# ---- design 1 ----
### src/rtl/interp_pkg.sv
// rtl/interp_pkg.sv - shared sizes, state type and helpers for the interpolation chain sequencer
package interp_pkg;

  localparam int unsigned DW     = 24;
  localparam int unsigned NSTAGE = 3;
  localparam int unsigned CW     = 12;

  typedef enum logic [1:0] {
    IDLE = 2'd0,
    ACQ  = 2'd1,
    RUN  = 2'd2
  } seq_state_e;

  // |a - b| widened by one bit so a small b minus a large a cannot wrap.
  function automatic logic [CW:0] abs_diff(input logic [CW-1:0] a, input logic [CW-1:0] b);
    logic [CW:0] d;
    d = {1'b0, a} - {1'b0, b};
    return d[CW] ? (~d + (CW+1)'(1)) : d;
  endfunction

endpackage

### src/rtl/interp_rate_divider.sv
// rtl/interp_rate_divider.sv - reloadable down-counter emitting a one-cycle strobe per reload
module interp_rate_divider
  import interp_pkg::*;
(
  input  logic          clk,
  input  logic          rst_n,
  input  logic          load_i,
  input  logic [CW-1:0] reload_i,
  output logic          strobe_o
);

  logic [CW-1:0] cnt_q, cnt_d;
  logic          strobe_q, strobe_d;
  logic          fire;

  // A forced load landing on a natural reload is one event, so one strobe.
  always_comb begin
    fire     = load_i || (cnt_q == '0);
    cnt_d    = fire ? reload_i : (cnt_q - CW'(1));
    strobe_d = fire;
  end

  always_ff @(posedge clk) begin
    if (!rst_n) begin
      cnt_q    <= '0;
      strobe_q <= 1'b0;
    end else begin
      cnt_q    <= cnt_d;
      strobe_q <= strobe_d;
    end
  end

  assign strobe_o = strobe_q;

endmodule

### src/rtl/interp_chain_sequencer.sv
// rtl/interp_chain_sequencer.sv - locks to the PCM sample rate and strobes the 2x interpolator stages
module interp_chain_sequencer
  import interp_pkg::*;
#(
  parameter logic [CW-1:0] NOM_PERIOD = CW'(512),
  parameter logic [CW-1:0] TOL        = CW'(4),
  parameter int unsigned   LOCK_N     = 2
) (
  input  logic              clk,
  input  logic              rst_n,
  input  logic [DW-1:0]     pcm_in,
  input  logic              pcm_in_vld,
  input  logic              err_clr,
  output logic [DW-1:0]     pcm_out,
  output logic [NSTAGE-1:0] en_stage,
  output logic              mute,
  output logic              locked,
  output logic              err_unlock,
  output logic [CW-1:0]     period
);

  localparam int unsigned MW = $clog2(LOCK_N + 1);
  localparam logic [CW-1:0] CNT_MAX = '1;

  seq_state_e    state_q, state_d;
  logic [CW-1:0] meas_cnt_q, meas_cnt_d;
  logic [CW-1:0] ref_q, ref_d;
  logic          has_ref_q, has_ref_d;
  logic [MW-1:0] match_q, match_d;
  logic [MW-1:0] match_next;
  logic [CW-1:0] period_q, period_d;
  logic          err_q, err_d;
  logic [DW-1:0] pcm_q, pcm_d;

  logic          meas_sat;
  logic [CW-1:0] m_val;
  logic          m_shape_ok;
  logic          m_ref_ok;
  logic          m_run_ok;
  logic [CW:0]   elapsed;
  logic [CW:0]   run_limit;
  logic          miss;
  logic          unlock;
  logic          load;

  // M is the number of clk cycles from one pcm_in_vld to the next.
  always_comb begin
    meas_sat   = (meas_cnt_q == CNT_MAX);
    m_val      = meas_sat ? CNT_MAX : (meas_cnt_q + CW'(1));
    m_shape_ok = (m_val[NSTAGE-1:0] == '0) && (m_val >= CW'(2 ** (NSTAGE + 1)));
    m_ref_ok   = !has_ref_q || (abs_diff(m_val, ref_q) <= {1'b0, TOL});
    m_run_ok   = (abs_diff(m_val, period_q) <= {1'b0, TOL});
    elapsed    = {1'b0, meas_cnt_q} + (CW+1)'(1);
    run_limit  = {1'b0, period_q} + {1'b0, TOL};
    miss       = (elapsed > run_limit);
  end

  always_comb begin
    state_d    = state_q;
    meas_cnt_d = pcm_in_vld ? '0 : (meas_sat ? meas_cnt_q : (meas_cnt_q + CW'(1)));
    ref_d      = ref_q;
    has_ref_d  = has_ref_q;
    match_d    = match_q;
    match_next = match_q + MW'(1);
    period_d   = period_q;
    unlock     = 1'b0;
    load       = 1'b0;

    case (state_q)
      IDLE: begin
        if (pcm_in_vld) begin
          state_d   = ACQ;
          has_ref_d = 1'b0;
          match_d   = '0;
        end
      end

      ACQ: begin
        if (pcm_in_vld) begin
          if (m_shape_ok && m_ref_ok) begin
            if (!has_ref_q) begin
              ref_d = m_val;
            end
            has_ref_d = 1'b1;
            match_d   = match_next;
            if (match_next == MW'(LOCK_N)) begin
              state_d  = RUN;
              period_d = has_ref_q ? ref_q : m_val;
              match_d  = '0;
              load     = 1'b1;
            end
          end else begin
            match_d   = '0;
            ref_d     = m_val;
            has_ref_d = 1'b1;
          end
        end else if (meas_sat) begin
          state_d = IDLE;
        end
      end

      RUN: begin
        if (pcm_in_vld) begin
          if (m_run_ok) begin
            load = 1'b1;
          end else begin
            unlock = 1'b1;
          end
        end else if (miss) begin
          unlock = 1'b1;
        end
        // Realign all stages on unlock so the free-run strobes stay nested.
        if (unlock) begin
          state_d   = ACQ;
          has_ref_d = 1'b0;
          match_d   = '0;
          period_d  = NOM_PERIOD;
          load      = 1'b1;
        end
      end

      default: begin
        state_d  = IDLE;
        period_d = NOM_PERIOD;
      end
    endcase

    err_d = unlock ? 1'b1 : (err_clr ? 1'b0 : err_q);

    if (state_d != RUN) begin
      pcm_d = '0;
    end else if (pcm_in_vld) begin
      pcm_d = pcm_in;
    end else begin
      pcm_d = pcm_q;
    end
  end

  always_ff @(posedge clk) begin
    if (!rst_n) begin
      state_q    <= IDLE;
      meas_cnt_q <= '0;
      ref_q      <= '0;
      has_ref_q  <= 1'b0;
      match_q    <= '0;
      period_q   <= NOM_PERIOD;
      err_q      <= 1'b0;
      pcm_q      <= '0;
    end else begin
      state_q    <= state_d;
      meas_cnt_q <= meas_cnt_d;
      ref_q      <= ref_d;
      has_ref_q  <= has_ref_d;
      match_q    <= match_d;
      period_q   <= period_d;
      err_q      <= err_d;
      pcm_q      <= pcm_d;
    end
  end

  // Stage k reloads every (P >> (k+1)) cycles, P being the period about to be in force.
  for (genvar k = 0; k < NSTAGE; k++) begin : g_stage
    logic [CW-1:0] reload_k;
    assign reload_k = (period_d >> (k + 1)) - CW'(1);

    interp_rate_divider u_div (
      .clk      (clk),
      .rst_n    (rst_n),
      .load_i   (load),
      .reload_i (reload_k),
      .strobe_o (en_stage[k])
    );
  end

  assign pcm_out    = pcm_q;
  assign mute       = (state_q != RUN);
  assign locked     = (state_q == RUN);
  assign err_unlock = err_q;
  assign period     = period_q;

endmodule

### config.mk
export PLATFORM = sky130hd
export DESIGN_NAME = interp_chain_sequencer
export DESIGN_NICKNAME = d
export VERILOG_FILES = /design/src/rtl/interp_pkg.sv /design/src/rtl/interp_rate_divider.sv /design/src/rtl/interp_chain_sequencer.sv
export SDC_FILE = /design/constraint.sdc
export NUM_CORES = 1
export LEC_CHECK = 0
export CORE_ASPECT_RATIO = 0.9
export CORE_UTILIZATION = 51
export DETAILED_ROUTE_END_ITERATION = 12
export PLACE_DENSITY = 0.72
export SETUP_SLACK_MARGIN = 0.2
export SKIP_CTS_REPAIR_TIMING = 1
export SYNTH_ARGS = -nofsm -noshare
export SYNTH_HDL_FRONTEND = slang
export SYNTH_HIERARCHICAL = 1
export SYNTH_SLANG_ARGS = --single-unit
### constraint.sdc
create_clock -name clk -period 8.84 [get_ports clk]
set_input_delay 1.768 -clock clk [delete_from_list [all_inputs] [get_ports clk]]
set_output_delay 1.768 -clock clk [all_outputs]
set_load 0.05 [all_outputs]
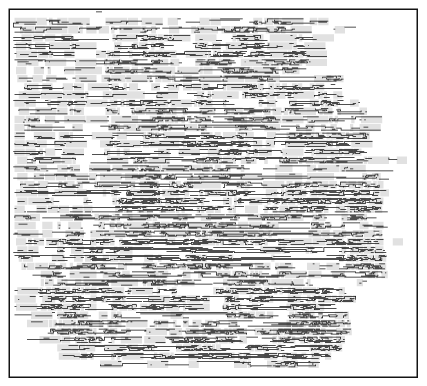
Figure 1: design 1, metal 1.
Drawn at 3 px/µm. Cells faint in the background.
The layer holds 48% of the routed length. The layer carries 10,700 µm of wire. The longest straight run is 54.7 µm.
drt total wl: 22,500 µm
DR vias: 7,645
met1 Use GR: 40.3%

==> changes_impl.md <==
### Physical design

* Chip area at 16,600 µm²
* Net Switching at 0.000578 W
* Seq/total area at 22.6%
* Remaining routing DRC violations at 0
* And+or+nand+nor area frac at 26.5%
* Post-layout util at 59.9%
* Core area at 15,500 µm²
* Number of fillers in the final layout at 1,391
* Clock buffers and inverters, area share at 3.47%
* Crit Path Max Fanout at 14
* Wirelength per Cell at 17.6 µm
* Metal2 WL at 9330 µm
* #MultiIn Comb at 817
* Post-Syn Nets at 1,111
* Ys flop type: dfxtp_1
* Synth Cell Area at 8180 µm²
* Worst setup SP type: flop
* Status: complete, no violations
* Switching Share at 36.4%
* Non-Filler Instances at 1,283
* GRT Total Usage at 28.0%
* Top cells excl fill/tap: 146 x nor2_1, 105 x dfxtp_1, 73 x nand2_1
* Dominant logic cell type in the layout: nor2_1
* Count of clock buffers in the final design at 9
* Initial DRC Count at 775
* Compound Share, Synth at 20.8%
* Worst setup path end: g_stage[0].u_div/cnt_q[7]
* Comb power frac at 34.0%
* Critical path arrival at 7450 ps
* Cell count after synthesis at 1,030
* R2r startpoint: meas_cnt_q[0]
* Seq group at 0.000618 W
* Root buf cell: clkbuf_16
* Slack of the worst reg-to-reg path at 1660 ps
* Latency at later pin at 360 ps
* Critical path depth in cells at 29
* H-tree depth at 3
* Top cells by count, synth: 146 x nor2_1, 105 x dfxtp_1, 73 x nand2_1
* Min-Delay Path Class: reg -> reg
* Share of layout cells above drive strength 1 at 6.75%

# ---- design 2 ----
Figure 2. Metal 1 (design 2).
Drawn at 2 px/µm. Cells faint in the background.
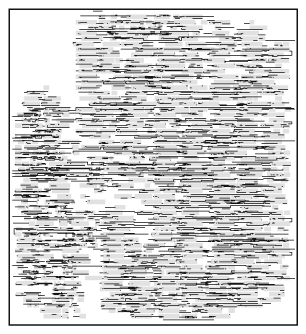
Figure 3. Met2 routing (design 2).
Drawn at 3 px/µm.
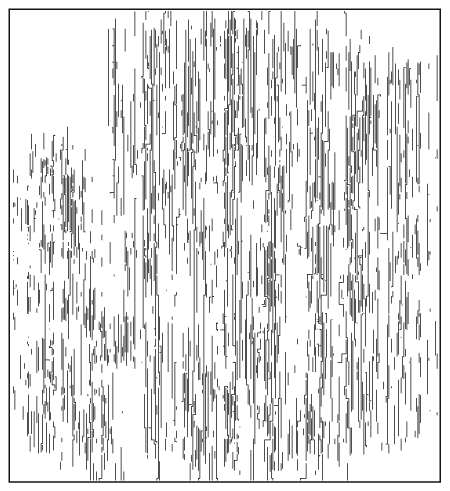
Figure 4. M3 wires (design 2).
Drawn at 2 px/µm. Cells faint in the background.
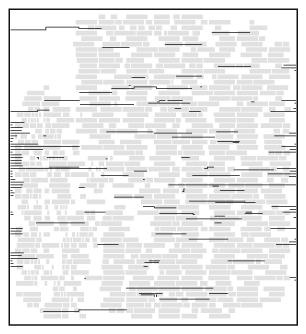
## src/rtl/demo_dec.sv

```systemverilog
// Shared constants and types for the demo receive path.
package demo_dec;
    localparam int DATA_W_DEF = 32;
    localparam int DEPTH_DEF  = 8;

    typedef logic [DATA_W_DEF-1:0] data_t;
endpackage

```

## src/rtl/demo_fifo_mem.sv

```systemverilog
// Register-array storage for the receive FIFO: synchronous write, combinational read.
module demo_fifo_mem #(
    parameter int DATA_W = 32,
    parameter int DEPTH  = 8,
    parameter int AW     = $clog2(DEPTH)
) (
    input  logic              clk,
    input  logic              we,
    input  logic [AW-1:0]     waddr,
    input  logic [DATA_W-1:0] wdata,
    input  logic [AW-1:0]     raddr,
    output logic [DATA_W-1:0] rdata
);
    logic [DATA_W-1:0] mem_q [DEPTH];

    // One write-enabled register per entry; contents are deliberately never reset.
    for (genvar gi = 0; gi < DEPTH; gi++) begin : g_entry
        always_ff @(posedge clk) begin
            if (we && (waddr == AW'(gi))) begin
                mem_q[gi] <= wdata;
            end
        end
    end

    assign rdata = mem_q[raddr];
endmodule

```

## src/rtl/demo_rx_fifo.sv

```systemverilog
// First-word-fall-through receive FIFO with occupancy, almost-full, flush and transfer counters.
module demo_rx_fifo
    import demo_dec::*;
#(
    parameter int DATA_W   = DATA_W_DEF,
    parameter int DEPTH    = DEPTH_DEF,
    parameter int AF_LEVEL = 6,
    parameter int CNT_W    = 16
) (
    input  logic                       clk,
    input  logic                       rst_n,
    input  logic                       in_valid,
    input  logic [DATA_W-1:0]          in_data,
    output logic                       in_ready,
    output logic                       out_valid,
    output logic [DATA_W-1:0]          out_data,
    input  logic                       out_ready,
    input  logic                       flush,
    output logic [$clog2(DEPTH):0]     count,
    output logic                       almost_full,
    output logic [CNT_W-1:0]           in_cnt,
    output logic [CNT_W-1:0]           out_cnt
);
    localparam int AW = $clog2(DEPTH);
    localparam int CW = AW + 1;

    if ((DEPTH < 2) || ((DEPTH & (DEPTH - 1)) != 0)) begin : g_bad_depth
        $fatal(1, "demo_rx_fifo: DEPTH must be a power of 2 and at least 2");
    end
    if ((AF_LEVEL < 1) || (AF_LEVEL > DEPTH)) begin : g_bad_af
        $fatal(1, "demo_rx_fifo: AF_LEVEL must lie in 1..DEPTH");
    end

    logic [AW-1:0]    wr_ptr_q, wr_ptr_d;
    logic [AW-1:0]    rd_ptr_q, rd_ptr_d;
    logic [CW-1:0]    count_q, count_d;
    logic [CNT_W-1:0] in_cnt_q, in_cnt_d;
    logic [CNT_W-1:0] out_cnt_q, out_cnt_d;
    logic             push, pop;

    assign in_ready    = (count_q != CW'(DEPTH));
    assign out_valid   = (count_q != '0);
    assign almost_full = (count_q >= CW'(AF_LEVEL));
    assign count       = count_q;
    assign in_cnt      = in_cnt_q;
    assign out_cnt     = out_cnt_q;

    // A flush cycle swallows any handshake that coincides with it.
    assign push = in_valid && in_ready && !flush;
    assign pop  = out_valid && out_ready && !flush;

    always_comb begin
        wr_ptr_d  = wr_ptr_q;
        rd_ptr_d  = rd_ptr_q;
        count_d   = count_q;
        in_cnt_d  = in_cnt_q;
        out_cnt_d = out_cnt_q;
        if (flush) begin
            wr_ptr_d = '0;
            rd_ptr_d = '0;
            count_d  = '0;
        end else begin
            if (push) begin
                wr_ptr_d = wr_ptr_q + AW'(1);
                in_cnt_d = in_cnt_q + CNT_W'(1);
            end
            if (pop) begin
                rd_ptr_d  = rd_ptr_q + AW'(1);
                out_cnt_d = out_cnt_q + CNT_W'(1);
            end
            count_d = count_q + CW'(push) - CW'(pop);
        end
    end

    always_ff @(posedge clk or negedge rst_n) begin
        if (!rst_n) begin
            wr_ptr_q  <= '0;
            rd_ptr_q  <= '0;
            count_q   <= '0;
            in_cnt_q  <= '0;
            out_cnt_q <= '0;
        end else begin
            wr_ptr_q  <= wr_ptr_d;
            rd_ptr_q  <= rd_ptr_d;
            count_q   <= count_d;
            in_cnt_q  <= in_cnt_d;
            out_cnt_q <= out_cnt_d;
        end
    end

    demo_fifo_mem #(
        .DATA_W (DATA_W),
        .DEPTH  (DEPTH),
        .AW     (AW)
    ) u_mem (
        .clk    (clk),
        .we     (push),
        .waddr  (wr_ptr_q),
        .wdata  (in_data),
        .raddr  (rd_ptr_q),
        .rdata  (out_data)
    );
endmodule

```

## config.mk

```make
export PLATFORM = sky130hd
export DESIGN_NAME = demo_rx_fifo
export DESIGN_NICKNAME = d
export VERILOG_FILES = /design/src/rtl/demo_dec.sv /design/src/rtl/demo_fifo_mem.sv /design/src/rtl/demo_rx_fifo.sv
export SDC_FILE = /design/constraint.sdc
export NUM_CORES = 1
export LEC_CHECK = 0
export CAP_MARGIN = 20
export CORE_ASPECT_RATIO = 1.1
export CORE_MARGIN = 2
export CORE_UTILIZATION = 55
export CTS_CLUSTER_DIAMETER = 30
export CTS_CLUSTER_SIZE = 28
export DETAILED_ROUTE_END_ITERATION = 8
export GPL_ROUTABILITY_DRIVEN = 0
export PLACE_DENSITY = 0.77
export RECOVER_POWER = 50
export SLEW_MARGIN = 10
export SYNTH_ARGS = -nofsm -noshare
export SYNTH_HDL_FRONTEND = slang
export SYNTH_SLANG_ARGS = --single-unit
```

## constraint.sdc

```tcl
create_clock -name clk -period 8.1 [get_ports clk]
set_clock_uncertainty 0.2 [all_clocks]
set_input_delay 1.62 -clock clk [delete_from_list [all_inputs] [get_ports clk]]
set_output_delay 1.62 -clock clk [all_outputs]
set_load 0.02 [all_outputs]
```

==> changes_impl.md <==
### Physical design

* Die height at 157 µm
* Failing checks: capacitance limit, slew limit
* Number of fillers in the final layout at 1,286
* Part of the power in registers at 38.8%
* Comb power frac at 21.4%
* Seq/Total Area, Yosys at 74.6%
* Slew HR at -50.7%
* Status: finished, violations left
* Metal2 WL at 11,800 µm
* Num CTS Buffers at 44
* FP Util at 55.6%
* Latency at later pin at 510 ps
* Vias in the first global route at 6,279
* HP Start: in_cnt[15]
* Switching Share at 26.8%
* Synth Cell Area at 11,700 µm²
* Maximum Capacitance Violations at 1
* Final ANT Viol Nets at 0
* Hold Slack at 286 ps
* Worst setup SP type: flop
* Top area cell types: edfxtp_1 66%, mux4_2 12%, dfrtp_1 9.0%
* Asr flop ratio synth at 14.1%
* Non-clock buffer share at 7.39%
* Mux area share at 15.6%
* Type of the worst setup path: reg -> out
* Max-slew violation count at 43
About Figure 2:
The layer carries 9,250 µm of wire. 694 nets have wire on it. The wires run mostly horizontal. The layer holds 41% of the routed length.
met1 Use GR: 27.3%
drt total wl: 22,800 µm
DR vias: 5,772

About Figure 3:
The longest straight run is 61.9 µm. The layer holds 52% of the routed length. The wires run mostly vertical. 684 nets have wire on it. The layer carries 11,800 µm of wire.
GR Util met2: 36.2%

About Figure 4:
The layer carries 1,360 µm of wire. The wires run mostly horizontal. The layer holds 6.0% of the routed length. The longest straight run is 63.4 µm.
met3 global-route usage: 4.59%


# ---- design 3 ----
## src/rtl/scs8hd_arb_pkg.sv

```systemverilog
// Shared state encoding, widths and one-hot decode for the scs8hd round-robin arbiter.
// Pure declarations: no latency, no flow control.
package scs8hd_arb_pkg;

  typedef enum logic {IDLE = 1'b0, BUSY = 1'b1} arb_state_e;

  localparam int ID_W   = 2;
  localparam int HOLD_W = 8;

  function automatic logic [ID_W-1:0] onehot_to_id(input logic [3:0] oh);
    logic [ID_W-1:0] id;
    id = '0;
    for (int i = 0; i < 4; i++) begin
      if (oh[i]) id = ID_W'(i);
    end
    return id;
  endfunction

endpackage

```

## src/rtl/scs8hd_arb_rrpick.sv

```systemverilog
// Combinational masked priority encoder: first set bit of req_i searching start_i, start_i+1, ... mod NREQ.
// Zero latency; no flow control. Bits at index >= NREQ are never visited.
module scs8hd_arb_rrpick #(
  parameter int NREQ = 4
) (
  input  logic [3:0] req_i,
  input  logic [1:0] start_i,
  output logic [3:0] win_o,
  output logic       any_o
);

  logic [1:0] idx;

  // Walk the search order backwards so the last hit is the highest-priority one.
  always_comb begin
    win_o = '0;
    any_o = 1'b0;
    idx   = '0;
    for (int i = NREQ - 1; i >= 0; i--) begin
      idx = 2'((int'(start_i) + i) % NREQ);
      if (req_i[idx]) begin
        win_o      = '0;
        win_o[idx] = 1'b1;
        any_o      = 1'b1;
      end
    end
  end

endmodule

```

## src/rtl/scs8hd_rrarb4.sv

```systemverilog
// Registered round-robin arbiter for up to 4 requesters; grant appears one cycle after REQ, held until REQ drops.
// No backpressure; SC_ARB_HOLD_LIMIT_EN adds forced rotation after HOLD_MAX cycles (PREEMPT); SC_USE_PG_PIN adds power pins.
module scs8hd_rrarb4
  import scs8hd_arb_pkg::*;
#(
  parameter int NREQ     = 4,
  parameter int HOLD_MAX = 15
) (
`ifdef SC_USE_PG_PIN
  input  logic            vpwr,
  input  logic            vgnd,
  input  logic            vpb,
  input  logic            vnb,
`endif
  input  logic            CLK,
  input  logic            RESETB,
  input  logic [3:0]      REQ,
  output logic [3:0]      GNT,
  output logic            GNT_VALID,
  output logic [ID_W-1:0] GNT_ID,
  output logic            PREEMPT
);

  if (NREQ < 2 || NREQ > 4 || HOLD_MAX < 1 || HOLD_MAX > 255) begin : g_bad_param
    $error("scs8hd_rrarb4: NREQ or HOLD_MAX out of range");
  end

  arb_state_e      state_q;
  logic [1:0]      ptr_q;
  logic [3:0]      gnt_q;
  logic [ID_W-1:0] gnt_id_q;
  logic            gnt_vld_q;
  logic            preempt_q;

  logic [3:0]      cand;
  logic [3:0]      win;
  logic            win_any;
  logic [ID_W-1:0] win_id;
  logic [1:0]      ptr_d;
  logic            owner_req;
  logic            hold_last;
  logic            take;
  logic            drop;

  // While BUSY the pointer already sits at owner+1, so one start index serves both cases.
  assign cand      = REQ & ~gnt_q;
  assign owner_req = |(REQ & gnt_q);

  scs8hd_arb_rrpick #(.NREQ(NREQ)) u_pick (
    .req_i   (cand),
    .start_i (ptr_q),
    .win_o   (win),
    .any_o   (win_any)
  );

  assign win_id = onehot_to_id(win);
  assign ptr_d  = (int'(win_id) == NREQ - 1) ? 2'd0 : win_id + 2'd1;

`ifdef SC_ARB_HOLD_LIMIT_EN
  logic [HOLD_W-1:0] hold_q;
  assign hold_last = (hold_q == HOLD_W'(HOLD_MAX - 1));
`else
  assign hold_last = 1'b0;
`endif

  assign take = win_any && (state_q == IDLE || !owner_req || hold_last);
  assign drop = (state_q == BUSY) && !owner_req && !win_any;

  always_ff @(posedge CLK or negedge RESETB) begin
    if (!RESETB) begin
      state_q   <= IDLE;
      ptr_q     <= '0;
      gnt_q     <= '0;
      gnt_id_q  <= '0;
      gnt_vld_q <= 1'b0;
      preempt_q <= 1'b0;
`ifdef SC_ARB_HOLD_LIMIT_EN
      hold_q    <= '0;
`endif
    end else begin
      preempt_q <= take && owner_req;
`ifdef SC_ARB_HOLD_LIMIT_EN
      if (state_q == BUSY && !hold_last) hold_q <= hold_q + 1'b1;
`endif
      if (take) begin
        state_q   <= BUSY;
        gnt_q     <= win;
        gnt_id_q  <= win_id;
        gnt_vld_q <= 1'b1;
        ptr_q     <= ptr_d;
`ifdef SC_ARB_HOLD_LIMIT_EN
        hold_q    <= '0;
`endif
      end else if (drop) begin
        state_q   <= IDLE;
        gnt_q     <= '0;
        gnt_id_q  <= '0;
        gnt_vld_q <= 1'b0;
      end
    end
  end

  assign GNT       = gnt_q;
  assign GNT_VALID = gnt_vld_q;
  assign GNT_ID    = gnt_id_q;
  assign PREEMPT   = preempt_q;

endmodule
```

## config.mk

```make
export PLATFORM = sky130hd
export DESIGN_NAME = scs8hd_rrarb4
export DESIGN_NICKNAME = d
export VERILOG_FILES = /design/src/rtl/scs8hd_arb_pkg.sv /design/src/rtl/scs8hd_arb_rrpick.sv /design/src/rtl/scs8hd_rrarb4.sv
export SDC_FILE = /design/constraint.sdc
export NUM_CORES = 1
export LEC_CHECK = 0
export CAP_MARGIN = 20
export CORE_MARGIN = 2
export CORE_UTILIZATION = 49
export CTS_BUF_LIST = sky130_fd_sc_hd__clkbuf_8
export DETAILED_ROUTE_END_ITERATION = 8
export PLACE_DENSITY_LB_ADDON = 0.12
export SYNTH_ARGS = -nofsm -noshare
export SYNTH_HDL_FRONTEND = slang
export SYNTH_SLANG_ARGS = --single-unit
```

## constraint.sdc

```tcl
create_clock -name CLK -period 2.8 [get_ports CLK]
set_input_delay 0.28 -clock CLK [delete_from_list [all_inputs] [get_ports CLK]]
set_output_delay 0.28 -clock CLK [all_outputs]
set_load 0.05 [all_outputs]
```

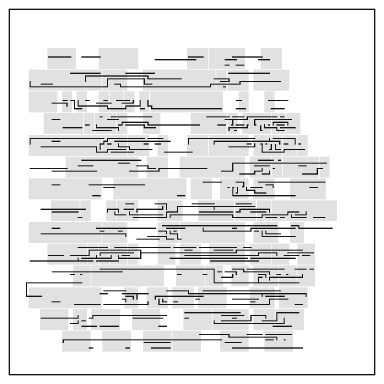
Figure 5: design 3, metal 1.
Drawn at 8 px/µm. Cells faint in the background.
The longest straight run is 19.8 µm. The layer carries 913 µm of wire. 106 nets have wire on it. The layer holds 45% of the routed length.
DR vias: 763
met1 Use GR: 31.3%

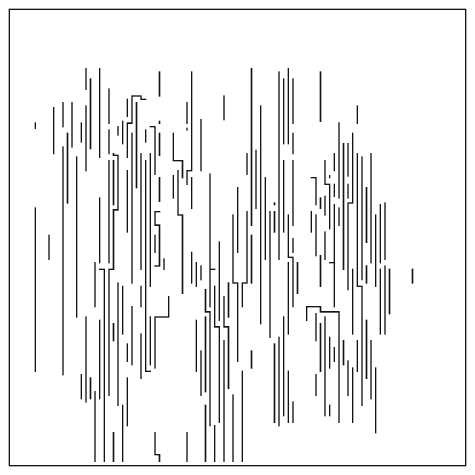
Figure 6: design 3, met2 routing.
Drawn at 10 px/µm.
The wires run mostly vertical. The layer carries 1,030 µm of wire. The longest straight run is 22.8 µm.
drt total wl: 2020 µm
GR Util met2: 38.0%

==> changes_impl.md <==
### Physical design

* Dominant kind of combinational cell: simple AND/OR/NAND/NOR gates
* Post-synth top area share at 29.7%
* Yosys xor share at 0%
* Largest net degree at the start of global routing at 16
* GRT Total Usage at 23.0%
* Setup bufs post-CTS at 0
* H-tree depth at 1
* Clock sink count at 10
* CTS tree: done
* R2R depth at 9
* Clock buffers and inverters, area share at 3.87%
* CP max stage cell: or4_1
* Root buf cell: clkbuf_8
* Status: complete, no violations
* Num CTS Buffers at 3
* Top cells excl fill/tap: 13 x clkdlybuf4s50_1, 10 x dfrtp_1, 10 x nand2_1
* Fin crit share at 94.7%
* Dominant logic cell type in the layout: clkdlybuf4s50_1
* R2r startpoint: ptr_q[0]
* Vias/cell at 6.15
* Met3 global-route usage at 1.98%
* Yosys cell types at 30
* Well Taps at 16

# ---- design 4 ----
Figure 7. Metal 1 (design 4).
Drawn at 6 px/µm. Cells faint in the background.
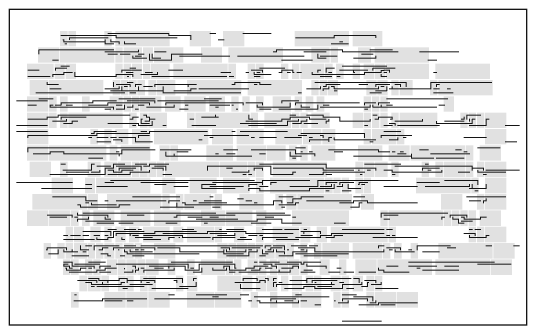
Figure 8. Met2 routing (design 4).
Drawn at 8 px/µm.
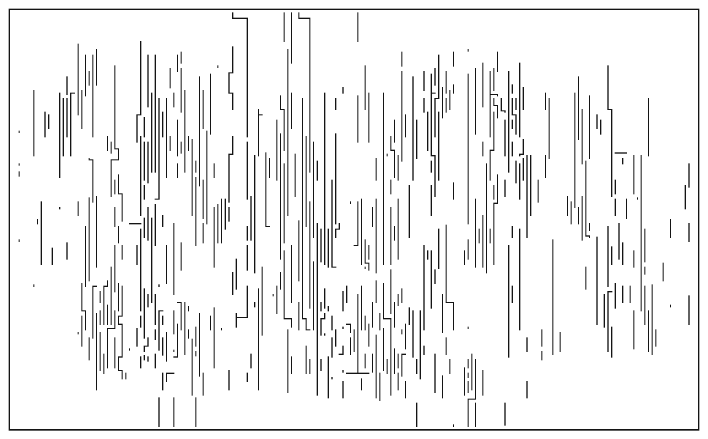
### config.mk
export PLATFORM = sky130hd
export DESIGN_NAME = bug_eval_sched
export DESIGN_NICKNAME = d
export VERILOG_FILES = /design/src/rtl/bug_eval_pkg.sv /design/src/rtl/bug_eval_rr_arb.sv /design/src/rtl/bug_eval_sched.sv
export SDC_FILE = /design/constraint.sdc
export NUM_CORES = 1
export LEC_CHECK = 0
export ABC_AREA = 1
export CORE_ASPECT_RATIO = 0.6
export CORE_UTILIZATION = 50
export DETAILED_ROUTE_END_ITERATION = 16
export PLACE_DENSITY = 0.8
export SLEW_MARGIN = 20
export SYNTH_ARGS = -nofsm -noshare
export SYNTH_HDL_FRONTEND = slang
export SYNTH_HIERARCHICAL = 1
export SYNTH_SLANG_ARGS = --single-unit
export TNS_END_PERCENT = 20
### constraint.sdc
create_clock -name clk -period 5.6 [get_ports clk]
set_input_delay 1.12 -clock clk [delete_from_list [all_inputs] [get_ports clk]]
set_output_delay 1.12 -clock clk [all_outputs]
set_load 0.05 [all_outputs]
### src/rtl/bug_eval_pkg.sv
// Shared types and defaults for the bug_eval run scheduler and its arbiter.
package bug_eval_pkg;
  localparam int RES_W_DEF = 5;
  localparam int CNT_W_DEF = 8;
  // Run-length counter width; RUN_CYCLES is limited to 1..255.
  localparam int CYC_W     = 8;

  typedef enum logic [1:0] {
    ST_IDLE,
    ST_RST,
    ST_RUN,
    ST_RESP
  } state_e;
endpackage

### src/rtl/bug_eval_rr_arb.sv
// Round-robin arbiter: one-hot grant to the first requester after last_grant.
module bug_eval_rr_arb #(
  parameter int NREQ = 4
) (
  input  logic [NREQ-1:0]         req,
  input  logic [$clog2(NREQ)-1:0] last_grant,
  output logic [NREQ-1:0]         grant
);
  logic found;

  // Visit last_grant+1 .. last_grant+NREQ, so last_grant itself is checked last.
  always_comb begin
    grant = '0;
    found = 1'b0;
    for (int i = 1; i <= NREQ; i++) begin
      if (!found && req[(int'(last_grant) + i) % NREQ]) begin
        grant[(int'(last_grant) + i) % NREQ] = 1'b1;
        found = 1'b1;
      end
    end
  end
endmodule

### src/rtl/bug_eval_sched.sv
// Shares one bug_eval evaluator among NREQ requesters: reset it, run RUN_CYCLES
// cycles, capture its result and hold the response until consumed.
module bug_eval_sched
  import bug_eval_pkg::*;
#(
  parameter int NREQ       = 4,
  parameter int RES_W      = RES_W_DEF,
  parameter int RUN_CYCLES = 10,
  parameter int CNT_W      = CNT_W_DEF
) (
  input  logic                    clk,
  input  logic                    rst,
  input  logic [NREQ-1:0]         req_valid,
  output logic [NREQ-1:0]         req_ready,
  output logic                    eval_rst,
  input  logic [RES_W-1:0]        eval_result,
  output logic                    rsp_valid,
  output logic [$clog2(NREQ)-1:0] rsp_id,
  output logic [RES_W-1:0]        rsp_result,
  input  logic                    rsp_ready,
  output logic                    busy,
  output logic [CNT_W-1:0]        run_count
);
  localparam int IDW = $clog2(NREQ);
  localparam logic [IDW-1:0]   LAST_RST = IDW'(NREQ - 1);
  localparam logic [CYC_W-1:0] CYC_LOAD = CYC_W'(RUN_CYCLES - 1);

  state_e           state_q, state_d;
  logic [CYC_W-1:0] cnt_q, cnt_d;
  logic [IDW-1:0]   last_grant_q, last_grant_d;
  logic             eval_rst_q, eval_rst_d;
  logic             busy_q, busy_d;
  logic             rsp_valid_q, rsp_valid_d;
  logic [IDW-1:0]   rsp_id_q, rsp_id_d;
  logic [RES_W-1:0] rsp_result_q, rsp_result_d;
  logic [CNT_W-1:0] run_count_q, run_count_d;
  logic [NREQ-1:0]  grant;
  logic [IDW-1:0]   grant_idx;

  bug_eval_rr_arb #(.NREQ(NREQ)) u_arb (
    .req        (req_valid),
    .last_grant (last_grant_q),
    .grant      (grant)
  );

  always_comb begin
    grant_idx = '0;
    for (int i = 0; i < NREQ; i++) begin
      if (grant[i]) grant_idx = IDW'(i);
    end
  end

  // Grants are only offered in IDLE; the arbiter output is always a requester that is valid.
  assign req_ready  = (state_q == ST_IDLE && !rst) ? grant : '0;
  assign eval_rst   = eval_rst_q;
  assign busy       = busy_q;
  assign rsp_valid  = rsp_valid_q;
  assign rsp_id     = rsp_id_q;
  assign rsp_result = rsp_result_q;
  assign run_count  = run_count_q;

  always_comb begin
    state_d      = state_q;
    cnt_d        = cnt_q;
    last_grant_d = last_grant_q;
    eval_rst_d   = eval_rst_q;
    busy_d       = busy_q;
    rsp_valid_d  = rsp_valid_q;
    rsp_id_d     = rsp_id_q;
    rsp_result_d = rsp_result_q;
    run_count_d  = run_count_q;
    case (state_q)
      ST_IDLE: begin
        if (|req_valid) begin
          state_d      = ST_RST;
          last_grant_d = grant_idx;
          busy_d       = 1'b1;
        end
      end
      ST_RST: begin
        state_d    = ST_RUN;
        cnt_d      = CYC_LOAD;
        eval_rst_d = 1'b0;
      end
      ST_RUN: begin
        if (cnt_q == '0) begin
          state_d      = ST_RESP;
          rsp_valid_d  = 1'b1;
          rsp_id_d     = last_grant_q;
          rsp_result_d = eval_result;
        end else begin
          cnt_d = cnt_q - 1'b1;
        end
      end
      ST_RESP: begin
        if (rsp_ready) begin
          state_d     = ST_IDLE;
          rsp_valid_d = 1'b0;
          eval_rst_d  = 1'b1;
          busy_d      = 1'b0;
          run_count_d = run_count_q + 1'b1;
        end
      end
      default: state_d = ST_IDLE;
    endcase
  end

  always_ff @(posedge clk or posedge rst) begin
    if (rst) begin
      state_q      <= ST_IDLE;
      cnt_q        <= '0;
      last_grant_q <= LAST_RST;
      eval_rst_q   <= 1'b1;
      busy_q       <= 1'b0;
      rsp_valid_q  <= 1'b0;
      rsp_id_q     <= '0;
      rsp_result_q <= '0;
      run_count_q  <= '0;
    end else begin
      state_q      <= state_d;
      cnt_q        <= cnt_d;
      last_grant_q <= last_grant_d;
      eval_rst_q   <= eval_rst_d;
      busy_q       <= busy_d;
      rsp_valid_q  <= rsp_valid_d;
      rsp_id_q     <= rsp_id_d;
      rsp_result_q <= rsp_result_d;
      run_count_q  <= run_count_d;
    end
  end
endmodule

==> changes_impl.md <==
### Physical design

* Post-Syn Nets at 310
* Mux area share at 0%
* Worst path cell trace: clkdlybuf4s50_1 -> nand2_1 -> nand3_2 -> nand2_4 -> nand2_4 -> nor2_4 -> nand2_1 -> nand3_1 -> inv_1 -> nor2_1 -> clkdlybuf4s50_1
* Kind of cell adding the most delay to the critical path: buffers and inverters
* Status: complete, no violations
* Global placement routability congestion at 0.914
* Post-layout minimum cycle time at 4480 ps
* Non-clock buffer share at 12.9%
* Logic share of the area at 45.6%
* Slew @ Worst Pin at 602 ps
* Worst path max stage delay at 810 ps
* Post-synth top area share at 31.9%
* R2R depth at 12
* Maximum Capacitance Violations at 0
* GRT Total Usage at 25.7%
* M1 WL at 2420 µm
* Post-DP Area at 2520 µm²
* Net Switching at 0.000950 W
* MI comb area at 1190 µm²
* Remaining routing DRC violations at 0
* Worst setup path end: req_ready[3]
* Worst setup SP type: primary input
* Dominant kind of combinational cell: simple AND/OR/NAND/NOR gates
* H-tree depth at 2
* CTS Hold Bufs at 0
* Met3 global-route usage at 6.61%
* First-pass GRT wire length at 8680 µm
* Yosys top cell by instances: nand2_1
* Post-synth EDFFs at 0
* Max-slew violation count at 0
* Switching Share at 54.4%
* Metal2 WL at 1980 µm
* Top area cell types: dfrtp_1 32%, nand2_1 16%, ha_1 9.5%
* Root buf cell: clkbuf_8
About Figure 7:
The layer holds 50% of the routed length. The wires run mostly horizontal. 309 nets have wire on it. The longest straight run is 28.5 µm.
DR vias: 1,919
met1 Use GR: 34.8%

About Figure 8:
The wires run mostly vertical. The layer holds 41% of the routed length. 274 nets have wire on it. The layer carries 1,980 µm of wire.
drt total wl: 4790 µm
GR Util met2: 40.1%


# ---- design 5 ----
Figure 9. Metal 1 (design 5).
Drawn at 3 px/µm. Cells faint in the background.
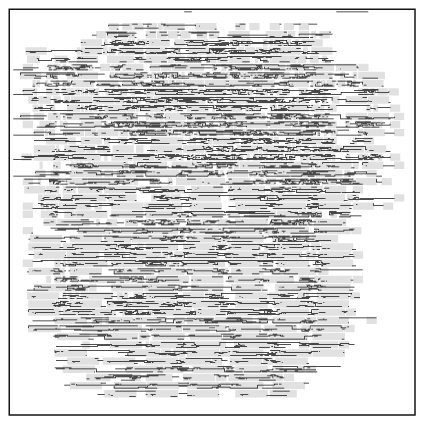
==> src/rtl/scemi_input_pipe_buffer_if.sv <==
// Handshake bundle between a SCE-MI input pipe buffer and its
// host-side writer / DUT-side receiver.
interface scemi_input_pipe_buffer_if #(
  parameter int EW = 8,
  parameter int NW = 3,
  parameter int PW = 32,
  parameter int CW = 5
);
  logic          wr_valid;
  logic          wr_ready;
  logic [EW-1:0] wr_data;
  logic          wr_eom;
  logic          rd_req;
  logic [NW-1:0] rd_num;
  logic          rd_ready;
  logic          rd_done;
  logic [NW-1:0] rd_num_valid;
  logic [PW-1:0] rd_data;
  logic          rd_eom;
  logic [CW-1:0] can_receive;
  logic          notify;

  modport master (
    output wr_valid, wr_data, wr_eom,
    output rd_req, rd_num,
    input  wr_ready, rd_ready, rd_done,
    input  rd_num_valid, rd_data, rd_eom,
    input  can_receive, notify
  );

  modport slave (
    input  wr_valid, wr_data, wr_eom,
    input  rd_req, rd_num,
    output wr_ready, rd_ready, rd_done,
    output rd_num_valid, rd_data, rd_eom,
    output can_receive, notify
  );
endinterface

==> src/rtl/scemi_input_pipe_buffer.sv <==
// SCE-MI input pipe buffer: element FIFO with deferred visibility,
// blocking multi-element receive FSM and free-slot notification.
module scemi_input_pipe_buffer #(
  parameter int BYTES_PER_ELEMENT      = 1,
  parameter int PAYLOAD_MAX_ELEMENTS   = 4,
  parameter int BUFFER_MAX_ELEMENTS    = 16,
  parameter int VISIBILITY_MODE        = 0,
  parameter int NOTIFICATION_THRESHOLD = BUFFER_MAX_ELEMENTS
) (
  input  logic clk,
  input  logic rst,
  scemi_input_pipe_buffer_if.slave pipe
);
  localparam int EW  = 8 * BYTES_PER_ELEMENT;
  localparam int PME = PAYLOAD_MAX_ELEMENTS;
  localparam int BME = BUFFER_MAX_ELEMENTS;
  localparam int NW  = $clog2(PME + 1);
  localparam int PW  = PME * EW;
  localparam int CW  = $clog2(BME + 1);
  localparam int AW  = $clog2(BME);

  localparam logic [1:0] S_IDLE   = 2'd0;
  localparam logic [1:0] S_GATHER = 2'd1;
  localparam logic [1:0] S_DONE   = 2'd2;

  logic [EW:0]   mem_q [BME];
  logic [AW-1:0] wptr_q, rptr_q;
  logic [CW-1:0] count_q, count_d;
  logic [CW-1:0] commit_q, commit_d;
  logic [CW-1:0] unc_q, unc_d;
  logic [1:0]    state_q, state_d;
  logic [NW-1:0] n_q, n_d;
  logic [NW-1:0] idx_q, idx_d;
  logic [NW-1:0] num_q, num_d;
  logic [PW-1:0] acc_q, acc_d;
  logic [PW-1:0] data_q, data_d;
  logic          eom_q, eom_d;
  logic          prev_q;

  logic [CW-1:0] vis;
  logic [CW-1:0] free;
  logic [NW-1:0] req_n;
  logic [EW:0]   head;
  logic          push, pop, cond;

  assign vis   = (VISIBILITY_MODE != 0) ? commit_q : count_q;
  assign push  = pipe.wr_valid && (count_q < CW'(BME));
  assign pop   = (state_q == S_GATHER) && (vis != '0);
  assign head  = mem_q[rptr_q];
  assign req_n = (pipe.rd_num > NW'(PME)) ? NW'(PME) : pipe.rd_num;
  assign free  = CW'(BME) - count_q;
  assign cond  = free >= CW'(NOTIFICATION_THRESHOLD);

  assign pipe.wr_ready     = count_q < CW'(BME);
  assign pipe.rd_ready     = state_q == S_IDLE;
  assign pipe.rd_done      = state_q == S_DONE;
  assign pipe.rd_num_valid = num_q;
  assign pipe.rd_data      = data_q;
  assign pipe.rd_eom       = eom_q;
  assign pipe.can_receive  = vis;
  assign pipe.notify       = cond && !prev_q;

  // Committed elements become visible once their message's eom lands.
  always_comb begin
    count_d  = count_q + CW'(push) - CW'(pop);
    commit_d = commit_q - CW'(pop);
    unc_d    = unc_q;
    if (push) begin
      if (pipe.wr_eom) begin
        commit_d = commit_d + unc_q + CW'(1);
        unc_d    = '0;
      end else begin
        unc_d = unc_q + CW'(1);
      end
    end
  end

  always_comb begin
    state_d = state_q;
    n_d     = n_q;
    idx_d   = idx_q;
    acc_d   = acc_q;
    num_d   = num_q;
    data_d  = data_q;
    eom_d   = eom_q;
    unique case (state_q)
      S_IDLE: begin
        if (pipe.rd_req) begin
          n_d   = req_n;
          idx_d = '0;
          acc_d = '0;
          if (req_n == '0) begin
            state_d = S_DONE;
            num_d   = '0;
            data_d  = '0;
            eom_d   = 1'b0;
          end else begin
            state_d = S_GATHER;
          end
        end
      end
      S_GATHER: begin
        if (pop) begin
          for (int k = 0; k < PME; k++) begin
            if (idx_q == NW'(k)) acc_d[k*EW +: EW] = head[EW-1:0];
          end
          idx_d = idx_q + NW'(1);
          if (idx_d == n_q || head[EW]) begin
            state_d = S_DONE;
            num_d   = idx_d;
            data_d  = acc_d;
            eom_d   = head[EW];
          end
        end
      end
      S_DONE:  state_d = S_IDLE;
      default: state_d = S_IDLE;
    endcase
  end

  always_ff @(posedge clk) begin
    if (push) mem_q[wptr_q] <= {pipe.wr_eom, pipe.wr_data};
  end

  always_ff @(posedge clk) begin
    if (rst) begin
      wptr_q   <= '0;
      rptr_q   <= '0;
      count_q  <= '0;
      commit_q <= '0;
      unc_q    <= '0;
      state_q  <= S_IDLE;
      n_q      <= '0;
      idx_q    <= '0;
      acc_q    <= '0;
      num_q    <= '0;
      data_q   <= '0;
      eom_q    <= 1'b0;
      prev_q   <= 1'b1;
    end else begin
      if (push) wptr_q <= wptr_q + AW'(1);
      if (pop)  rptr_q <= rptr_q + AW'(1);
      count_q  <= count_d;
      commit_q <= commit_d;
      unc_q    <= unc_d;
      state_q  <= state_d;
      n_q      <= n_d;
      idx_q    <= idx_d;
      acc_q    <= acc_d;
      num_q    <= num_d;
      data_q   <= data_d;
      eom_q    <= eom_d;
      prev_q   <= cond;
    end
  end
endmodule
==> src/flat_wrapper.sv <==
// flat-port wrapper written by rule: the top's interface ports become plain ports
module scemi_input_pipe_buffer_flat 
#(
  parameter int BYTES_PER_ELEMENT      = 1,
  parameter int PAYLOAD_MAX_ELEMENTS   = 4,
  parameter int BUFFER_MAX_ELEMENTS    = 16,
  parameter int VISIBILITY_MODE        = 0,
  parameter int NOTIFICATION_THRESHOLD = BUFFER_MAX_ELEMENTS
)
  (clk, rst, pipe_wr_valid, pipe_wr_data, pipe_wr_eom, pipe_rd_req, pipe_rd_num, pipe_wr_ready, pipe_rd_ready, pipe_rd_done, pipe_rd_num_valid, pipe_rd_data, pipe_rd_eom, pipe_can_receive, pipe_notify);
  scemi_input_pipe_buffer_if pipe_i ();
  input  logic clk;
  input  logic rst;
  input wire logic [$bits(pipe_i.wr_valid)-1:0] pipe_wr_valid;
  input wire logic [$bits(pipe_i.wr_data)-1:0] pipe_wr_data;
  input wire logic [$bits(pipe_i.wr_eom)-1:0] pipe_wr_eom;
  input wire logic [$bits(pipe_i.rd_req)-1:0] pipe_rd_req;
  input wire logic [$bits(pipe_i.rd_num)-1:0] pipe_rd_num;
  output wire logic [$bits(pipe_i.wr_ready)-1:0] pipe_wr_ready;
  output wire logic [$bits(pipe_i.rd_ready)-1:0] pipe_rd_ready;
  output wire logic [$bits(pipe_i.rd_done)-1:0] pipe_rd_done;
  output wire logic [$bits(pipe_i.rd_num_valid)-1:0] pipe_rd_num_valid;
  output wire logic [$bits(pipe_i.rd_data)-1:0] pipe_rd_data;
  output wire logic [$bits(pipe_i.rd_eom)-1:0] pipe_rd_eom;
  output wire logic [$bits(pipe_i.can_receive)-1:0] pipe_can_receive;
  output wire logic [$bits(pipe_i.notify)-1:0] pipe_notify;
  assign pipe_i.wr_valid = pipe_wr_valid;
  assign pipe_i.wr_data = pipe_wr_data;
  assign pipe_i.wr_eom = pipe_wr_eom;
  assign pipe_i.rd_req = pipe_rd_req;
  assign pipe_i.rd_num = pipe_rd_num;
  assign pipe_wr_ready = pipe_i.wr_ready;
  assign pipe_rd_ready = pipe_i.rd_ready;
  assign pipe_rd_done = pipe_i.rd_done;
  assign pipe_rd_num_valid = pipe_i.rd_num_valid;
  assign pipe_rd_data = pipe_i.rd_data;
  assign pipe_rd_eom = pipe_i.rd_eom;
  assign pipe_can_receive = pipe_i.can_receive;
  assign pipe_notify = pipe_i.notify;
  scemi_input_pipe_buffer #(.BYTES_PER_ELEMENT(BYTES_PER_ELEMENT), .PAYLOAD_MAX_ELEMENTS(PAYLOAD_MAX_ELEMENTS), .BUFFER_MAX_ELEMENTS(BUFFER_MAX_ELEMENTS), .VISIBILITY_MODE(VISIBILITY_MODE), .NOTIFICATION_THRESHOLD(NOTIFICATION_THRESHOLD)) u_core (.clk(clk), .rst(rst), .pipe(pipe_i));
endmodule
==> config.mk <==
export PLATFORM = sky130hd
export DESIGN_NAME = scemi_input_pipe_buffer_flat
export DESIGN_NICKNAME = d
export VERILOG_FILES = /design/src/rtl/scemi_input_pipe_buffer_if.sv /design/src/rtl/scemi_input_pipe_buffer.sv /design/src/flat_wrapper.sv
export SDC_FILE = /design/constraint.sdc
export NUM_CORES = 1
export LEC_CHECK = 0
export CAP_MARGIN = 20
export CORE_MARGIN = 3
export CORE_UTILIZATION = 60
export DETAILED_ROUTE_END_ITERATION = 10
export GPL_TIMING_DRIVEN = 0
export PLACE_DENSITY = 0.89
export SLEW_MARGIN = 20
export SYNTH_ARGS = -nofsm -noshare
export SYNTH_HDL_FRONTEND = slang
export SYNTH_SLANG_ARGS = --single-unit
==> constraint.sdc <==
create_clock -name clk -period 6.2 [get_ports clk]
set_clock_uncertainty 0.2 [all_clocks]
set_input_delay 0.62 -clock clk [delete_from_list [all_inputs] [get_ports clk]]
set_output_delay 0.62 -clock clk [all_outputs]
set_load 0.03 [all_outputs]
==> changes_impl.md <==
### Physical design

* Nature of the critical path endpoint: flop
* Remaining routing DRC violations at 0
* Vias/cell at 6.21
* Status: complete, no violations
* Latency at later pin at 520 ps
* Number of setup violations in the final report at 0
* Worst Path Required at 6130 ps
* Max Used Layer: met4
* Mux area share at 8.85%
* Pre-CTS setup slack at 2940 ps
* Asr flop ratio synth at 0%
* Maximum Capacitance Violations at 0
* Inverters at 12
* Worst path cell trace: inv_1 -> ha_1 -> nor3b_1 -> ha_1 -> a21oi_1 -> and2_1 -> clkbuf_1 -> nand2_1 -> nor2_1
* Slew @ Worst Pin at 1170 ps
* Final Worst Setup Slack at 2780 ps
* Crit path from: u_core.pipe.can_receive[2]
* Clk power at 0.00131 W
* Ys flop type: edfxtp_1
* Core area at 16,100 µm²
* Post-synth EDFFs at 144
* Non-clock buffer share at 7.91%
* Leak Pwr at 3.91 nW
* Clock sink count at 238
* Highest-power group: registers
About Figure 9:
877 nets have wire on it. The layer holds 39% of the routed length.
DR vias: 7,095
met1 Use GR: 35.6%
drt total wl: 23,900 µm


# ---- design 6 ----
<file path="src/rtl/data_source_gen.sv">
`default_nettype none
// +----------------------------------------------------------------------------+
// | Module      : data_source_gen                                              |
// | Description : Burst source of address/data beats with four data patterns   |
// |               and a valid/ready handshake. DS_CHECKSUM_EN adds csum_out.   |
// | Revision    : 1.0 - initial release                                        |
// +----------------------------------------------------------------------------+
module data_source_gen #(
  parameter int                ADDR_W    = 4,
  parameter int                DATA_W    = 4,
  parameter logic [DATA_W-1:0] LFSR_TAPS = 'hC
) (
  input  logic              clk,
  input  logic              rst,
  input  logic              start,
  input  logic              stop,
  input  logic [1:0]        mode,
  input  logic [DATA_W-1:0] seed,
  input  logic [ADDR_W-1:0] len,
  input  logic              ready,
  output logic              valid_out,
  output logic [ADDR_W-1:0] addr_out,
  output logic [DATA_W-1:0] data_out,
  output logic              busy,
  output logic              done,
`ifdef DS_CHECKSUM_EN
  output logic              abort,
  output logic [DATA_W-1:0] csum_out
`else
  output logic              abort
`endif
);

  localparam logic [0:0] c_st_idle = 1'b0;
  localparam logic [0:0] c_st_run  = 1'b1;

  localparam logic [1:0] c_mode_cnt  = 2'd0;
  localparam logic [1:0] c_mode_inv  = 2'd1;
  localparam logic [1:0] c_mode_lfsr = 2'd2;
  localparam logic [1:0] c_mode_walk = 2'd3;

  localparam logic [ADDR_W-1:0] c_addr_one = ADDR_W'(1);
  localparam logic [DATA_W-1:0] c_data_one = DATA_W'(1);

  logic [0:0]        r_state;
  logic [0:0]        w_state_nxt;

  logic              r_valid;
  logic              r_busy;
  logic              r_done;
  logic              r_abort;
  logic [ADDR_W-1:0] r_addr;
  logic [DATA_W-1:0] r_data;
  logic [1:0]        r_mode;
  logic [DATA_W-1:0] r_seed;
  logic [ADDR_W-1:0] r_len;

  logic              w_valid_nxt;
  logic              w_busy_nxt;
  logic              w_done_nxt;
  logic              w_abort_nxt;
  logic [ADDR_W-1:0] w_addr_nxt;
  logic [DATA_W-1:0] w_data_nxt;
  logic [1:0]        w_mode_nxt;
  logic [DATA_W-1:0] w_seed_nxt;
  logic [ADDR_W-1:0] w_len_nxt;

  logic              w_xfer;
  logic              w_last;
  logic [ADDR_W-1:0] w_addr_inc;

  // len==0 wraps to all-ones here, which is exactly the 2^ADDR_W-beat case.
  assign w_xfer     = r_valid & ready;
  assign w_last     = (r_addr == (r_len - c_addr_one));
  assign w_addr_inc = r_addr + c_addr_one;

  function automatic logic [DATA_W-1:0] f_first(input logic [1:0]        m,
                                                 input logic [DATA_W-1:0] s);
    logic [DATA_W-1:0] v;
    v = s;
    case (m)
      c_mode_cnt:  v = s;
      c_mode_inv:  v = DATA_W'(~{ADDR_W{1'b0}});
      c_mode_lfsr: v = (s == '0) ? c_data_one : s;
      c_mode_walk: v = c_data_one;
      default:     v = s;
    endcase
    return v;
  endfunction

  // LFSR and walking-one step from the current beat; the other modes derive from the new address.
  function automatic logic [DATA_W-1:0] f_next(input logic [1:0]        m,
                                                input logic [DATA_W-1:0] s,
                                                input logic [DATA_W-1:0] d,
                                                input logic [ADDR_W-1:0] a);
    logic [DATA_W-1:0] v;
    v = d;
    case (m)
      c_mode_cnt:  v = s + DATA_W'(a);
      c_mode_inv:  v = DATA_W'(~a);
      c_mode_lfsr: v = (d >> 1) ^ (d[0] ? LFSR_TAPS : '0);
      c_mode_walk: v = {d[DATA_W-2:0], d[DATA_W-1]};
      default:     v = d;
    endcase
    return v;
  endfunction

  always_ff @(posedge clk or posedge rst) begin
    if (rst) begin
      r_state <= c_st_idle;
    end else begin
      r_state <= w_state_nxt;
    end
  end

  always_comb begin
    w_state_nxt = r_state;
    case (r_state)
      c_st_idle: begin
        if (start) begin
          w_state_nxt = c_st_run;
        end
      end
      c_st_run: begin
        if (stop || (w_xfer && w_last)) begin
          w_state_nxt = c_st_idle;
        end
      end
      default: w_state_nxt = c_st_idle;
    endcase
  end

  always_comb begin
    w_valid_nxt = 1'b0;
    w_busy_nxt  = 1'b0;
    w_done_nxt  = 1'b0;
    w_abort_nxt = 1'b0;
    w_addr_nxt  = r_addr;
    w_data_nxt  = r_data;
    w_mode_nxt  = r_mode;
    w_seed_nxt  = r_seed;
    w_len_nxt   = r_len;
    case (r_state)
      c_st_idle: begin
        if (start) begin
          w_valid_nxt = 1'b1;
          w_busy_nxt  = 1'b1;
          w_addr_nxt  = '0;
          w_data_nxt  = f_first(mode, seed);
          w_mode_nxt  = mode;
          w_seed_nxt  = seed;
          w_len_nxt   = len;
        end
      end
      c_st_run: begin
        if (stop) begin
          w_abort_nxt = 1'b1;
        end else if (w_xfer && w_last) begin
          w_done_nxt = 1'b1;
        end else begin
          w_valid_nxt = 1'b1;
          w_busy_nxt  = 1'b1;
          if (w_xfer) begin
            w_addr_nxt = w_addr_inc;
            w_data_nxt = f_next(r_mode, r_seed, r_data, w_addr_inc);
          end
        end
      end
      default: begin
        w_valid_nxt = 1'b0;
      end
    endcase
  end

  always_ff @(posedge clk or posedge rst) begin
    if (rst) begin
      r_valid <= 1'b0;
      r_busy  <= 1'b0;
      r_done  <= 1'b0;
      r_abort <= 1'b0;
      r_addr  <= '0;
      r_data  <= '0;
      r_mode  <= '0;
      r_seed  <= '0;
      r_len   <= '0;
    end else begin
      r_valid <= w_valid_nxt;
      r_busy  <= w_busy_nxt;
      r_done  <= w_done_nxt;
      r_abort <= w_abort_nxt;
      r_addr  <= w_addr_nxt;
      r_data  <= w_data_nxt;
      r_mode  <= w_mode_nxt;
      r_seed  <= w_seed_nxt;
      r_len   <= w_len_nxt;
    end
  end

  assign valid_out = r_valid;
  assign addr_out  = r_addr;
  assign data_out  = r_data;
  assign busy      = r_busy;
  assign done      = r_done;
  assign abort     = r_abort;

`ifdef DS_CHECKSUM_EN
  logic [DATA_W-1:0] r_csum;

  // A beat accepted in the stop cycle still reached the sink, so it is folded in.
  always_ff @(posedge clk or posedge rst) begin
    if (rst) begin
      r_csum <= '0;
    end else if ((r_state == c_st_idle) && start) begin
      r_csum <= '0;
    end else if ((r_state == c_st_run) && w_xfer) begin
      r_csum <= r_csum ^ r_data;
    end
  end

  assign csum_out = r_csum;
`endif

endmodule
`default_nettype wire

</file>
<file path="config.mk">
export PLATFORM = sky130hd
export DESIGN_NAME = data_source_gen
export DESIGN_NICKNAME = d
export VERILOG_FILES = /design/src/rtl/data_source_gen.sv
export SDC_FILE = /design/constraint.sdc
export NUM_CORES = 1
export LEC_CHECK = 0
export ABC_AREA = 1
export ABC_CLOCK_PERIOD_IN_PS = 3150
export CORE_MARGIN = 10
export CORE_UTILIZATION = 49
export DETAILED_ROUTE_END_ITERATION = 7
export PLACE_DENSITY = 0.77
export SETUP_SLACK_MARGIN = 0.4
export SYNTH_ARGS = -nofsm -noshare
export SYNTH_HDL_FRONTEND = slang
export SYNTH_SLANG_ARGS = --single-unit
</file>
<file path="constraint.sdc">
create_clock -name clk -period 3.15 [get_ports clk]
set_input_delay 0.4725 -clock clk [delete_from_list [all_inputs] [get_ports clk]]
set_output_delay 0.4725 -clock clk [all_outputs]
set_load 0.01 [all_outputs]
</file>
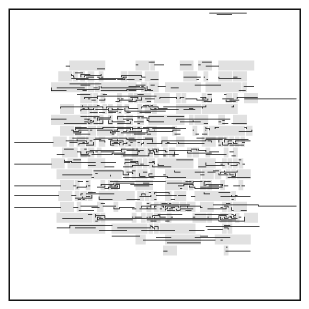
Figure 10: design 6, metal 1.
Drawn at 4 px/µm. Cells faint in the background.
209 nets have wire on it. The longest straight run is 28.5 µm. The layer carries 1,420 µm of wire.
drt total wl: 3320 µm
DR vias: 1,274
met1 Use GR: 14.2%

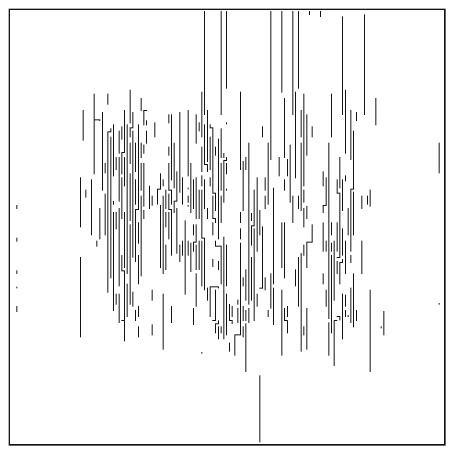
Figure 11: design 6, met2 routing.
Drawn at 6 px/µm.
184 nets have wire on it. The wires run mostly vertical. The layer holds 50% of the routed length. The longest straight run is 29.2 µm.
GR Util met2: 23.3%

==> changes_impl.md <==
### Physical design

* Status: complete, no violations
* Leak Pwr at 0.837 nW
* Well Taps at 30
* Post-synth top area share at 39.1%
* Final Worst Setup Slack at 1120 ps
* Met3 global-route usage at 3.40%
* Metal2 WL at 1650 µm
* GRT Max-Usage Layer: met2
* Yosys cell types at 26
* Achievable Freq at 492 MHz
* Number of fillers in the final layout at 242
* Yosys xor share at 1.96%
* M1 WL at 1420 µm
* Global placement routability congestion at 0.846
* Worst path max stage delay at 460 ps
* Non-Filler Instances at 240
* Post-synth top area cell: dfrtp_1
* Mux area share at 0.839%
* Post_cts resized at 0
* Clk power at 0.000134 W
* Seq group at 0.000423 W
* Vias/cell at 5.31
* Post-DP Area at 1620 µm²
* Fin Clk Skew at 3.49 ps
* Seq/total area at 32.0%
* Finished Cell Area at 1640 µm²

# ---- design 7 ----
### src/rtl/pipeline_if_stage_if.sv
// Bundle of the fetch stage's signals.
// The master modport is the fetch stage itself. The slave modport is the
// surrounding pipeline: the hazard unit, the ID/EX redirect sources, the
// halt logic, IF/ID and the instruction memory.
interface pipeline_if_stage_if #(
    parameter int IM_ADDR_BIT = 10
);
    // Control and redirects driven into the fetch stage
    logic                   en;
    logic                   id_jump_en;
    logic [31:0]            id_jump_target;
    logic                   ex_branch_en;
    logic [31:0]            ex_branch_target;
    logic                   halt;
    logic                   resume;

    // Instruction-memory read path (combinational)
    logic [31:0]            im_data;
    logic [IM_ADDR_BIT-1:0] im_addr;

    // Outputs towards IF/ID, the flush network and status
    logic [31:0]            pc;
    logic [31:0]            pc_4;
    logic [31:0]            inst;
    logic                   flush_if_id;
    logic                   flush_id_ex;
    logic                   halted;
    logic [31:0]            fetch_cnt;

    modport master (
        input  en, id_jump_en, id_jump_target, ex_branch_en, ex_branch_target,
        input  halt, resume, im_data,
        output im_addr, pc, pc_4, inst, flush_if_id, flush_id_ex, halted, fetch_cnt
    );

    modport slave (
        output en, id_jump_en, id_jump_target, ex_branch_en, ex_branch_target,
        output halt, resume, im_data,
        input  im_addr, pc, pc_4, inst, flush_if_id, flush_id_ex, halted, fetch_cnt
    );
endinterface

### src/rtl/pipeline_if_stage.sv
// Instruction-fetch stage.
// Owns the PC, reads the instruction memory combinationally and applies
// redirects: a branch from EX outranks a jump from ID, which outranks
// sequential fetch. It also drives the IF/ID and ID/EX flushes, tracks the
// RUN/HALTED state and counts PC updates.
module pipeline_if_stage #(
    parameter int          IM_ADDR_BIT = 10,
    parameter logic [31:0] RESET_PC    = 32'h0
) (
    input  logic                 clk,
    input  logic                 rst,    // asynchronous, active-low
    pipeline_if_stage_if.master  bus
);

    typedef enum logic {
        ST_RUN    = 1'b0,
        ST_HALTED = 1'b1
    } state_t;

    // The low two bits of the reset PC are cleared so the PC stays word aligned.
    localparam logic [31:0] RESET_PC_ALIGNED = {RESET_PC[31:2], 2'b00};

    state_t      state_q, state_d;
    logic [31:0] pc_q, pc_d;
    logic [31:0] cnt_q, cnt_d;
    logic [31:0] pc_plus4;
    logic [31:0] target;
    logic        pc_move;
    logic        flush_if_id_c;
    logic        flush_id_ex_c;

    // The sum wraps naturally at 32 bits, so 0xFFFF_FFFC + 4 gives 0.
    assign pc_plus4 = pc_q + 32'd4;

    // State, PC and fetch-counter registers.
    // NOTE: sequential state uses non-blocking assignments, so every register
    // samples the values from before the clock edge.
    always_ff @(posedge clk or negedge rst) begin
        if (!rst) begin
            state_q <= ST_RUN;
            pc_q    <= RESET_PC_ALIGNED;
            cnt_q   <= '0;
        end else begin
            state_q <= state_d;
            pc_q    <= pc_d;
            cnt_q   <= cnt_d;
        end
    end

    // Select the next state and next PC, and raise the flushes. The redirect
    // priority is: branch, then jump (only while not stalled), then pc+4.
    // NOTE: every output of this block gets a default first. Without the
    // defaults, any path that skips an assignment would infer a latch.
    always_comb begin
        state_d       = state_q;
        pc_d          = pc_q;
        cnt_d         = cnt_q;
        target        = pc_q;
        pc_move       = 1'b0;
        flush_if_id_c = 1'b0;
        flush_id_ex_c = 1'b0;

        case (state_q)
            ST_RUN: begin
                if (bus.ex_branch_en) begin
                    target        = {bus.ex_branch_target[31:2], 2'b00};
                    pc_move       = 1'b1;
                    flush_if_id_c = 1'b1;
                    flush_id_ex_c = 1'b1;
                end else if (bus.id_jump_en && bus.en) begin
                    target        = {bus.id_jump_target[31:2], 2'b00};
                    pc_move       = 1'b1;
                    flush_if_id_c = 1'b1;
                end else if (bus.en) begin
                    target        = pc_plus4;
                    pc_move       = 1'b1;
                end

                // A halt wins over the PC update. The flushes still go out,
                // so the younger instructions are killed.
                if (bus.halt) begin
                    state_d = ST_HALTED;
                end else if (pc_move) begin
                    pc_d  = target;
                    cnt_d = cnt_q + 32'd1;
                end
            end

            ST_HALTED: begin
                if (bus.resume && !bus.halt) begin
                    state_d = ST_RUN;
                end
            end

            default: begin
                state_d = ST_RUN;
            end
        endcase
    end

    // Output drive. While reset is asserted, inst and the flushes are gated to
    // 0. The state register already forces halted and fetch_cnt to 0.
    assign bus.im_addr     = pc_q[IM_ADDR_BIT+1:2];
    assign bus.pc          = pc_q;
    assign bus.pc_4        = pc_plus4;
    assign bus.inst        = (rst && state_q == ST_RUN) ? bus.im_data : 32'h0;
    assign bus.flush_if_id = rst & flush_if_id_c;
    assign bus.flush_id_ex = rst & flush_id_ex_c;
    assign bus.halted      = (state_q == ST_HALTED);
    assign bus.fetch_cnt   = cnt_q;

endmodule

### src/flat_wrapper.sv
// flat-port wrapper written by rule: the top's interface ports become plain ports
module pipeline_if_stage_flat 
#(
    parameter int          IM_ADDR_BIT = 10,
    parameter logic [31:0] RESET_PC    = 32'h0
)
  (clk, rst, bus_en, bus_id_jump_en, bus_id_jump_target, bus_ex_branch_en, bus_ex_branch_target, bus_halt, bus_resume, bus_im_data, bus_im_addr, bus_pc, bus_pc_4, bus_inst, bus_flush_if_id, bus_flush_id_ex, bus_halted, bus_fetch_cnt);
  pipeline_if_stage_if #(.IM_ADDR_BIT(IM_ADDR_BIT)) bus_i ();
  input  logic clk;
  input  logic rst;
  input wire logic [$bits(bus_i.en)-1:0] bus_en;
  input wire logic [$bits(bus_i.id_jump_en)-1:0] bus_id_jump_en;
  input wire logic [$bits(bus_i.id_jump_target)-1:0] bus_id_jump_target;
  input wire logic [$bits(bus_i.ex_branch_en)-1:0] bus_ex_branch_en;
  input wire logic [$bits(bus_i.ex_branch_target)-1:0] bus_ex_branch_target;
  input wire logic [$bits(bus_i.halt)-1:0] bus_halt;
  input wire logic [$bits(bus_i.resume)-1:0] bus_resume;
  input wire logic [$bits(bus_i.im_data)-1:0] bus_im_data;
  output wire logic [$bits(bus_i.im_addr)-1:0] bus_im_addr;
  output wire logic [$bits(bus_i.pc)-1:0] bus_pc;
  output wire logic [$bits(bus_i.pc_4)-1:0] bus_pc_4;
  output wire logic [$bits(bus_i.inst)-1:0] bus_inst;
  output wire logic [$bits(bus_i.flush_if_id)-1:0] bus_flush_if_id;
  output wire logic [$bits(bus_i.flush_id_ex)-1:0] bus_flush_id_ex;
  output wire logic [$bits(bus_i.halted)-1:0] bus_halted;
  output wire logic [$bits(bus_i.fetch_cnt)-1:0] bus_fetch_cnt;
  assign bus_i.en = bus_en;
  assign bus_i.id_jump_en = bus_id_jump_en;
  assign bus_i.id_jump_target = bus_id_jump_target;
  assign bus_i.ex_branch_en = bus_ex_branch_en;
  assign bus_i.ex_branch_target = bus_ex_branch_target;
  assign bus_i.halt = bus_halt;
  assign bus_i.resume = bus_resume;
  assign bus_i.im_data = bus_im_data;
  assign bus_im_addr = bus_i.im_addr;
  assign bus_pc = bus_i.pc;
  assign bus_pc_4 = bus_i.pc_4;
  assign bus_inst = bus_i.inst;
  assign bus_flush_if_id = bus_i.flush_if_id;
  assign bus_flush_id_ex = bus_i.flush_id_ex;
  assign bus_halted = bus_i.halted;
  assign bus_fetch_cnt = bus_i.fetch_cnt;
  pipeline_if_stage #(.IM_ADDR_BIT(IM_ADDR_BIT), .RESET_PC(RESET_PC)) u_core (.clk(clk), .rst(rst), .bus(bus_i));
endmodule
### config.mk
export PLATFORM = sky130hd
export DESIGN_NAME = pipeline_if_stage_flat
export DESIGN_NICKNAME = d
export VERILOG_FILES = /design/src/rtl/pipeline_if_stage_if.sv /design/src/rtl/pipeline_if_stage.sv /design/src/flat_wrapper.sv
export SDC_FILE = /design/constraint.sdc
export NUM_CORES = 1
export LEC_CHECK = 0
export CORE_ASPECT_RATIO = 0.9
export CORE_MARGIN = 2
export CORE_UTILIZATION = 44
export DETAILED_ROUTE_END_ITERATION = 6
export PLACE_DENSITY = 0.88
export SLEW_MARGIN = 40
export SYNTH_ARGS = -nofsm -noshare
export SYNTH_HDL_FRONTEND = slang
export SYNTH_SLANG_ARGS = --single-unit
### constraint.sdc
create_clock -name clk -period 3.8 [get_ports clk]
set_input_delay 0.57 -clock clk [delete_from_list [all_inputs] [get_ports clk]]
set_output_delay 0.57 -clock clk [all_outputs]
set_load 0.01 [all_outputs]
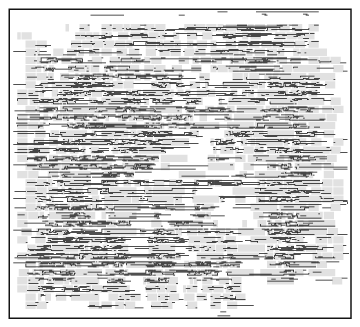
Figure 12: design 7, metal 1.
Drawn at 3 px/µm. Cells faint in the background.
The longest straight run is 63.9 µm. 767 nets have wire on it. The layer holds 39% of the routed length. The wires run mostly horizontal. The layer carries 7,020 µm of wire.
DR vias: 5,532
drt total wl: 17,800 µm
met1 Use GR: 39.3%

==> changes_impl.md <==
### Physical design

* Dominant kind of combinational cell: simple AND/OR/NAND/NOR gates
* #MultiIn Comb at 448
* CP most frequent cell: or4_4
* Row cnt at 35
* Die Wd at 113 µm
* Power Internal at 0.00200 W
* Max-slew violation count at 0
* CP max stage cell: or4_4
* Final ANT Viol Nets at 0
* Setup TNS at 0 ps
* Worst setup path end: bus_pc_4[28]
* Pre-CTS setup slack at 479 ps
* Ys flop type: dfrtp_1
* Final #Nets at 886
* Worst Path Required at 3230 ps
* Top cells excl fill/tap: 233 x clkdlybuf4s50_1, 61 x dfrtp_1, 48 x nand2_1
* MI comb area at 2880 µm²
* Ys flops at 63
* Seq/Total Area, Yosys at 33.2%
* Hold Slack at 404 ps
* Register Area at 1580 µm²
* Switching Share at 32.2%
* Nature of the critical path endpoint: output port
* Comb power frac at 35.6%
* Total congestion overflow at 0
* H-tree depth at 3
* GRT Max-Usage Layer: met2
* Synth Cell Area at 4740 µm²
* Finished Cell Area at 7450 µm²
* Critical path arrival at 3090 ps
* FP Util at 45.7%
* Post-DP Area at 7100 µm²
* Vias/cell at 6.05
* Root buf cell: clkbuf_16
* Top area cell types: dfrtp_1 33%, xnor2_1 5.9%, and2_1 5.7%
* Max reg flops at 32
* Unrepaired setup endpoints after global routing: no
* Status: complete, no violations
* First-pass GRT wire length at 27,300 µm

# ---- design 8 ----
## config.mk

```make
export PLATFORM = sky130hd
export DESIGN_NAME = sc_bitstream_decoder
export DESIGN_NICKNAME = d
export VERILOG_FILES = /design/src/rtl/sc_pkg.sv /design/src/rtl/sc_window_counter.sv /design/src/rtl/sc_bitstream_decoder.sv
export SDC_FILE = /design/constraint.sdc
export NUM_CORES = 1
export LEC_CHECK = 0
export CAP_MARGIN = 20
export CORE_ASPECT_RATIO = 1.2
export CORE_MARGIN = 2
export CORE_UTILIZATION = 57
export CTS_BUF_LIST = sky130_fd_sc_hd__clkbuf_2
export DETAILED_ROUTE_END_ITERATION = 10
export GPL_TIMING_DRIVEN = 0
export PLACE_DENSITY = 0.82
export SETUP_SLACK_MARGIN = 0.3
export SYNTH_ARGS = -nofsm -noshare
export SYNTH_HDL_FRONTEND = slang
export SYNTH_SLANG_ARGS = --single-unit
export TNS_END_PERCENT = 1
```

## constraint.sdc

```tcl
create_clock -name clk -period 2.6 [get_ports clk]
set_clock_uncertainty 0.05 [all_clocks]
set_input_delay 0.26 -clock clk [delete_from_list [all_inputs] [get_ports clk]]
set_output_delay 0.26 -clock clk [all_outputs]
set_load 0.05 [all_outputs]
```

## src/rtl/sc_pkg.sv

```systemverilog
// Shared stochastic-computing package: FSM state encoding, default window size
// and width helpers used by the bitstream decoder and the number generators.
package sc_pkg;

   typedef enum logic [1:0] {
      IDLE  = 2'd0,
      ACCUM = 2'd1,
      HOLD  = 2'd2
   } scState_e;

   localparam int SC_WINDOW_LOG2_DEFAULT = 8;

   // Ones count spans 0..N inclusive, so it needs one bit more than log2(N).
   function automatic int scCountWidth(input int windowLog2);
      return windowLog2 + 1;
   endfunction

   // Result must also hold -N..+N in bipolar form, hence one more bit again.
   function automatic int scValueWidth(input int windowLog2);
      return windowLog2 + 2;
   endfunction

endpackage

```

## src/rtl/sc_window_counter.sv

```systemverilog
// Sample counter for one decode window: counts accepted samples modulo N and
// flags the last sample of the window (count == N-1).
module sc_window_counter
   import sc_pkg::*;
#(
   parameter int WINDOW_LOG2 = SC_WINDOW_LOG2_DEFAULT
)(
   input  logic clk,
   input  logic rst,
   input  logic i_clear,
   input  logic i_enable,
   output logic o_terminal
);

   logic [WINDOW_LOG2-1:0] r_count;

   // Clear wins over enable so an abort never lets a stale sample slip in.
   always_ff @(posedge clk or posedge rst) begin
      if (rst) begin
         r_count <= '0;
      end else if (i_clear) begin
         r_count <= '0;
      end else if (i_enable) begin
         r_count <= r_count + WINDOW_LOG2'(1);
      end
   end

   assign o_terminal = &r_count;

endmodule

```

## src/rtl/sc_bitstream_decoder.sv

```systemverilog
// Stochastic-to-binary converter: counts ones over a window of N = 2^WINDOW_LOG2
// accepted samples and hands the result out over a valid/ready handshake.
// Define SC_BIPOLAR_EN to encode the result as 2*count - N (two's complement);
// otherwise the result is the plain ones count.
module sc_bitstream_decoder
   import sc_pkg::*;
#(
   parameter int WINDOW_LOG2 = SC_WINDOW_LOG2_DEFAULT
)(
   input  logic                   clk,
   input  logic                   rst,
   input  logic                   start,
   input  logic                   abort,
   input  logic                   bit_in,
   input  logic                   bit_valid,
   output logic                   busy,
   output logic                   out_valid,
   input  logic                   out_ready,
   output logic [WINDOW_LOG2+1:0] value
);

   localparam int COUNT_W  = scCountWidth(WINDOW_LOG2);
   localparam int VALUE_W  = scValueWidth(WINDOW_LOG2);
   localparam int WINDOW_N = 1 << WINDOW_LOG2;

   scState_e           r_state;
   logic               r_busy;
   logic               r_outValid;
   logic [VALUE_W-1:0] r_value;
   logic [COUNT_W-1:0] r_onesCount;

   logic               w_sampleEnable;
   logic               w_sampleClear;
   logic               w_terminal;
   logic [COUNT_W-1:0] w_finalCount;
   logic [VALUE_W-1:0] w_latchValue;

   assign w_sampleEnable = (r_state == ACCUM) && bit_valid && !abort;
   assign w_sampleClear  = abort || (r_state != ACCUM);
   assign w_finalCount   = r_onesCount + COUNT_W'(bit_in);

`ifdef SC_BIPOLAR_EN
   assign w_latchValue = {w_finalCount, 1'b0} - VALUE_W'(WINDOW_N);
`else
   assign w_latchValue = {1'b0, w_finalCount};
`endif

   sc_window_counter #(
      .WINDOW_LOG2 (WINDOW_LOG2)
   ) u_windowCounter (
      .clk        (clk),
      .rst        (rst),
      .i_clear    (w_sampleClear),
      .i_enable   (w_sampleEnable),
      .o_terminal (w_terminal)
   );

   // Window FSM with registered busy/out_valid, ones counter and result latch.
   always_ff @(posedge clk or posedge rst) begin
      if (rst) begin
         r_state     <= IDLE;
         r_busy      <= 1'b0;
         r_outValid  <= 1'b0;
         r_value     <= '0;
         r_onesCount <= '0;
      end else if (abort) begin
         r_state     <= IDLE;
         r_busy      <= 1'b0;
         r_outValid  <= 1'b0;
         r_onesCount <= '0;
      end else begin
         case (r_state)
            IDLE: begin
               if (start) begin
                  r_state     <= ACCUM;
                  r_busy      <= 1'b1;
                  r_onesCount <= '0;
               end
            end
            ACCUM: begin
               if (bit_valid) begin
                  if (w_terminal) begin
                     r_state     <= HOLD;
                     r_busy      <= 1'b0;
                     r_outValid  <= 1'b1;
                     r_value     <= w_latchValue;
                     r_onesCount <= '0;
                  end else begin
                     r_onesCount <= w_finalCount;
                  end
               end
            end
            HOLD: begin
               if (out_ready) begin
                  r_outValid <= 1'b0;
                  if (start) begin
                     r_state     <= ACCUM;
                     r_busy      <= 1'b1;
                     r_onesCount <= '0;
                  end else begin
                     r_state <= IDLE;
                  end
               end
            end
            default: begin
               r_state    <= IDLE;
               r_busy     <= 1'b0;
               r_outValid <= 1'b0;
            end
         endcase
      end
   end

   assign busy      = r_busy;
   assign out_valid = r_outValid;
   assign value     = r_value;

endmodule

```

==> changes_impl.md <==
### Physical design

* M1 WL at 1350 µm
* Non-clock buffer share at 13.5%
* Share of layout cells above drive strength 1 at 10.6%
* Yosys xor share at 6.26%
* Mean post-synth cell area at 9.94 µm²
* Crit path from: r_state[1]
* Hpwl dp at 2270 µm
* Count of clock buffers in the final design at 6
* Slew @ Worst Pin at 573 ps
* Kind of cell adding the most delay to the critical path: simple AND/OR/NAND/NOR gates
* FFs & Latches at 30
* Synth warnings at 0
* Seq/Total Area, Yosys at 48.7%
* GRT Total Usage at 24.4%
* Largest net degree at the start of global routing at 31
* Clock sink count at 30
* Comb power frac at 11.2%
* Post-layout util at 70.8%
* Status: complete, no violations
* Crit Path Max Fanout at 10
* Num CTS Buffers at 5
* Min-Delay Path Class: in -> async
* ANT cells at 0
* MI comb area at 714 µm²
* Ys flops at 30
* Unrepaired setup endpoints after global routing: no
* Yosys Instances at 155
* Top cells excl fill/tap: 30 x dfrtp_1, 21 x nor2_1, 16 x clkdlybuf4s50_1
* Post-layout minimum cycle time at 2140 ps
* Synthesis area per yosys at 1540 µm²
* Synth Area in Adders at 2.44%
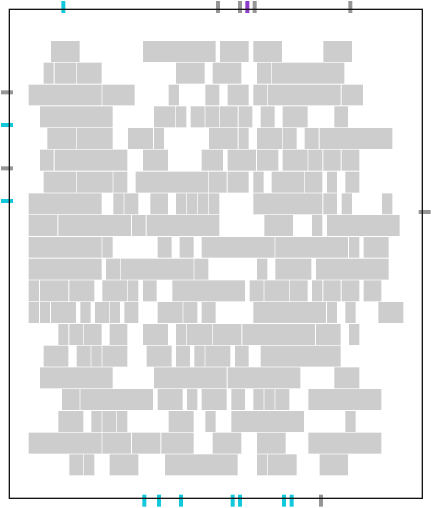
Figure 13: design 8, pin placement.
Drawn at 8 px/µm. Pins as bars across the die edge, other pins in gray.
`start`: marked purple, pins 1, direction input, edge top. `value`: marked cyan, pins 10, direction output, edge 7 bottom, 2 left, 1 top.
Die Wd: 51.5 µm
die height: 60.9 µm
I/O Buffers: 16


# ---- design 9 ----
<file path="config.mk">
export PLATFORM = sky130hd
export DESIGN_NAME = seq_det_arbiter
export DESIGN_NICKNAME = d
export VERILOG_FILES = /design/src/rtl/seq_det_arbiter.sv
export SDC_FILE = /design/constraint.sdc
export NUM_CORES = 1
export LEC_CHECK = 0
export CAP_MARGIN = 30
export CORE_MARGIN = 4
export CORE_UTILIZATION = 40
export DETAILED_ROUTE_END_ITERATION = 16
export HOLD_SLACK_MARGIN = 0.08
export PLACE_DENSITY_LB_ADDON = 0.05
export SKIP_CTS_REPAIR_TIMING = 1
export SYNTH_ARGS = -nofsm -noshare
export SYNTH_HDL_FRONTEND = slang
export SYNTH_SLANG_ARGS = --single-unit
</file>
<file path="constraint.sdc">
create_clock -name clk -period 4.6 [get_ports clk]
set_input_delay 0.46 -clock clk [delete_from_list [all_inputs] [get_ports clk]]
set_output_delay 0.46 -clock clk [all_outputs]
set_load 0.005 [all_outputs]
</file>
<file path="src/rtl/seq_det_arbiter.sv">
// Two-requester round-robin front end for a bit-serial Moore pattern detector.
// Define SEQDET_OVERLAP_EN to allow overlapping pattern matches.
module seq_det_arbiter #(
   parameter int         PAT_LEN = 4,
   parameter logic [7:0] PAT_RST = 8'b0000_1011
) (
   input  logic       clk,
   input  logic       rst,
   input  logic [1:0] req,
   input  logic [7:0] data0,
   input  logic [7:0] data1,
   output logic [1:0] ack,
   output logic [1:0] gnt,
   output logic [3:0] hits,
   output logic       y,
   output logic       busy,
   input  logic       cfg_we,
   input  logic [7:0] cfg_pat
);

   localparam int VW = $clog2(PAT_LEN + 1);
   localparam logic [VW-1:0] VMAX = VW'(PAT_LEN);

   typedef enum logic [1:0] {
      S_IDLE,
      S_SHIFT,
      S_DONE
   } state_t;

   state_t r_state;
   state_t w_next;

   logic               r_ptr;
   logic               r_win_id;
   logic [7:0]         r_byte;
   logic [2:0]         r_bcnt;
   logic [PAT_LEN-1:0] r_win;
   logic [PAT_LEN-1:0] r_pat;
   logic [VW-1:0]      r_vcnt;
   logic [3:0]         r_hcnt;
   logic [3:0]         r_hits;
   logic               r_y;

   logic               w_start;
   logic               w_sel;
   logic               w_shift;
   logic               w_hit;
   logic [PAT_LEN-1:0] w_win_n;
   logic [VW-1:0]      w_vinc;
   logic [VW-1:0]      w_vcnt_n;
   logic [3:0]         w_hcnt_n;
   logic               w_unused;

   assign w_unused = &{1'b0, cfg_pat};

   assign w_start = (r_state == S_IDLE) && !cfg_we && (|req);
   assign w_sel   = (req == 2'b11) ? r_ptr : req[1];
   assign w_shift = (r_state == S_SHIFT);
   assign w_win_n = {r_win[PAT_LEN-2:0], r_byte[7]};
   assign w_vinc  = (r_vcnt == VMAX) ? VMAX : r_vcnt + VW'(1);
   assign w_hit   = w_shift && (w_vinc == VMAX) && (w_win_n == r_pat);
   assign w_hcnt_n = r_hcnt + {3'b000, w_hit};

`ifdef SEQDET_OVERLAP_EN
   assign w_vcnt_n = w_vinc;
`else
   // A hit consumes its bits: the next match needs a fresh full window.
   assign w_vcnt_n = w_hit ? '0 : w_vinc;
`endif

   assign hits = r_hits;
   assign y    = r_y;

   always_ff @(posedge clk) begin
      if (rst) r_state <= S_IDLE;
      else     r_state <= w_next;
   end

   always_comb begin
      w_next = r_state;
      ack    = 2'b00;
      gnt    = 2'b00;
      busy   = 1'b0;
      unique case (r_state)
         S_IDLE: begin
            if (w_start) w_next = S_SHIFT;
         end
         S_SHIFT: begin
            gnt[r_win_id] = 1'b1;
            busy          = 1'b1;
            if (r_bcnt == 3'd7) w_next = S_DONE;
         end
         S_DONE: begin
            gnt[r_win_id] = 1'b1;
            ack[r_win_id] = 1'b1;
            busy          = 1'b1;
            w_next        = S_IDLE;
         end
         default: w_next = S_IDLE;
      endcase
   end

   always_ff @(posedge clk) begin
      if (rst) begin
         r_ptr    <= 1'b0;
         r_win_id <= 1'b0;
         r_byte   <= '0;
         r_bcnt   <= '0;
         r_win    <= '0;
         r_pat    <= PAT_RST[PAT_LEN-1:0];
         r_vcnt   <= '0;
         r_hcnt   <= '0;
         r_hits   <= '0;
         r_y      <= 1'b0;
      end else begin
         r_y <= w_hit;
         if (r_state == S_IDLE && cfg_we)
            r_pat <= cfg_pat[PAT_LEN-1:0];
         if (w_start) begin
            r_win_id <= w_sel;
            r_byte   <= w_sel ? data1 : data0;
            r_bcnt   <= '0;
            r_win    <= '0;
            r_vcnt   <= '0;
            r_hcnt   <= '0;
         end
         if (w_shift) begin
            r_byte <= {r_byte[6:0], 1'b0};
            r_bcnt <= r_bcnt + 3'd1;
            r_win  <= w_win_n;
            r_vcnt <= w_vcnt_n;
            r_hcnt <= w_hcnt_n;
            if (r_bcnt == 3'd7) r_hits <= w_hcnt_n;
         end
         if (r_state == S_DONE)
            r_ptr <= ~r_win_id;
      end
   end

endmodule

</file>
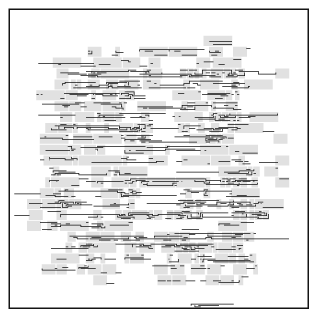
Figure 14: design 9, metal 1.
Drawn at 4 px/µm. Cells faint in the background.
The layer holds 45% of the routed length. 249 nets have wire on it. The longest straight run is 21.2 µm.
drt total wl: 3970 µm
met1 Use GR: 19.2%
DR vias: 1,500

==> changes_impl.md <==
### Physical design

* Status: complete, no violations
* Highest-power group: registers
* FP Util at 42.8%
* Slack of the worst reg-to-reg path at 2080 ps
* Synthesis area per yosys at 1760 µm²
* Synth Area in Adders at 6.39%
* Largest reg by FF count: r_byte
* Maximum Capacitance Violations at 0
* Worst path max stage delay at 620 ps
* Inverters at 14
* Top area cell types: dfxtp_1 39%, ha_1 6.4%, a21oi_1 5.7%
* Peak VDD IR at 0.306 mV
* CTS tree: done
* Net Switching at 0.000167 W
* Mean post-synth cell area at 8.51 µm²
* Max-slew violation count at 0

# ---- design 10 ----
Figure 15. M3 wires (design 10).
Drawn at 4 px/µm. Cells faint in the background.
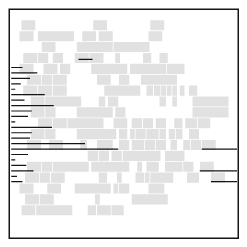
Figure 16. Met2 routing (design 10).
Drawn at 8 px/µm.
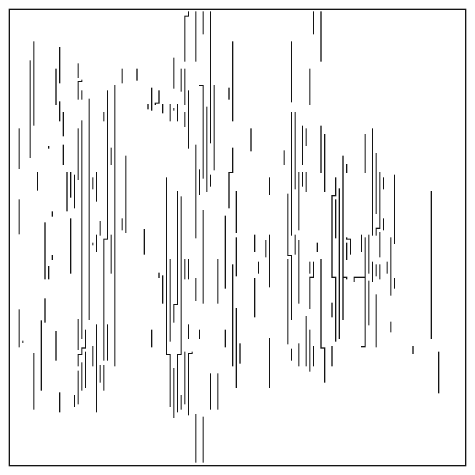
File: config.mk
export PLATFORM = sky130hd
export DESIGN_NAME = mux21_rr_arbiter
export DESIGN_NICKNAME = d
export VERILOG_FILES = /design/src/rtl/mux21_rr_arbiter.sv
export SDC_FILE = /design/constraint.sdc
export NUM_CORES = 1
export LEC_CHECK = 0
export ABC_CLOCK_PERIOD_IN_PS = 4300
export CAP_MARGIN = 20
export CORE_MARGIN = 2
export CORE_UTILIZATION = 35
export DETAILED_ROUTE_END_ITERATION = 6
export SLEW_MARGIN = 20
export SYNTH_ARGS = -nofsm -noshare
export SYNTH_HDL_FRONTEND = slang
export SYNTH_SLANG_ARGS = --single-unit
export TNS_END_PERCENT = 1
File: constraint.sdc
create_clock -name clk -period 4.3 [get_ports clk]
set_clock_uncertainty 0.15 [all_clocks]
set_input_delay 1.29 -clock clk [delete_from_list [all_inputs] [get_ports clk]]
set_output_delay 1.29 -clock clk [all_outputs]
set_load 0.005 [all_outputs]
File: src/rtl/mux21_rr_arbiter.sv
// mux21_rr_arbiter
//   Front-end stage for the 2:1 mux datapath. Two valid/ready sources (a, b)
//   are arbitrated round-robin with a bounded burst length, and the winning
//   word is forwarded through a one-entry output register. The registered
//   select s tells the downstream mux which source the held word came from.
//
// Parameters
//   WIDTH      data width of a_data, b_data, y_data
//   MAX_BURST  consecutive grants to one source while the other is
//              requesting (1..15)
//
// Ports
//   clk, rst_n          clock, asynchronous active-low reset
//   a_valid/a_data      source A stream in, a_ready accept strobe out
//   b_valid/b_data      source B stream in, b_ready accept strobe out
//   y_valid/y_data      output register contents
//   y_ready             downstream accepts y_data
//   s                   source of y_data: 0 = a, 1 = b
module mux21_rr_arbiter #(
    parameter int WIDTH     = 8,
    parameter int MAX_BURST = 4
) (
    input  logic             clk,
    input  logic             rst_n,
    input  logic             a_valid,
    input  logic [WIDTH-1:0] a_data,
    output logic             a_ready,
    input  logic             b_valid,
    input  logic [WIDTH-1:0] b_data,
    output logic             b_ready,
    output logic             y_valid,
    output logic [WIDTH-1:0] y_data,
    input  logic             y_ready,
    output logic             s
);

    typedef enum logic [1:0] {
        IDLE    = 2'd0,
        GRANT_A = 2'd1,
        GRANT_B = 2'd2
    } state_t;

    localparam logic [3:0] CNT_MAX = 4'(MAX_BURST);

    state_t     state, state_nxt;
    logic [3:0] cnt, cnt_nxt;
    logic       last, last_nxt;     // 0 = A won last, 1 = B won last

    logic load_en;
    logic pick_a;
    logic pick_b;
    logic xfer;

    // The output register can take a new word when it is empty or being drained.
    assign load_en = !y_valid || y_ready;

    // Combinational pick. At most one of pick_a/pick_b is ever set, and a pick
    // implies the picked side is valid.
    always_comb begin
        pick_a = 1'b0;
        pick_b = 1'b0;
        case (state)
            IDLE: begin
                if (a_valid && b_valid) begin
                    // Tie from idle goes to the side that did not win last.
                    pick_a = last;
                    pick_b = !last;
                end else begin
                    pick_a = a_valid;
                    pick_b = b_valid;
                end
            end
            GRANT_A: begin
                if (a_valid && (!b_valid || cnt < CNT_MAX)) begin
                    pick_a = 1'b1;
                end else begin
                    pick_b = b_valid;
                end
            end
            GRANT_B: begin
                if (b_valid && (!a_valid || cnt < CNT_MAX)) begin
                    pick_b = 1'b1;
                end else begin
                    pick_a = a_valid;
                end
            end
            default: begin
                pick_a = 1'b0;
                pick_b = 1'b0;
            end
        endcase
    end

    assign xfer    = load_en && (pick_a || pick_b);
    assign a_ready = load_en && pick_a;
    assign b_ready = load_en && pick_b;

    // Next-state: burst counting on transfer, drop to IDLE on an empty slot,
    // and hold everything while the output is stalled.
    always_comb begin
        state_nxt = state;
        cnt_nxt   = cnt;
        last_nxt  = last;
        if (xfer) begin
            last_nxt  = pick_b;
            state_nxt = pick_b ? GRANT_B : GRANT_A;
            if ((state == GRANT_A && pick_a) || (state == GRANT_B && pick_b)) begin
                // Saturate so a lone requester keeps its grant indefinitely.
                cnt_nxt = (cnt < CNT_MAX) ? cnt + 4'd1 : CNT_MAX;
            end else begin
                cnt_nxt = 4'd1;
            end
        end else if (load_en) begin
            state_nxt = IDLE;
            cnt_nxt   = 4'd0;
        end
    end

    always_ff @(posedge clk or negedge rst_n) begin
        if (!rst_n) begin
            state <= IDLE;
            cnt   <= 4'd0;
            last  <= 1'b1;
        end else begin
            state <= state_nxt;
            cnt   <= cnt_nxt;
            last  <= last_nxt;
        end
    end

    // Output register: word and select are captured together on transfer.
    always_ff @(posedge clk or negedge rst_n) begin
        if (!rst_n) begin
            y_valid <= 1'b0;
            y_data  <= '0;
            s       <= 1'b0;
        end else if (xfer) begin
            y_valid <= 1'b1;
            y_data  <= pick_b ? b_data : a_data;
            s       <= pick_b;
        end else if (y_ready) begin
            y_valid <= 1'b0;
        end
    end

endmodule

==> changes_impl.md <==
### Physical design

* I/O Buffers at 32
* Slew HR at 48.2%
* Post-placement cell count at 153
* Ys flop type: dfrtp_1
* Crit path from: a_valid
* ANT cells at 0
* FP Util at 36.1%
* Final Worst Setup Slack at 110 ps
* Nature of the critical path endpoint: output port
* Initial DRT Pass Iterations at 4
* CP bufs+invs at 2
* Min-Delay Path Class: reg -> reg
* Asr flop ratio synth at 100%
* WHS Path Cells at 2
* Hpwl dp at 1700 µm
* HP Start: last
* Die height at 56.9 µm
* Final #Nets at 149
* Status: complete, no violations
* Core area at 2710 µm²
* Mean post-synth cell area at 11.4 µm²
* Top class by area: logic gates
Notes on Figure 15 above:
The longest straight run is 26.4 µm. 26 nets have wire on it.
drt total wl: 2230 µm
DR vias: 839
met3 global-route usage: 4.61%

Notes on Figure 16 above:
The layer holds 47% of the routed length. The layer carries 1,040 µm of wire. The wires run mostly vertical.
GR Util met2: 25.6%


# ---- design 11 ----
<file path="src/rtl/ama_riscv_retire_tracker.sv">
// ama_riscv_retire_tracker
// Observer that carries per-instruction side-band metadata from execute to
// retirement. At retirement it merges the metadata with the retired
// instruction/PC, updates saturating event counters, and pushes a trace
// record into a first-word-fall-through FIFO drained via valid/ready.
// Optional feature macro: RETIRE_TRACKER_BP_EN (branch-predictor hit tracking).
module ama_riscv_retire_tracker #(
  parameter int STAGES     = 3,
  parameter int ARCH_WIDTH = 32,
  parameter int INST_WIDTH = 32,
  parameter int FIFO_DEPTH = 8,
  parameter int CNT_WIDTH  = 32
) (
  input  logic                  clk,
  input  logic                  rst,
  input  logic [STAGES-1:0]     stage_en,
  input  logic [STAGES-1:0]     stage_bubble,
  input  logic                  cap_valid,
  input  logic                  cap_branch,
  input  logic                  cap_taken,
  input  logic                  cap_bp_hit,
  input  logic                  cap_dmem_valid,
  input  logic [ARCH_WIDTH-1:0] cap_dmem_addr,
  input  logic [2:0]            cap_dmem_size,
  input  logic                  inst_retired,
  input  logic [INST_WIDTH-1:0] inst_ret,
  input  logic [ARCH_WIDTH-1:0] pc_ret,
  input  logic                  clr_cnt,
  output logic                  trc_valid,
  input  logic                  trc_ready,
  output logic [INST_WIDTH-1:0] trc_inst,
  output logic [ARCH_WIDTH-1:0] trc_pc,
  output logic [ARCH_WIDTH-1:0] trc_dmem_addr,
  output logic                  trc_branch,
  output logic                  trc_taken,
  output logic                  trc_bp_hit,
  output logic [3:0]            trc_dmem_size,
  output logic [CNT_WIDTH-1:0]  cnt_retired,
  output logic [CNT_WIDTH-1:0]  cnt_branch,
  output logic [CNT_WIDTH-1:0]  cnt_taken,
  output logic [CNT_WIDTH-1:0]  cnt_bp_hit,
  output logic [CNT_WIDTH-1:0]  cnt_load,
  output logic [CNT_WIDTH-1:0]  cnt_store,
  output logic [CNT_WIDTH-1:0]  cnt_drop,
  output logic                  trc_ovf,
  output logic                  meta_err
);

  // Metadata word: {valid, branch, taken, bp_hit, addr, size[3:0]}
  localparam int META_W = ARCH_WIDTH + 8;
  localparam int PTR_W  = $clog2(FIFO_DEPTH);
  // Trace record drops the valid bit: {inst, pc, branch, taken, bp_hit, addr, size}
  localparam int REC_W  = INST_WIDTH + ARCH_WIDTH + META_W - 1;
  localparam int NCNT   = 7;
  localparam logic [META_W-1:0] BUBBLE_META = META_W'(8);

  genvar gi;

  // ---------------- capture ----------------
  logic              w_cap_bp;
  logic [META_W-1:0] w_cap_meta;

`ifdef RETIRE_TRACKER_BP_EN
  assign w_cap_bp = cap_bp_hit & cap_branch;
`else
  // Predictor hit is not tracked in this build; the port is kept and ignored.
  assign w_cap_bp = cap_bp_hit & 1'b0;
`endif

  assign w_cap_meta = cap_valid ?
      {1'b1, cap_branch, cap_taken & cap_branch, w_cap_bp,
       cap_dmem_addr & {ARCH_WIDTH{cap_dmem_valid}},
       cap_dmem_valid ? {1'b0, cap_dmem_size} : 4'd8} :
      BUBBLE_META;

  // ---------------- metadata pipeline ----------------
  logic [META_W-1:0] w_stage_q [STAGES];

  generate
    for (gi = 0; gi < STAGES; gi++) begin : g_stage
      logic [META_W-1:0] r_meta;
      logic [META_W-1:0] w_up;
      if (gi == 0) begin : g_first
        assign w_up = w_cap_meta;
      end else begin : g_rest
        assign w_up = w_stage_q[gi-1];
      end
      // Stage register: load upstream, insert a bubble, or hold
      always_ff @(posedge clk or negedge rst) begin
        if (!rst) begin
          r_meta <= BUBBLE_META;
        end else if (stage_en[gi]) begin
          r_meta <= stage_bubble[gi] ? BUBBLE_META : w_up;
        end
      end
      assign w_stage_q[gi] = r_meta;
    end
  endgenerate

  logic [META_W-1:0] w_last;
  logic              w_last_valid;
  logic              w_last_branch;
  logic              w_last_taken;
  logic              w_last_bp;
  logic [3:0]        w_last_size;

  assign w_last        = w_stage_q[STAGES-1];
  assign w_last_valid  = w_last[META_W-1];
  assign w_last_branch = w_last[META_W-2];
  assign w_last_taken  = w_last[META_W-3];
  assign w_last_bp     = w_last[META_W-4];
  assign w_last_size   = w_last[3:0];

  // ---------------- trace FIFO ----------------
  logic [REC_W-1:0] r_mem [FIFO_DEPTH];
  logic [PTR_W:0]   r_wptr;
  logic [PTR_W:0]   r_rptr;
  logic             w_empty;
  logic             w_full;
  logic             w_pop;
  logic             w_push;
  logic             w_drop;
  logic [REC_W-1:0] w_rec;
  logic [REC_W-1:0] w_head;
  logic [META_W-2:0] w_head_meta;

  assign w_empty = (r_wptr == r_rptr);
  assign w_full  = (r_wptr[PTR_W] != r_rptr[PTR_W]) &&
                   (r_wptr[PTR_W-1:0] == r_rptr[PTR_W-1:0]);
  assign w_pop   = !w_empty && trc_ready;
  // A pop in the same cycle frees the slot, so a full FIFO still accepts.
  assign w_push  = inst_retired && (!w_full || w_pop);
  assign w_drop  = inst_retired && w_full && !w_pop;
  assign w_rec   = {inst_ret, pc_ret, w_last[META_W-2:0]};

  // Record storage (no reset: contents are qualified by the pointers)
  always_ff @(posedge clk) begin
    if (w_push) begin
      r_mem[r_wptr[PTR_W-1:0]] <= w_rec;
    end
  end

  // Read/write pointers with an extra wrap bit for full/empty
  always_ff @(posedge clk or negedge rst) begin
    if (!rst) begin
      r_wptr <= '0;
      r_rptr <= '0;
    end else begin
      if (w_push) r_wptr <= r_wptr + 1'b1;
      if (w_pop)  r_rptr <= r_rptr + 1'b1;
    end
  end

  // Head record shows bubble defaults while empty so idle outputs are clean.
  assign w_head      = r_mem[r_rptr[PTR_W-1:0]];
  assign w_head_meta = w_empty ? BUBBLE_META[META_W-2:0] : w_head[META_W-2:0];

  assign trc_valid     = !w_empty;
  assign trc_inst      = w_empty ? '0 : w_head[REC_W-1 -: INST_WIDTH];
  assign trc_pc        = w_empty ? '0 : w_head[META_W-1 +: ARCH_WIDTH];
  assign trc_branch    = w_head_meta[META_W-2];
  assign trc_taken     = w_head_meta[META_W-3];
  assign trc_dmem_addr = w_head_meta[ARCH_WIDTH+3:4];
  assign trc_dmem_size = w_head_meta[3:0];
`ifdef RETIRE_TRACKER_BP_EN
  assign trc_bp_hit    = w_head_meta[META_W-4];
`else
  assign trc_bp_hit    = 1'b0;
`endif

  // ---------------- event counters ----------------
  logic [NCNT-1:0]      w_ev;
  logic [CNT_WIDTH-1:0] w_cnt [NCNT];

  assign w_ev[0] = inst_retired;
  assign w_ev[1] = inst_retired && w_last_branch;
  assign w_ev[2] = inst_retired && w_last_taken;
  assign w_ev[3] = inst_retired && w_last_bp;
  assign w_ev[4] = inst_retired && (w_last_size[3:2] == 2'b00);
  assign w_ev[5] = inst_retired && (w_last_size[3:2] == 2'b01);
  assign w_ev[6] = w_drop;

  generate
    for (gi = 0; gi < NCNT; gi++) begin : g_cnt
      logic [CNT_WIDTH-1:0] r_cnt;
      // Saturating counter; clear has priority over a same-cycle event
      always_ff @(posedge clk or negedge rst) begin
        if (!rst) begin
          r_cnt <= '0;
        end else if (clr_cnt) begin
          r_cnt <= '0;
        end else if (w_ev[gi] && (r_cnt != {CNT_WIDTH{1'b1}})) begin
          r_cnt <= r_cnt + 1'b1;
        end
      end
      assign w_cnt[gi] = r_cnt;
    end
  endgenerate

  assign cnt_retired = w_cnt[0];
  assign cnt_branch  = w_cnt[1];
  assign cnt_taken   = w_cnt[2];
  assign cnt_bp_hit  = w_cnt[3];
  assign cnt_load    = w_cnt[4];
  assign cnt_store   = w_cnt[5];
  assign cnt_drop    = w_cnt[6];

  // Sticky overflow and bubble-retirement flags
  always_ff @(posedge clk or negedge rst) begin
    if (!rst) begin
      trc_ovf  <= 1'b0;
      meta_err <= 1'b0;
    end else if (clr_cnt) begin
      trc_ovf  <= 1'b0;
      meta_err <= 1'b0;
    end else begin
      if (w_drop) trc_ovf <= 1'b1;
      if (inst_retired && !w_last_valid) meta_err <= 1'b1;
    end
  end

endmodule

</file>
<file path="config.mk">
export PLATFORM = sky130hd
export DESIGN_NAME = ama_riscv_retire_tracker
export DESIGN_NICKNAME = d
export VERILOG_FILES = /design/src/rtl/ama_riscv_retire_tracker.sv
export SDC_FILE = /design/constraint.sdc
export NUM_CORES = 2
export LEC_CHECK = 0
export CAP_MARGIN = 10
export CORE_MARGIN = 2
export CORE_UTILIZATION = 37
export DETAILED_ROUTE_END_ITERATION = 10
export SYNTH_ARGS = -nofsm -noshare
export SYNTH_HDL_FRONTEND = slang
export SYNTH_SLANG_ARGS = --single-unit
export TNS_END_PERCENT = 30
</file>
<file path="constraint.sdc">
create_clock -name clk -period 16.6 [get_ports clk]
set_input_delay 4.15 -clock clk [delete_from_list [all_inputs] [get_ports clk]]
set_output_delay 4.15 -clock clk [all_outputs]
set_load 0.05 [all_outputs]
</file>
==> changes_impl.md <==
### Physical design

* Slew HR at 22.6%
* Net Switching at 0.00345 W
* CTS tree: done
* Post_cts resized at 0
* Share of layout cells above drive strength 1 at 13.7%
* Remaining routing DRC violations at 0
* FP Util at 37.2%
* Synth Cell Area at 47,900 µm²
* Post-placement cell count at 5,167
* Leak Pwr at 20.2 nW
* Status: complete, no violations
* Hold Slack at 490 ps
* Seq group at 0.00362 W
* Logic share of the area at 23.0%
* Endpoints failing hold at 0
* And+or+nand+nor area frac at 9.72%
* CTS Hold Bufs at 0
* Critical path depth in cells at 6
* Largest net degree at the start of global routing at 165
* Dominant logic cell type in the layout: edfxtp_1
* Clock sink count at 1,167
* Setup TNS at 0 ps
* GRT Total Usage at 17.8%
* R2R depth at 7
* FFs & Latches at 1,167
* MI comb area at 13,500 µm²
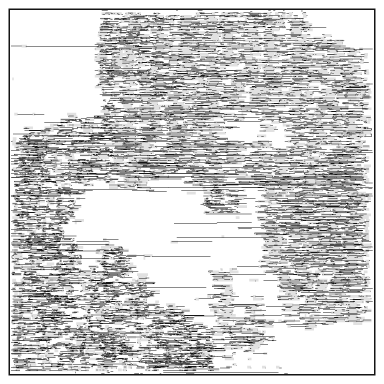
Figure 17: design 11, metal 1.
Drawn at 1 px/µm. Cells faint in the background.
The longest straight run is 115 µm. The layer carries 50.0 mm of wire. The layer holds 42% of the routed length. 3,415 nets have wire on it.
drt total wl: 118,000 µm
DR vias: 28,400
met1 Use GR: 23.6%


# ---- design 12 ----
[src/rtl/ks_pkg.sv]
// Shared types and constants for the multi-precision Kogge-Stone add/sub sequencer.
package ks_pkg;

    typedef enum logic [1:0] {
        IDLE = 2'd0,
        RUN  = 2'd1,
        DONE = 2'd2
    } state_t;

    localparam int BYTE_W = 8;

endpackage

[src/rtl/ks_adder.sv]
// Combinational 8-bit Kogge-Stone adder: log2(8)=3 prefix levels over generate/propagate pairs.
module KS_adder
    import ks_pkg::*;
(
    input  logic [BYTE_W-1:0] A,
    input  logic [BYTE_W-1:0] B,
    input  logic              Cin,
    output logic [BYTE_W-1:0] S,
    output logic              Cout
);

    logic [BYTE_W-1:0] g0, p0, g1, p1, g2, p2, g3, p3;
    logic [BYTE_W:0]   c;

    // Group (g,p) at level k spans 2^k bits; the carry-in is folded in after the prefix tree.
    always_comb begin
        g0 = A & B;
        p0 = A ^ B;

        g1 = g0;
        p1 = p0;
        for (int i = 1; i < BYTE_W; i++) begin
            g1[i] = g0[i] | (p0[i] & g0[i-1]);
            p1[i] = p0[i] & p0[i-1];
        end

        g2 = g1;
        p2 = p1;
        for (int i = 2; i < BYTE_W; i++) begin
            g2[i] = g1[i] | (p1[i] & g1[i-2]);
            p2[i] = p1[i] & p1[i-2];
        end

        g3 = g2;
        p3 = p2;
        for (int i = 4; i < BYTE_W; i++) begin
            g3[i] = g2[i] | (p2[i] & g2[i-4]);
            p3[i] = p2[i] & p2[i-4];
        end

        c[0] = Cin;
        for (int i = 0; i < BYTE_W; i++) begin
            c[i+1] = g3[i] | (p3[i] & Cin);
        end

        S    = p0 ^ c[BYTE_W-1:0];
        Cout = c[BYTE_W];
    end

endmodule

[src/rtl/ks_mp_add_seq.sv]
// Byte-serial multi-precision add/subtract: one shared 8-bit Kogge-Stone adder,
// LSB byte first, carry chained through a register between cycles.
module ks_mp_add_seq
    import ks_pkg::*;
#(
    parameter  int NBYTES = 4,
    localparam int W      = BYTE_W * NBYTES
) (
    input  logic         clk,
    input  logic         rst_n,
    input  logic         in_valid,
    output logic         in_ready,
    input  logic [W-1:0] in_a,
    input  logic [W-1:0] in_b,
    input  logic         in_sub,
    input  logic         in_cin,
    output logic         out_valid,
    input  logic         out_ready,
    output logic [W-1:0] out_sum,
    output logic         out_cout,
    output logic         out_ovf,
    output logic         busy
);

    localparam int IDXW = (NBYTES > 1) ? $clog2(NBYTES) : 1;
    localparam logic [IDXW-1:0] LAST_IDX = IDXW'(NBYTES - 1);

    state_t state, state_next;

    logic [W-1:0]      a_reg;
    logic [W-1:0]      b_eff;
    logic              carry;
    logic [IDXW-1:0]   idx;
    logic [BYTE_W-1:0] a_byte, b_byte, s_byte;
    logic              cout_byte;
    logic              last_byte;

    assign in_ready  = (state == IDLE);
    assign busy      = (state != IDLE);
    assign out_valid = (state == DONE);
    assign last_byte = (idx == LAST_IDX);

    always_ff @(posedge clk or negedge rst_n) begin
        if (!rst_n) state <= IDLE;
        else        state <= state_next;
    end

    always_comb begin
        state_next = state;
        case (state)
            IDLE:    if (in_valid)  state_next = RUN;
            RUN:     if (last_byte) state_next = DONE;
            DONE:    if (out_ready) state_next = IDLE;
            default: state_next = IDLE;
        endcase
    end

    // Byte-select muxes feeding the shared adder.
    always_comb begin
        a_byte = '0;
        b_byte = '0;
        for (int i = 0; i < NBYTES; i++) begin
            if (idx == IDXW'(i)) begin
                a_byte = a_reg[i*BYTE_W +: BYTE_W];
                b_byte = b_eff[i*BYTE_W +: BYTE_W];
            end
        end
    end

    KS_adder u_adder (
        .A    (a_byte),
        .B    (b_byte),
        .Cin  (carry),
        .S    (s_byte),
        .Cout (cout_byte)
    );

    // Subtract is A + ~B + 1, so the inversion and the forced carry are captured at accept time.
    always_ff @(posedge clk or negedge rst_n) begin
        if (!rst_n) begin
            a_reg    <= '0;
            b_eff    <= '0;
            carry    <= 1'b0;
            idx      <= '0;
            out_sum  <= '0;
            out_cout <= 1'b0;
            out_ovf  <= 1'b0;
        end else begin
            case (state)
                IDLE: begin
                    if (in_valid) begin
                        a_reg   <= in_a;
                        b_eff   <= in_sub ? ~in_b : in_b;
                        carry   <= in_sub ? 1'b1 : in_cin;
                        idx     <= '0;
                        out_sum <= '0;
                    end
                end
                RUN: begin
                    for (int i = 0; i < NBYTES; i++) begin
                        if (idx == IDXW'(i)) out_sum[i*BYTE_W +: BYTE_W] <= s_byte;
                    end
                    carry <= cout_byte;
                    if (last_byte) begin
                        out_cout <= cout_byte;
                        out_ovf  <= (a_reg[W-1] == b_eff[W-1]) & (s_byte[BYTE_W-1] != a_reg[W-1]);
                    end else begin
                        idx <= idx + IDXW'(1);
                    end
                end
                default: ;
            endcase
        end
    end

endmodule

[config.mk]
export PLATFORM = sky130hd
export DESIGN_NAME = ks_mp_add_seq
export DESIGN_NICKNAME = d
export VERILOG_FILES = /design/src/rtl/ks_pkg.sv /design/src/rtl/ks_adder.sv /design/src/rtl/ks_mp_add_seq.sv
export SDC_FILE = /design/constraint.sdc
export NUM_CORES = 1
export LEC_CHECK = 0
export ABC_AREA = 1
export CORE_ASPECT_RATIO = 0.9
export CORE_MARGIN = 1.5
export CORE_UTILIZATION = 24
export CTS_BUF_LIST = sky130_fd_sc_hd__clkbuf_4
export CTS_CLUSTER_SIZE = 28
export DETAILED_ROUTE_END_ITERATION = 10
export HOLD_SLACK_MARGIN = 0.05
export SLEW_MARGIN = 40
export SYNTH_ARGS = -nofsm -noshare
export SYNTH_HDL_FRONTEND = slang
export SYNTH_HIERARCHICAL = 1
export SYNTH_SLANG_ARGS = --single-unit
[constraint.sdc]
create_clock -name clk -period 2.7 [get_ports clk]
set_clock_uncertainty 0.2 [all_clocks]
set_input_delay 0.405 -clock clk [delete_from_list [all_inputs] [get_ports clk]]
set_output_delay 0.405 -clock clk [all_outputs]
set_load 0.05 [all_outputs]
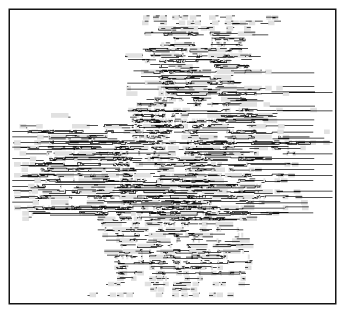
Figure 18: design 12, metal 1.
Drawn at 2 px/µm. Cells faint in the background.
840 nets have wire on it. The wires run mostly horizontal. The layer holds 50% of the routed length. The layer carries 8,110 µm of wire. The longest straight run is 43.7 µm.
met1 Use GR: 20.2%
DR vias: 4,904
drt total wl: 16,100 µm

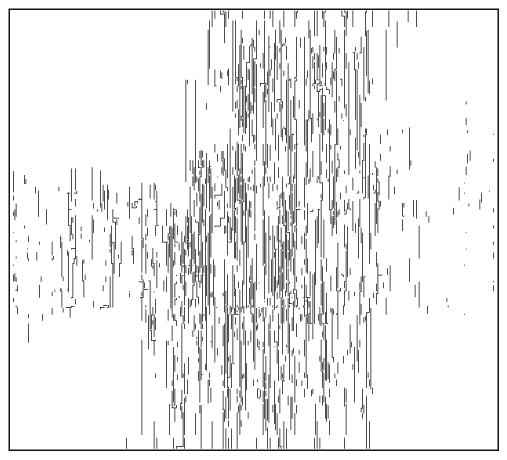
Figure 19: design 12, met2 routing.
Drawn at 3 px/µm.
The longest straight run is 39.8 µm. The layer carries 7,040 µm of wire. The wires run mostly vertical.
GR Util met2: 20.0%

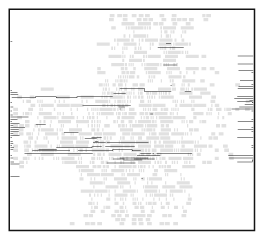
Figure 20: design 12, M3 wires.
Drawn at 1.5 px/µm. Cells faint in the background.
The layer carries 838 µm of wire. The layer holds 5.2% of the routed length.
met3 global-route usage: 2.98%

==> changes_impl.md <==
### Physical design

* Slew @ Worst Pin at 688 ps
* Failing checks: setup timing
* IO Count at 107
* Status: finished, violations left
* Leak Pwr at 3.85 nW
* Pwr dens at 1450 nW/µm²
* Post-Syn Nets at 817
* Post-layout util at 34.4%
* Count of clock buffers in the final design at 9
* GRT Max-Usage Layer: met1
* Ys flop type: dfrtp_1
* Number of setup violations in the final report at 1
* Final Worst Setup Slack at -3.51 ps
* Clock sink count at 103
* Inverters at 55
* Fin crit share at 100%
* Met3 wire length at 838 µm
* R2R depth at 17
* Synth Cell Area at 5490 µm²
* Root buf cell: clkbuf_4
* FF-to-FF End: out_sum[26]
* CP max stage cell: dfrtp_1
* Min-Delay Path Class: in -> reg
* #MultiIn Comb at 539
* Max Used Layer: met4

# ---- design 13 ----
$ cat src/rtl/fsk8_modulator.sv
// Continuous-phase 8-FSK I/Q source: one pending + one active symbol slot,
// phase accumulator, and a quarter-wave sine LUT with a 2-clock output pipeline.
module fsk8_modulator #(
   parameter int SAMPLES_PER_SYMBOL = 64,
   parameter int CLKS_PER_SAMPLE    = 1,
   parameter int PHASE_W            = 16,
   parameter int FCW_BASE           = 1024,
   parameter int FCW_STEP           = 1024,
   parameter int AMP                = 32767
) (
   input  logic               clk,
   input  logic               rst_n,
   input  logic               sym_valid,
   input  logic [2:0]         sym_data,
   output logic               sym_ready,
   output logic               out_valid,
   output logic signed [17:0] out_i,
   output logic signed [17:0] out_q,
   output logic               sym_start,
   output logic               busy
);
   localparam int CNT_W  = $clog2(SAMPLES_PER_SYMBOL);
   localparam int DIV_W  = $clog2(CLKS_PER_SAMPLE + 1);
   localparam int STAGES = 2;
   localparam logic [CNT_W-1:0] CNT_LAST = CNT_W'(SAMPLES_PER_SYMBOL - 1);
   localparam logic [DIV_W-1:0] DIV_LAST = DIV_W'(CLKS_PER_SAMPLE - 1);

   typedef logic [64:0][17:0] qlut_t;
   typedef logic [7:0][PHASE_W-1:0] fcw_t;

   // Quarter-wave magnitudes, rounded to nearest at elaboration time
   function automatic qlut_t build_qlut();
      qlut_t t;
      for (int k = 0; k <= 64; k++)
         t[k] = 18'($rtoi(real'(AMP) * $sin(2.0 * 3.141592653589793 * real'(k) / 256.0) + 0.5));
      return t;
   endfunction

   function automatic fcw_t build_fcw();
      fcw_t t;
      for (int k = 0; k < 8; k++)
         t[k] = PHASE_W'(FCW_BASE + k * FCW_STEP);
      return t;
   endfunction

   localparam qlut_t QLUT    = build_qlut();
   localparam fcw_t  FCW_TAB = build_fcw();

   function automatic logic signed [17:0] lut_sin(input logic [7:0] a);
      logic [6:0]         idx;
      logic signed [17:0] mag;
      idx = a[6] ? 7'd64 - {1'b0, a[5:0]} : {1'b0, a[5:0]};
      mag = QLUT[idx];
      return a[7] ? -mag : mag;
   endfunction

   typedef enum logic {IDLE, RUN} state_t;
   state_t state_q, state_d;

   logic               pend_full, act_valid;
   logic [2:0]         pend_data, act_data;
   logic [PHASE_W-1:0] phase;
   logic [DIV_W-1:0]   div_q;
   logic [CNT_W-1:0]   cnt_q;
   logic [STAGES:0]    vld_pipe, start_pipe;
   logic [7:0]         addr_r;
   logic signed [17:0] sin_r, cos_r;
   logic               accept, tick, last_tick, load;

   assign sym_ready = ~pend_full;
   assign accept    = sym_valid & sym_ready;
   assign tick      = (state_q == RUN) && (div_q == DIV_LAST);
   assign last_tick = tick && (cnt_q == CNT_LAST);

   always_comb begin
      state_d = state_q;
      load    = 1'b0;
      case (state_q)
         IDLE: if (pend_full) begin
            load    = 1'b1;
            state_d = RUN;
         end
         RUN: if (last_tick) begin
            // a symbol arriving on the boundary edge bypasses pending
            if (pend_full || accept) load = 1'b1;
            else                     state_d = IDLE;
         end
         default: state_d = IDLE;
      endcase
   end

   always_ff @(posedge clk or negedge rst_n) begin
      if (!rst_n) state_q <= IDLE;
      else        state_q <= state_d;
   end

   always_ff @(posedge clk or negedge rst_n) begin
      if (!rst_n) begin
         pend_full <= 1'b0;
         pend_data <= '0;
         act_valid <= 1'b0;
         act_data  <= '0;
         div_q     <= '0;
         cnt_q     <= '0;
         phase     <= '0;
      end else begin
         if (load && pend_full) pend_full <= 1'b0;
         else if (accept && !load) begin
            pend_full <= 1'b1;
            pend_data <= sym_data;
         end
         if (load) begin
            act_valid <= 1'b1;
            act_data  <= pend_full ? pend_data : sym_data;
         end else if (last_tick) act_valid <= 1'b0;
         if (state_q == IDLE) begin
            div_q <= '0;
            cnt_q <= '0;
         end else if (tick) begin
            div_q <= '0;
            cnt_q <= last_tick ? '0 : cnt_q + 1'b1;
         end else div_q <= div_q + 1'b1;
         // a seamless reload keeps the phase; only a fresh start from IDLE zeroes it
         if (state_q == IDLE && load) phase <= '0;
         else if (tick)               phase <= phase + FCW_TAB[act_data];
      end
   end

   always_ff @(posedge clk or negedge rst_n) begin
      if (!rst_n) begin
         vld_pipe   <= '0;
         start_pipe <= '0;
         addr_r     <= '0;
         sin_r      <= '0;
         cos_r      <= '0;
         out_i      <= '0;
         out_q      <= '0;
      end else begin
         vld_pipe   <= {vld_pipe[STAGES-1:0], tick};
         start_pipe <= {start_pipe[STAGES-1:0], tick && (cnt_q == '0)};
         if (tick) addr_r <= phase[PHASE_W-1 -: 8];
         sin_r <= lut_sin(addr_r);
         cos_r <= lut_sin(addr_r + 8'd64);
         if (vld_pipe[STAGES-1]) begin
            out_i <= cos_r;
            out_q <= sin_r;
         end else if (vld_pipe[STAGES] && !act_valid) begin
            out_i <= '0;
            out_q <= '0;
         end
      end
   end

   assign out_valid = vld_pipe[STAGES];
   assign sym_start = start_pipe[STAGES];
   assign busy      = act_valid | pend_full | (|vld_pipe);
endmodule
$ cat config.mk
export PLATFORM = sky130hd
export DESIGN_NAME = fsk8_modulator
export DESIGN_NICKNAME = d
export VERILOG_FILES = /design/src/rtl/fsk8_modulator.sv
export SDC_FILE = /design/constraint.sdc
export NUM_CORES = 1
export LEC_CHECK = 0
export CAP_MARGIN = 30
export CELL_PAD_IN_SITES_DETAIL_PLACEMENT = 0
export CELL_PAD_IN_SITES_GLOBAL_PLACEMENT = 1
export CORE_UTILIZATION = 40
export DETAILED_ROUTE_END_ITERATION = 10
export PLACE_DENSITY_LB_ADDON = 0.1
export SLEW_MARGIN = 20
export SYNTH_ARGS = -nofsm -noshare
export SYNTH_HDL_FRONTEND = slang
export SYNTH_SLANG_ARGS = --single-unit
$ cat constraint.sdc
create_clock -name clk -period 4.2 [get_ports clk]
set_clock_uncertainty 0.05 [all_clocks]
set_input_delay 0.42 -clock clk [delete_from_list [all_inputs] [get_ports clk]]
set_output_delay 0.42 -clock clk [all_outputs]
set_load 0.05 [all_outputs]
==> changes_impl.md <==
### Physical design

* Status: complete, no violations
* Unrepaired setup endpoints after global routing: no
* Yosys xor share at 4.67%
* Synth warnings at 0
* Number of fillers in the final layout at 1,282
* Compound Share, Synth at 23.8%
* Synthesis area per yosys at 5620 µm²
* Share of layout cells above drive strength 1 at 8.31%
* CTS Hold Bufs at 1
* Final ANT Viol Nets at 0
* Comb power frac at 59.0%
* Ys flops at 106
* Final #Nets at 641
* Highest-power group: combinational cells
* Vias in the first global route at 4,353
* Area Overhead vs Synth at 16.9%
* Clk slew on worst S/H paths at 70 ps
* Inverters at 17
* Count of clock buffers in the final design at 9
* Clock sink count at 106
* Ys flop type: dfrtp_1
* GRT Max-Usage Layer: met2
* Critical path depth in cells at 11
* Plain + repair buffers at 67
* Non-Filler Instances at 802
* Yosys top cell by instances: dfrtp_1
* Latency at later pin at 350 ps
* Synth Cell Area at 5620 µm²
* And+or+nand+nor area frac at 14.1%
* ANT cells at 0
* Mean post-synth cell area at 9.51 µm²
* Yosys Instances at 591
* Post-synth EDFFs at 0
* Min-Delay Path Class: reg -> reg
* I/O Buffers at 45
* HP Start: start_pipe[0]
* Worst path max stage delay at 590 ps
* Critical path arrival at 3680 ps
* CP max stage cell: dfrtp_1
* Num CTS Buffers at 9
* WHS Path Cells at 0
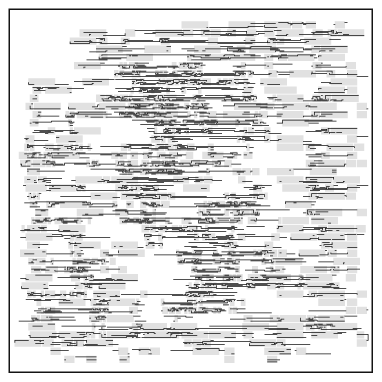
Figure 21: design 13, metal 1.
Drawn at 3 px/µm. Cells faint in the background.
The layer holds 46% of the routed length. The longest straight run is 36.3 µm. 584 nets have wire on it. The layer carries 6,270 µm of wire. The wires run mostly horizontal.
met1 Use GR: 28.1%
drt total wl: 13,500 µm
DR vias: 4,547

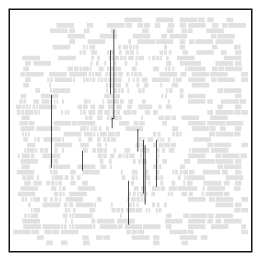
Figure 22: design 13, met4 routing.
Drawn at 2 px/µm. Cells faint in the background.
The longest straight run is 44.2 µm. 7 nets have wire on it. The wires run mostly vertical.


# ---- design 14 ----
Figure 23. Metal 1 (design 14).
Drawn at 4 px/µm. Cells faint in the background.
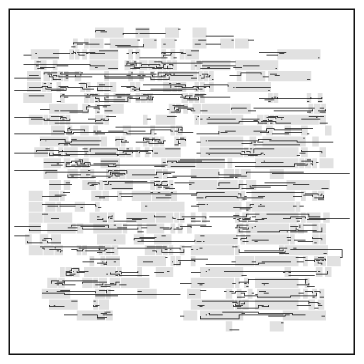
Figure 24. Met2 routing (design 14).
Drawn at 6 px/µm.
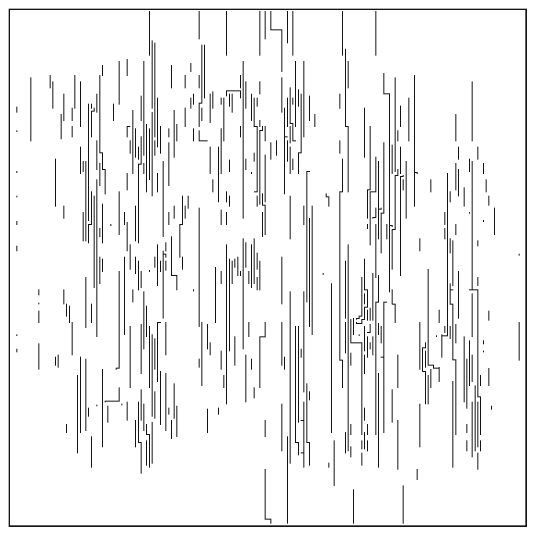
Figure 25. M3 wires (design 14).
Drawn at 3 px/µm. Cells faint in the background.
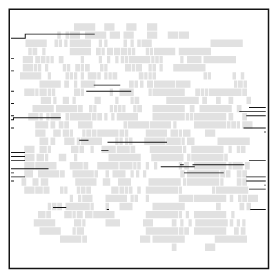
--- src/rtl/fifo_stream_reader.sv ---
// Drains a registered-output synchronous FIFO onto a valid/ready stream master.
// A credit-limited output queue absorbs the FIFO's one-cycle read latency.
module fifo_stream_reader #(
    parameter int unsigned BUF_DEPTH = 4,
    parameter int unsigned DATA_W    = 8
) (
    input  logic              clk,
    input  logic              rst,
    input  logic              fifo_empty,
    output logic              fifo_rd_en,
    input  logic [DATA_W-1:0] fifo_dout,
    input  logic              flush,
    output logic              m_valid,
    input  logic              m_ready,
    output logic [DATA_W-1:0] m_data,
    output logic              busy,
    output logic [15:0]       xfer_count
);
    localparam int unsigned IDX_W = (BUF_DEPTH > 1) ? $clog2(BUF_DEPTH) : 1;
    localparam int unsigned OCC_W = $clog2(BUF_DEPTH + 1);

    logic [DATA_W-1:0] queue_mem [BUF_DEPTH];
    logic [OCC_W-1:0]  occ;
    logic              inflight_q;
    logic [IDX_W-1:0]  wr_idx;
    logic [IDX_W-1:0]  rd_idx;
    logic              capture;
    logic              pop;
    logic [OCC_W:0]    credit_used;

    function automatic logic [IDX_W-1:0] next_idx(input logic [IDX_W-1:0] idx);
        return (idx == IDX_W'(BUF_DEPTH - 1)) ? '0 : idx + IDX_W'(1);
    endfunction

    // Credits count both queued bytes and the byte still on its way from the FIFO
    always_comb begin
        credit_used = (OCC_W + 1)'(occ) + (OCC_W + 1)'(inflight_q);
        fifo_rd_en  = rst && !fifo_empty && !flush &&
                      (credit_used < (OCC_W + 1)'(BUF_DEPTH));
        m_valid     = rst && (occ != '0);
        m_data      = m_valid ? queue_mem[rd_idx] : '0;
        busy        = rst && ((occ != '0) || inflight_q);
        capture     = inflight_q && !flush;
        pop         = m_valid && m_ready && !flush;
    end

    always_ff @(posedge clk) begin
        if (!rst) begin
            occ        <= '0;
            inflight_q <= 1'b0;
            wr_idx     <= '0;
            rd_idx     <= '0;
            xfer_count <= '0;
        end else begin
            inflight_q <= fifo_rd_en;
            if (flush) begin
                occ    <= '0;
                wr_idx <= '0;
                rd_idx <= '0;
            end else begin
                if (capture) begin
                    wr_idx <= next_idx(wr_idx);
                end
                if (pop) begin
                    rd_idx     <= next_idx(rd_idx);
                    xfer_count <= xfer_count + 16'd1;
                end
                if (capture && !pop) begin
                    occ <= occ + OCC_W'(1);
                end else if (pop && !capture) begin
                    occ <= occ - OCC_W'(1);
                end
            end
        end
    end

    // Storage is deliberately not reset; it is only visible while m_valid is high
    always_ff @(posedge clk) begin
        if (capture) begin
            queue_mem[wr_idx] <= fifo_dout;
        end
    end

endmodule

--- config.mk ---
export PLATFORM = sky130hd
export DESIGN_NAME = fifo_stream_reader
export DESIGN_NICKNAME = d
export VERILOG_FILES = /design/src/rtl/fifo_stream_reader.sv
export SDC_FILE = /design/constraint.sdc
export NUM_CORES = 1
export LEC_CHECK = 0
export ABC_AREA = 1
export CAP_MARGIN = 10
export CORE_MARGIN = 3
export CORE_UTILIZATION = 42
export CTS_CLUSTER_SIZE = 25
export DETAILED_ROUTE_END_ITERATION = 7
export PLACE_DENSITY_LB_ADDON = 0.15
export RECOVER_POWER = 100
export SLEW_MARGIN = 20
export SYNTH_ARGS = -nofsm -noshare
export SYNTH_HDL_FRONTEND = slang
export SYNTH_SLANG_ARGS = --single-unit
--- constraint.sdc ---
create_clock -name clk -period 2.1 [get_ports clk]
set_input_delay 0.42 -clock clk [delete_from_list [all_inputs] [get_ports clk]]
set_output_delay 0.42 -clock clk [all_outputs]
set_load 0.02 [all_outputs]
==> changes_impl.md <==
### Physical design

* Status: complete, no violations
* Seq/total area at 44.0%
* Vias in the first global route at 1,959
* Non-Filler Instances at 438
* Share of layout cells above drive strength 1 at 15.2%
* Dominant logic cell type in the layout: nor2_1
* Initial DRT Pass Iterations at 4
* Worst path max stage delay at 490 ps
* Post-synth top area share at 35.8%
* Post-synth top area cell: edfxtp_1
* Cell count after synthesis at 292
* Antenna violations before repair at 0
* Kind of cell adding the most delay to the critical path: buffers and inverters
* Synthesis area per yosys at 2680 µm²
* Power Internal at 0.00179 W
* FFs & Latches at 58
* Seq group at 0.00121 W
* Clk slew on worst S/H paths at 60 ps
* Metal2 WL at 2510 µm
* Met3 wire length at 230 µm
* Maximum Capacitance Violations at 0
* WHS Path Cells at 2
* Yosys xor share at 0.327%
* Critical path arrival at 2230 ps
* Endpoints failing hold at 0
* Final Worst Setup Slack at 73.9 ps
* Die height at 85.9 µm
* Nature of the critical path endpoint: flop
* Logic power comb at 0.000110 W
* Post-layout util at 55.6%
* Total power at 0.00225 W
## Picture notes: Figure 23
The longest straight run is 29.0 µm. 342 nets have wire on it. The wires run mostly horizontal. The layer carries 2,530 µm of wire. The layer holds 48% of the routed length.
DR vias: 2,046
drt total wl: 5300 µm
met1 Use GR: 19.6%

## Picture notes: Figure 24
The wires run mostly vertical. 280 nets have wire on it.
GR Util met2: 24.9%

## Picture notes: Figure 25
The layer carries 230 µm of wire. 33 nets have wire on it. The longest straight run is 23.0 µm. The wires run mostly horizontal.
met3 global-route usage: 3.75%



==> layout pictures side by side <==
Pin placement.
picture 1
Drawn at 8 px/µm. Pins as bars across the die edge, other pins in gray.
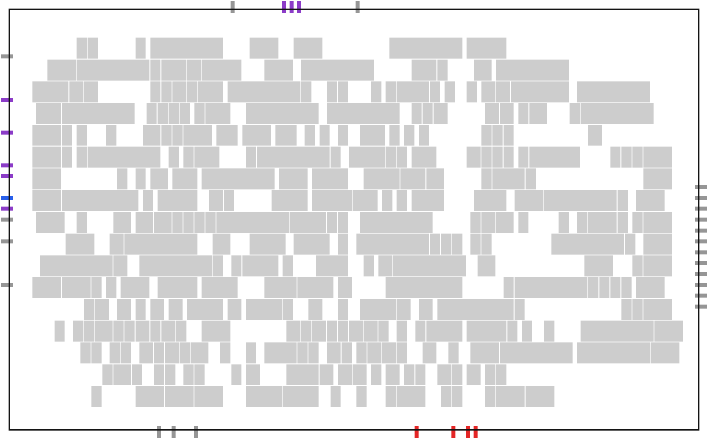
picture 2
Drawn at 10 px/µm. Pins as bars across the die edge, other pins in gray.
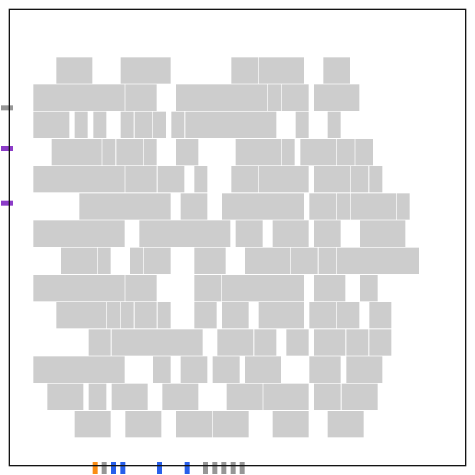
picture 3
Drawn at 8 px/µm. Pins as bars across the die edge, other pins in gray.
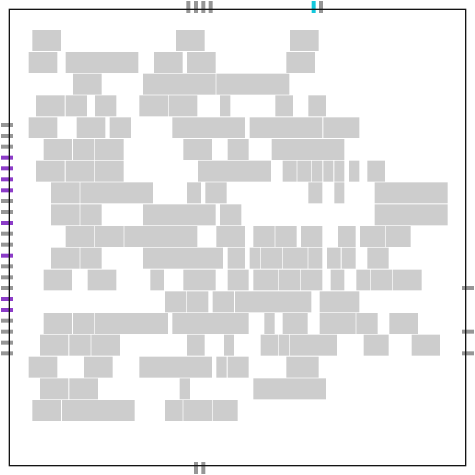
picture 4
Drawn at 6 px/µm. Pins as bars across the die edge, other pins in gray.
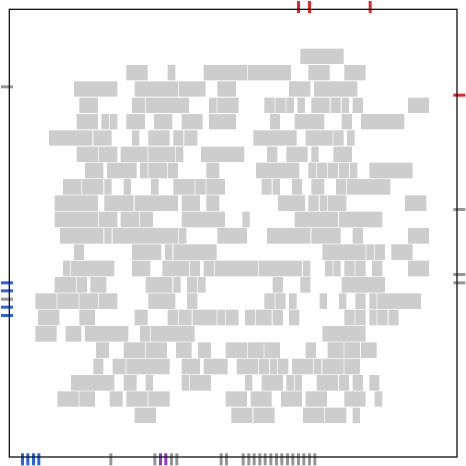
picture 5
Drawn at 6 px/µm. Pins as bars across the die edge, other pins in gray.
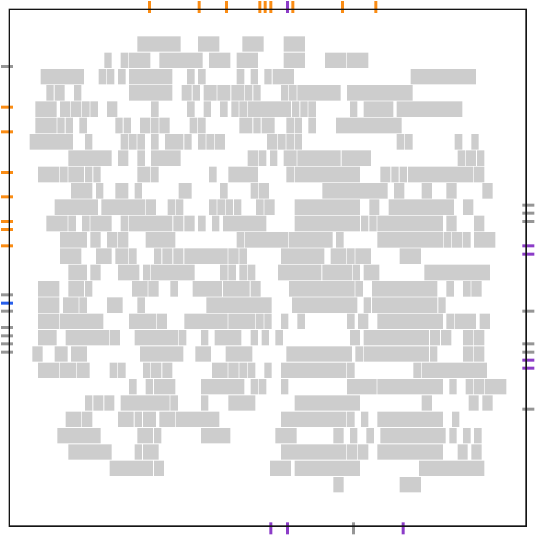
picture 6
Drawn at 6 px/µm. Pins as bars across the die edge, other pins in gray.
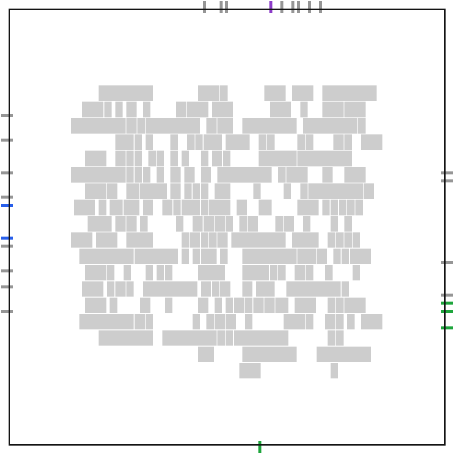
design 6 -> picture 6
design 14 -> picture 5
design 9 -> picture 4
design 4 -> picture 1
design 10 -> picture 3
design 3 -> picture 2
The one with the smallest die is picture 2.
The one with the largest die is picture 5.


==> layout pictures side by side <==
Met4 routing.
panel A
Drawn at 2 px/µm. Cells faint in the background.
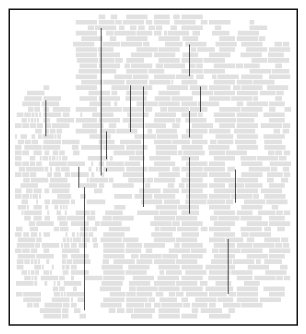
panel B
Drawn at 2 px/µm. Cells faint in the background.
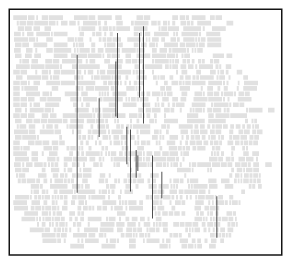
panel C
Drawn at 2 px/µm. Cells faint in the background.
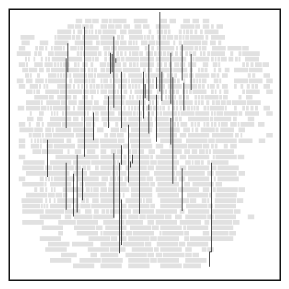
panel D
Drawn at 1.5 px/µm. Cells faint in the background.
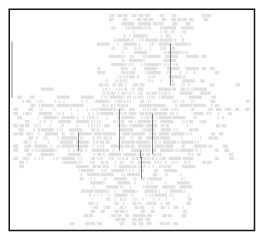
panel E
Drawn at 1 px/µm. Cells faint in the background.
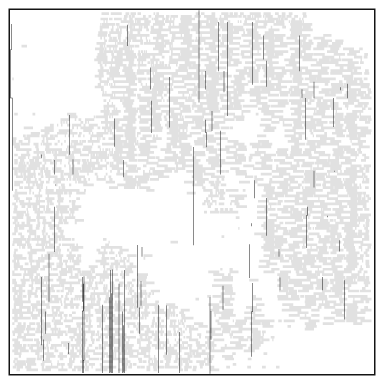
panel F
Drawn at 2 px/µm. Cells faint in the background.
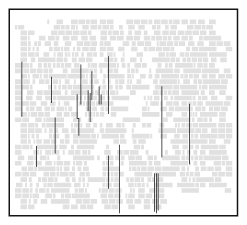
For design 7, see panel F.
For design 2, see panel A.
For design 12, see panel D.
For design 11, see panel E.
For design 5, see panel C.
For design 1, see panel B.
- largest die: panel E
- smallest die: panel F

No activity file was given, so power comes from the tool's default toggle rates.
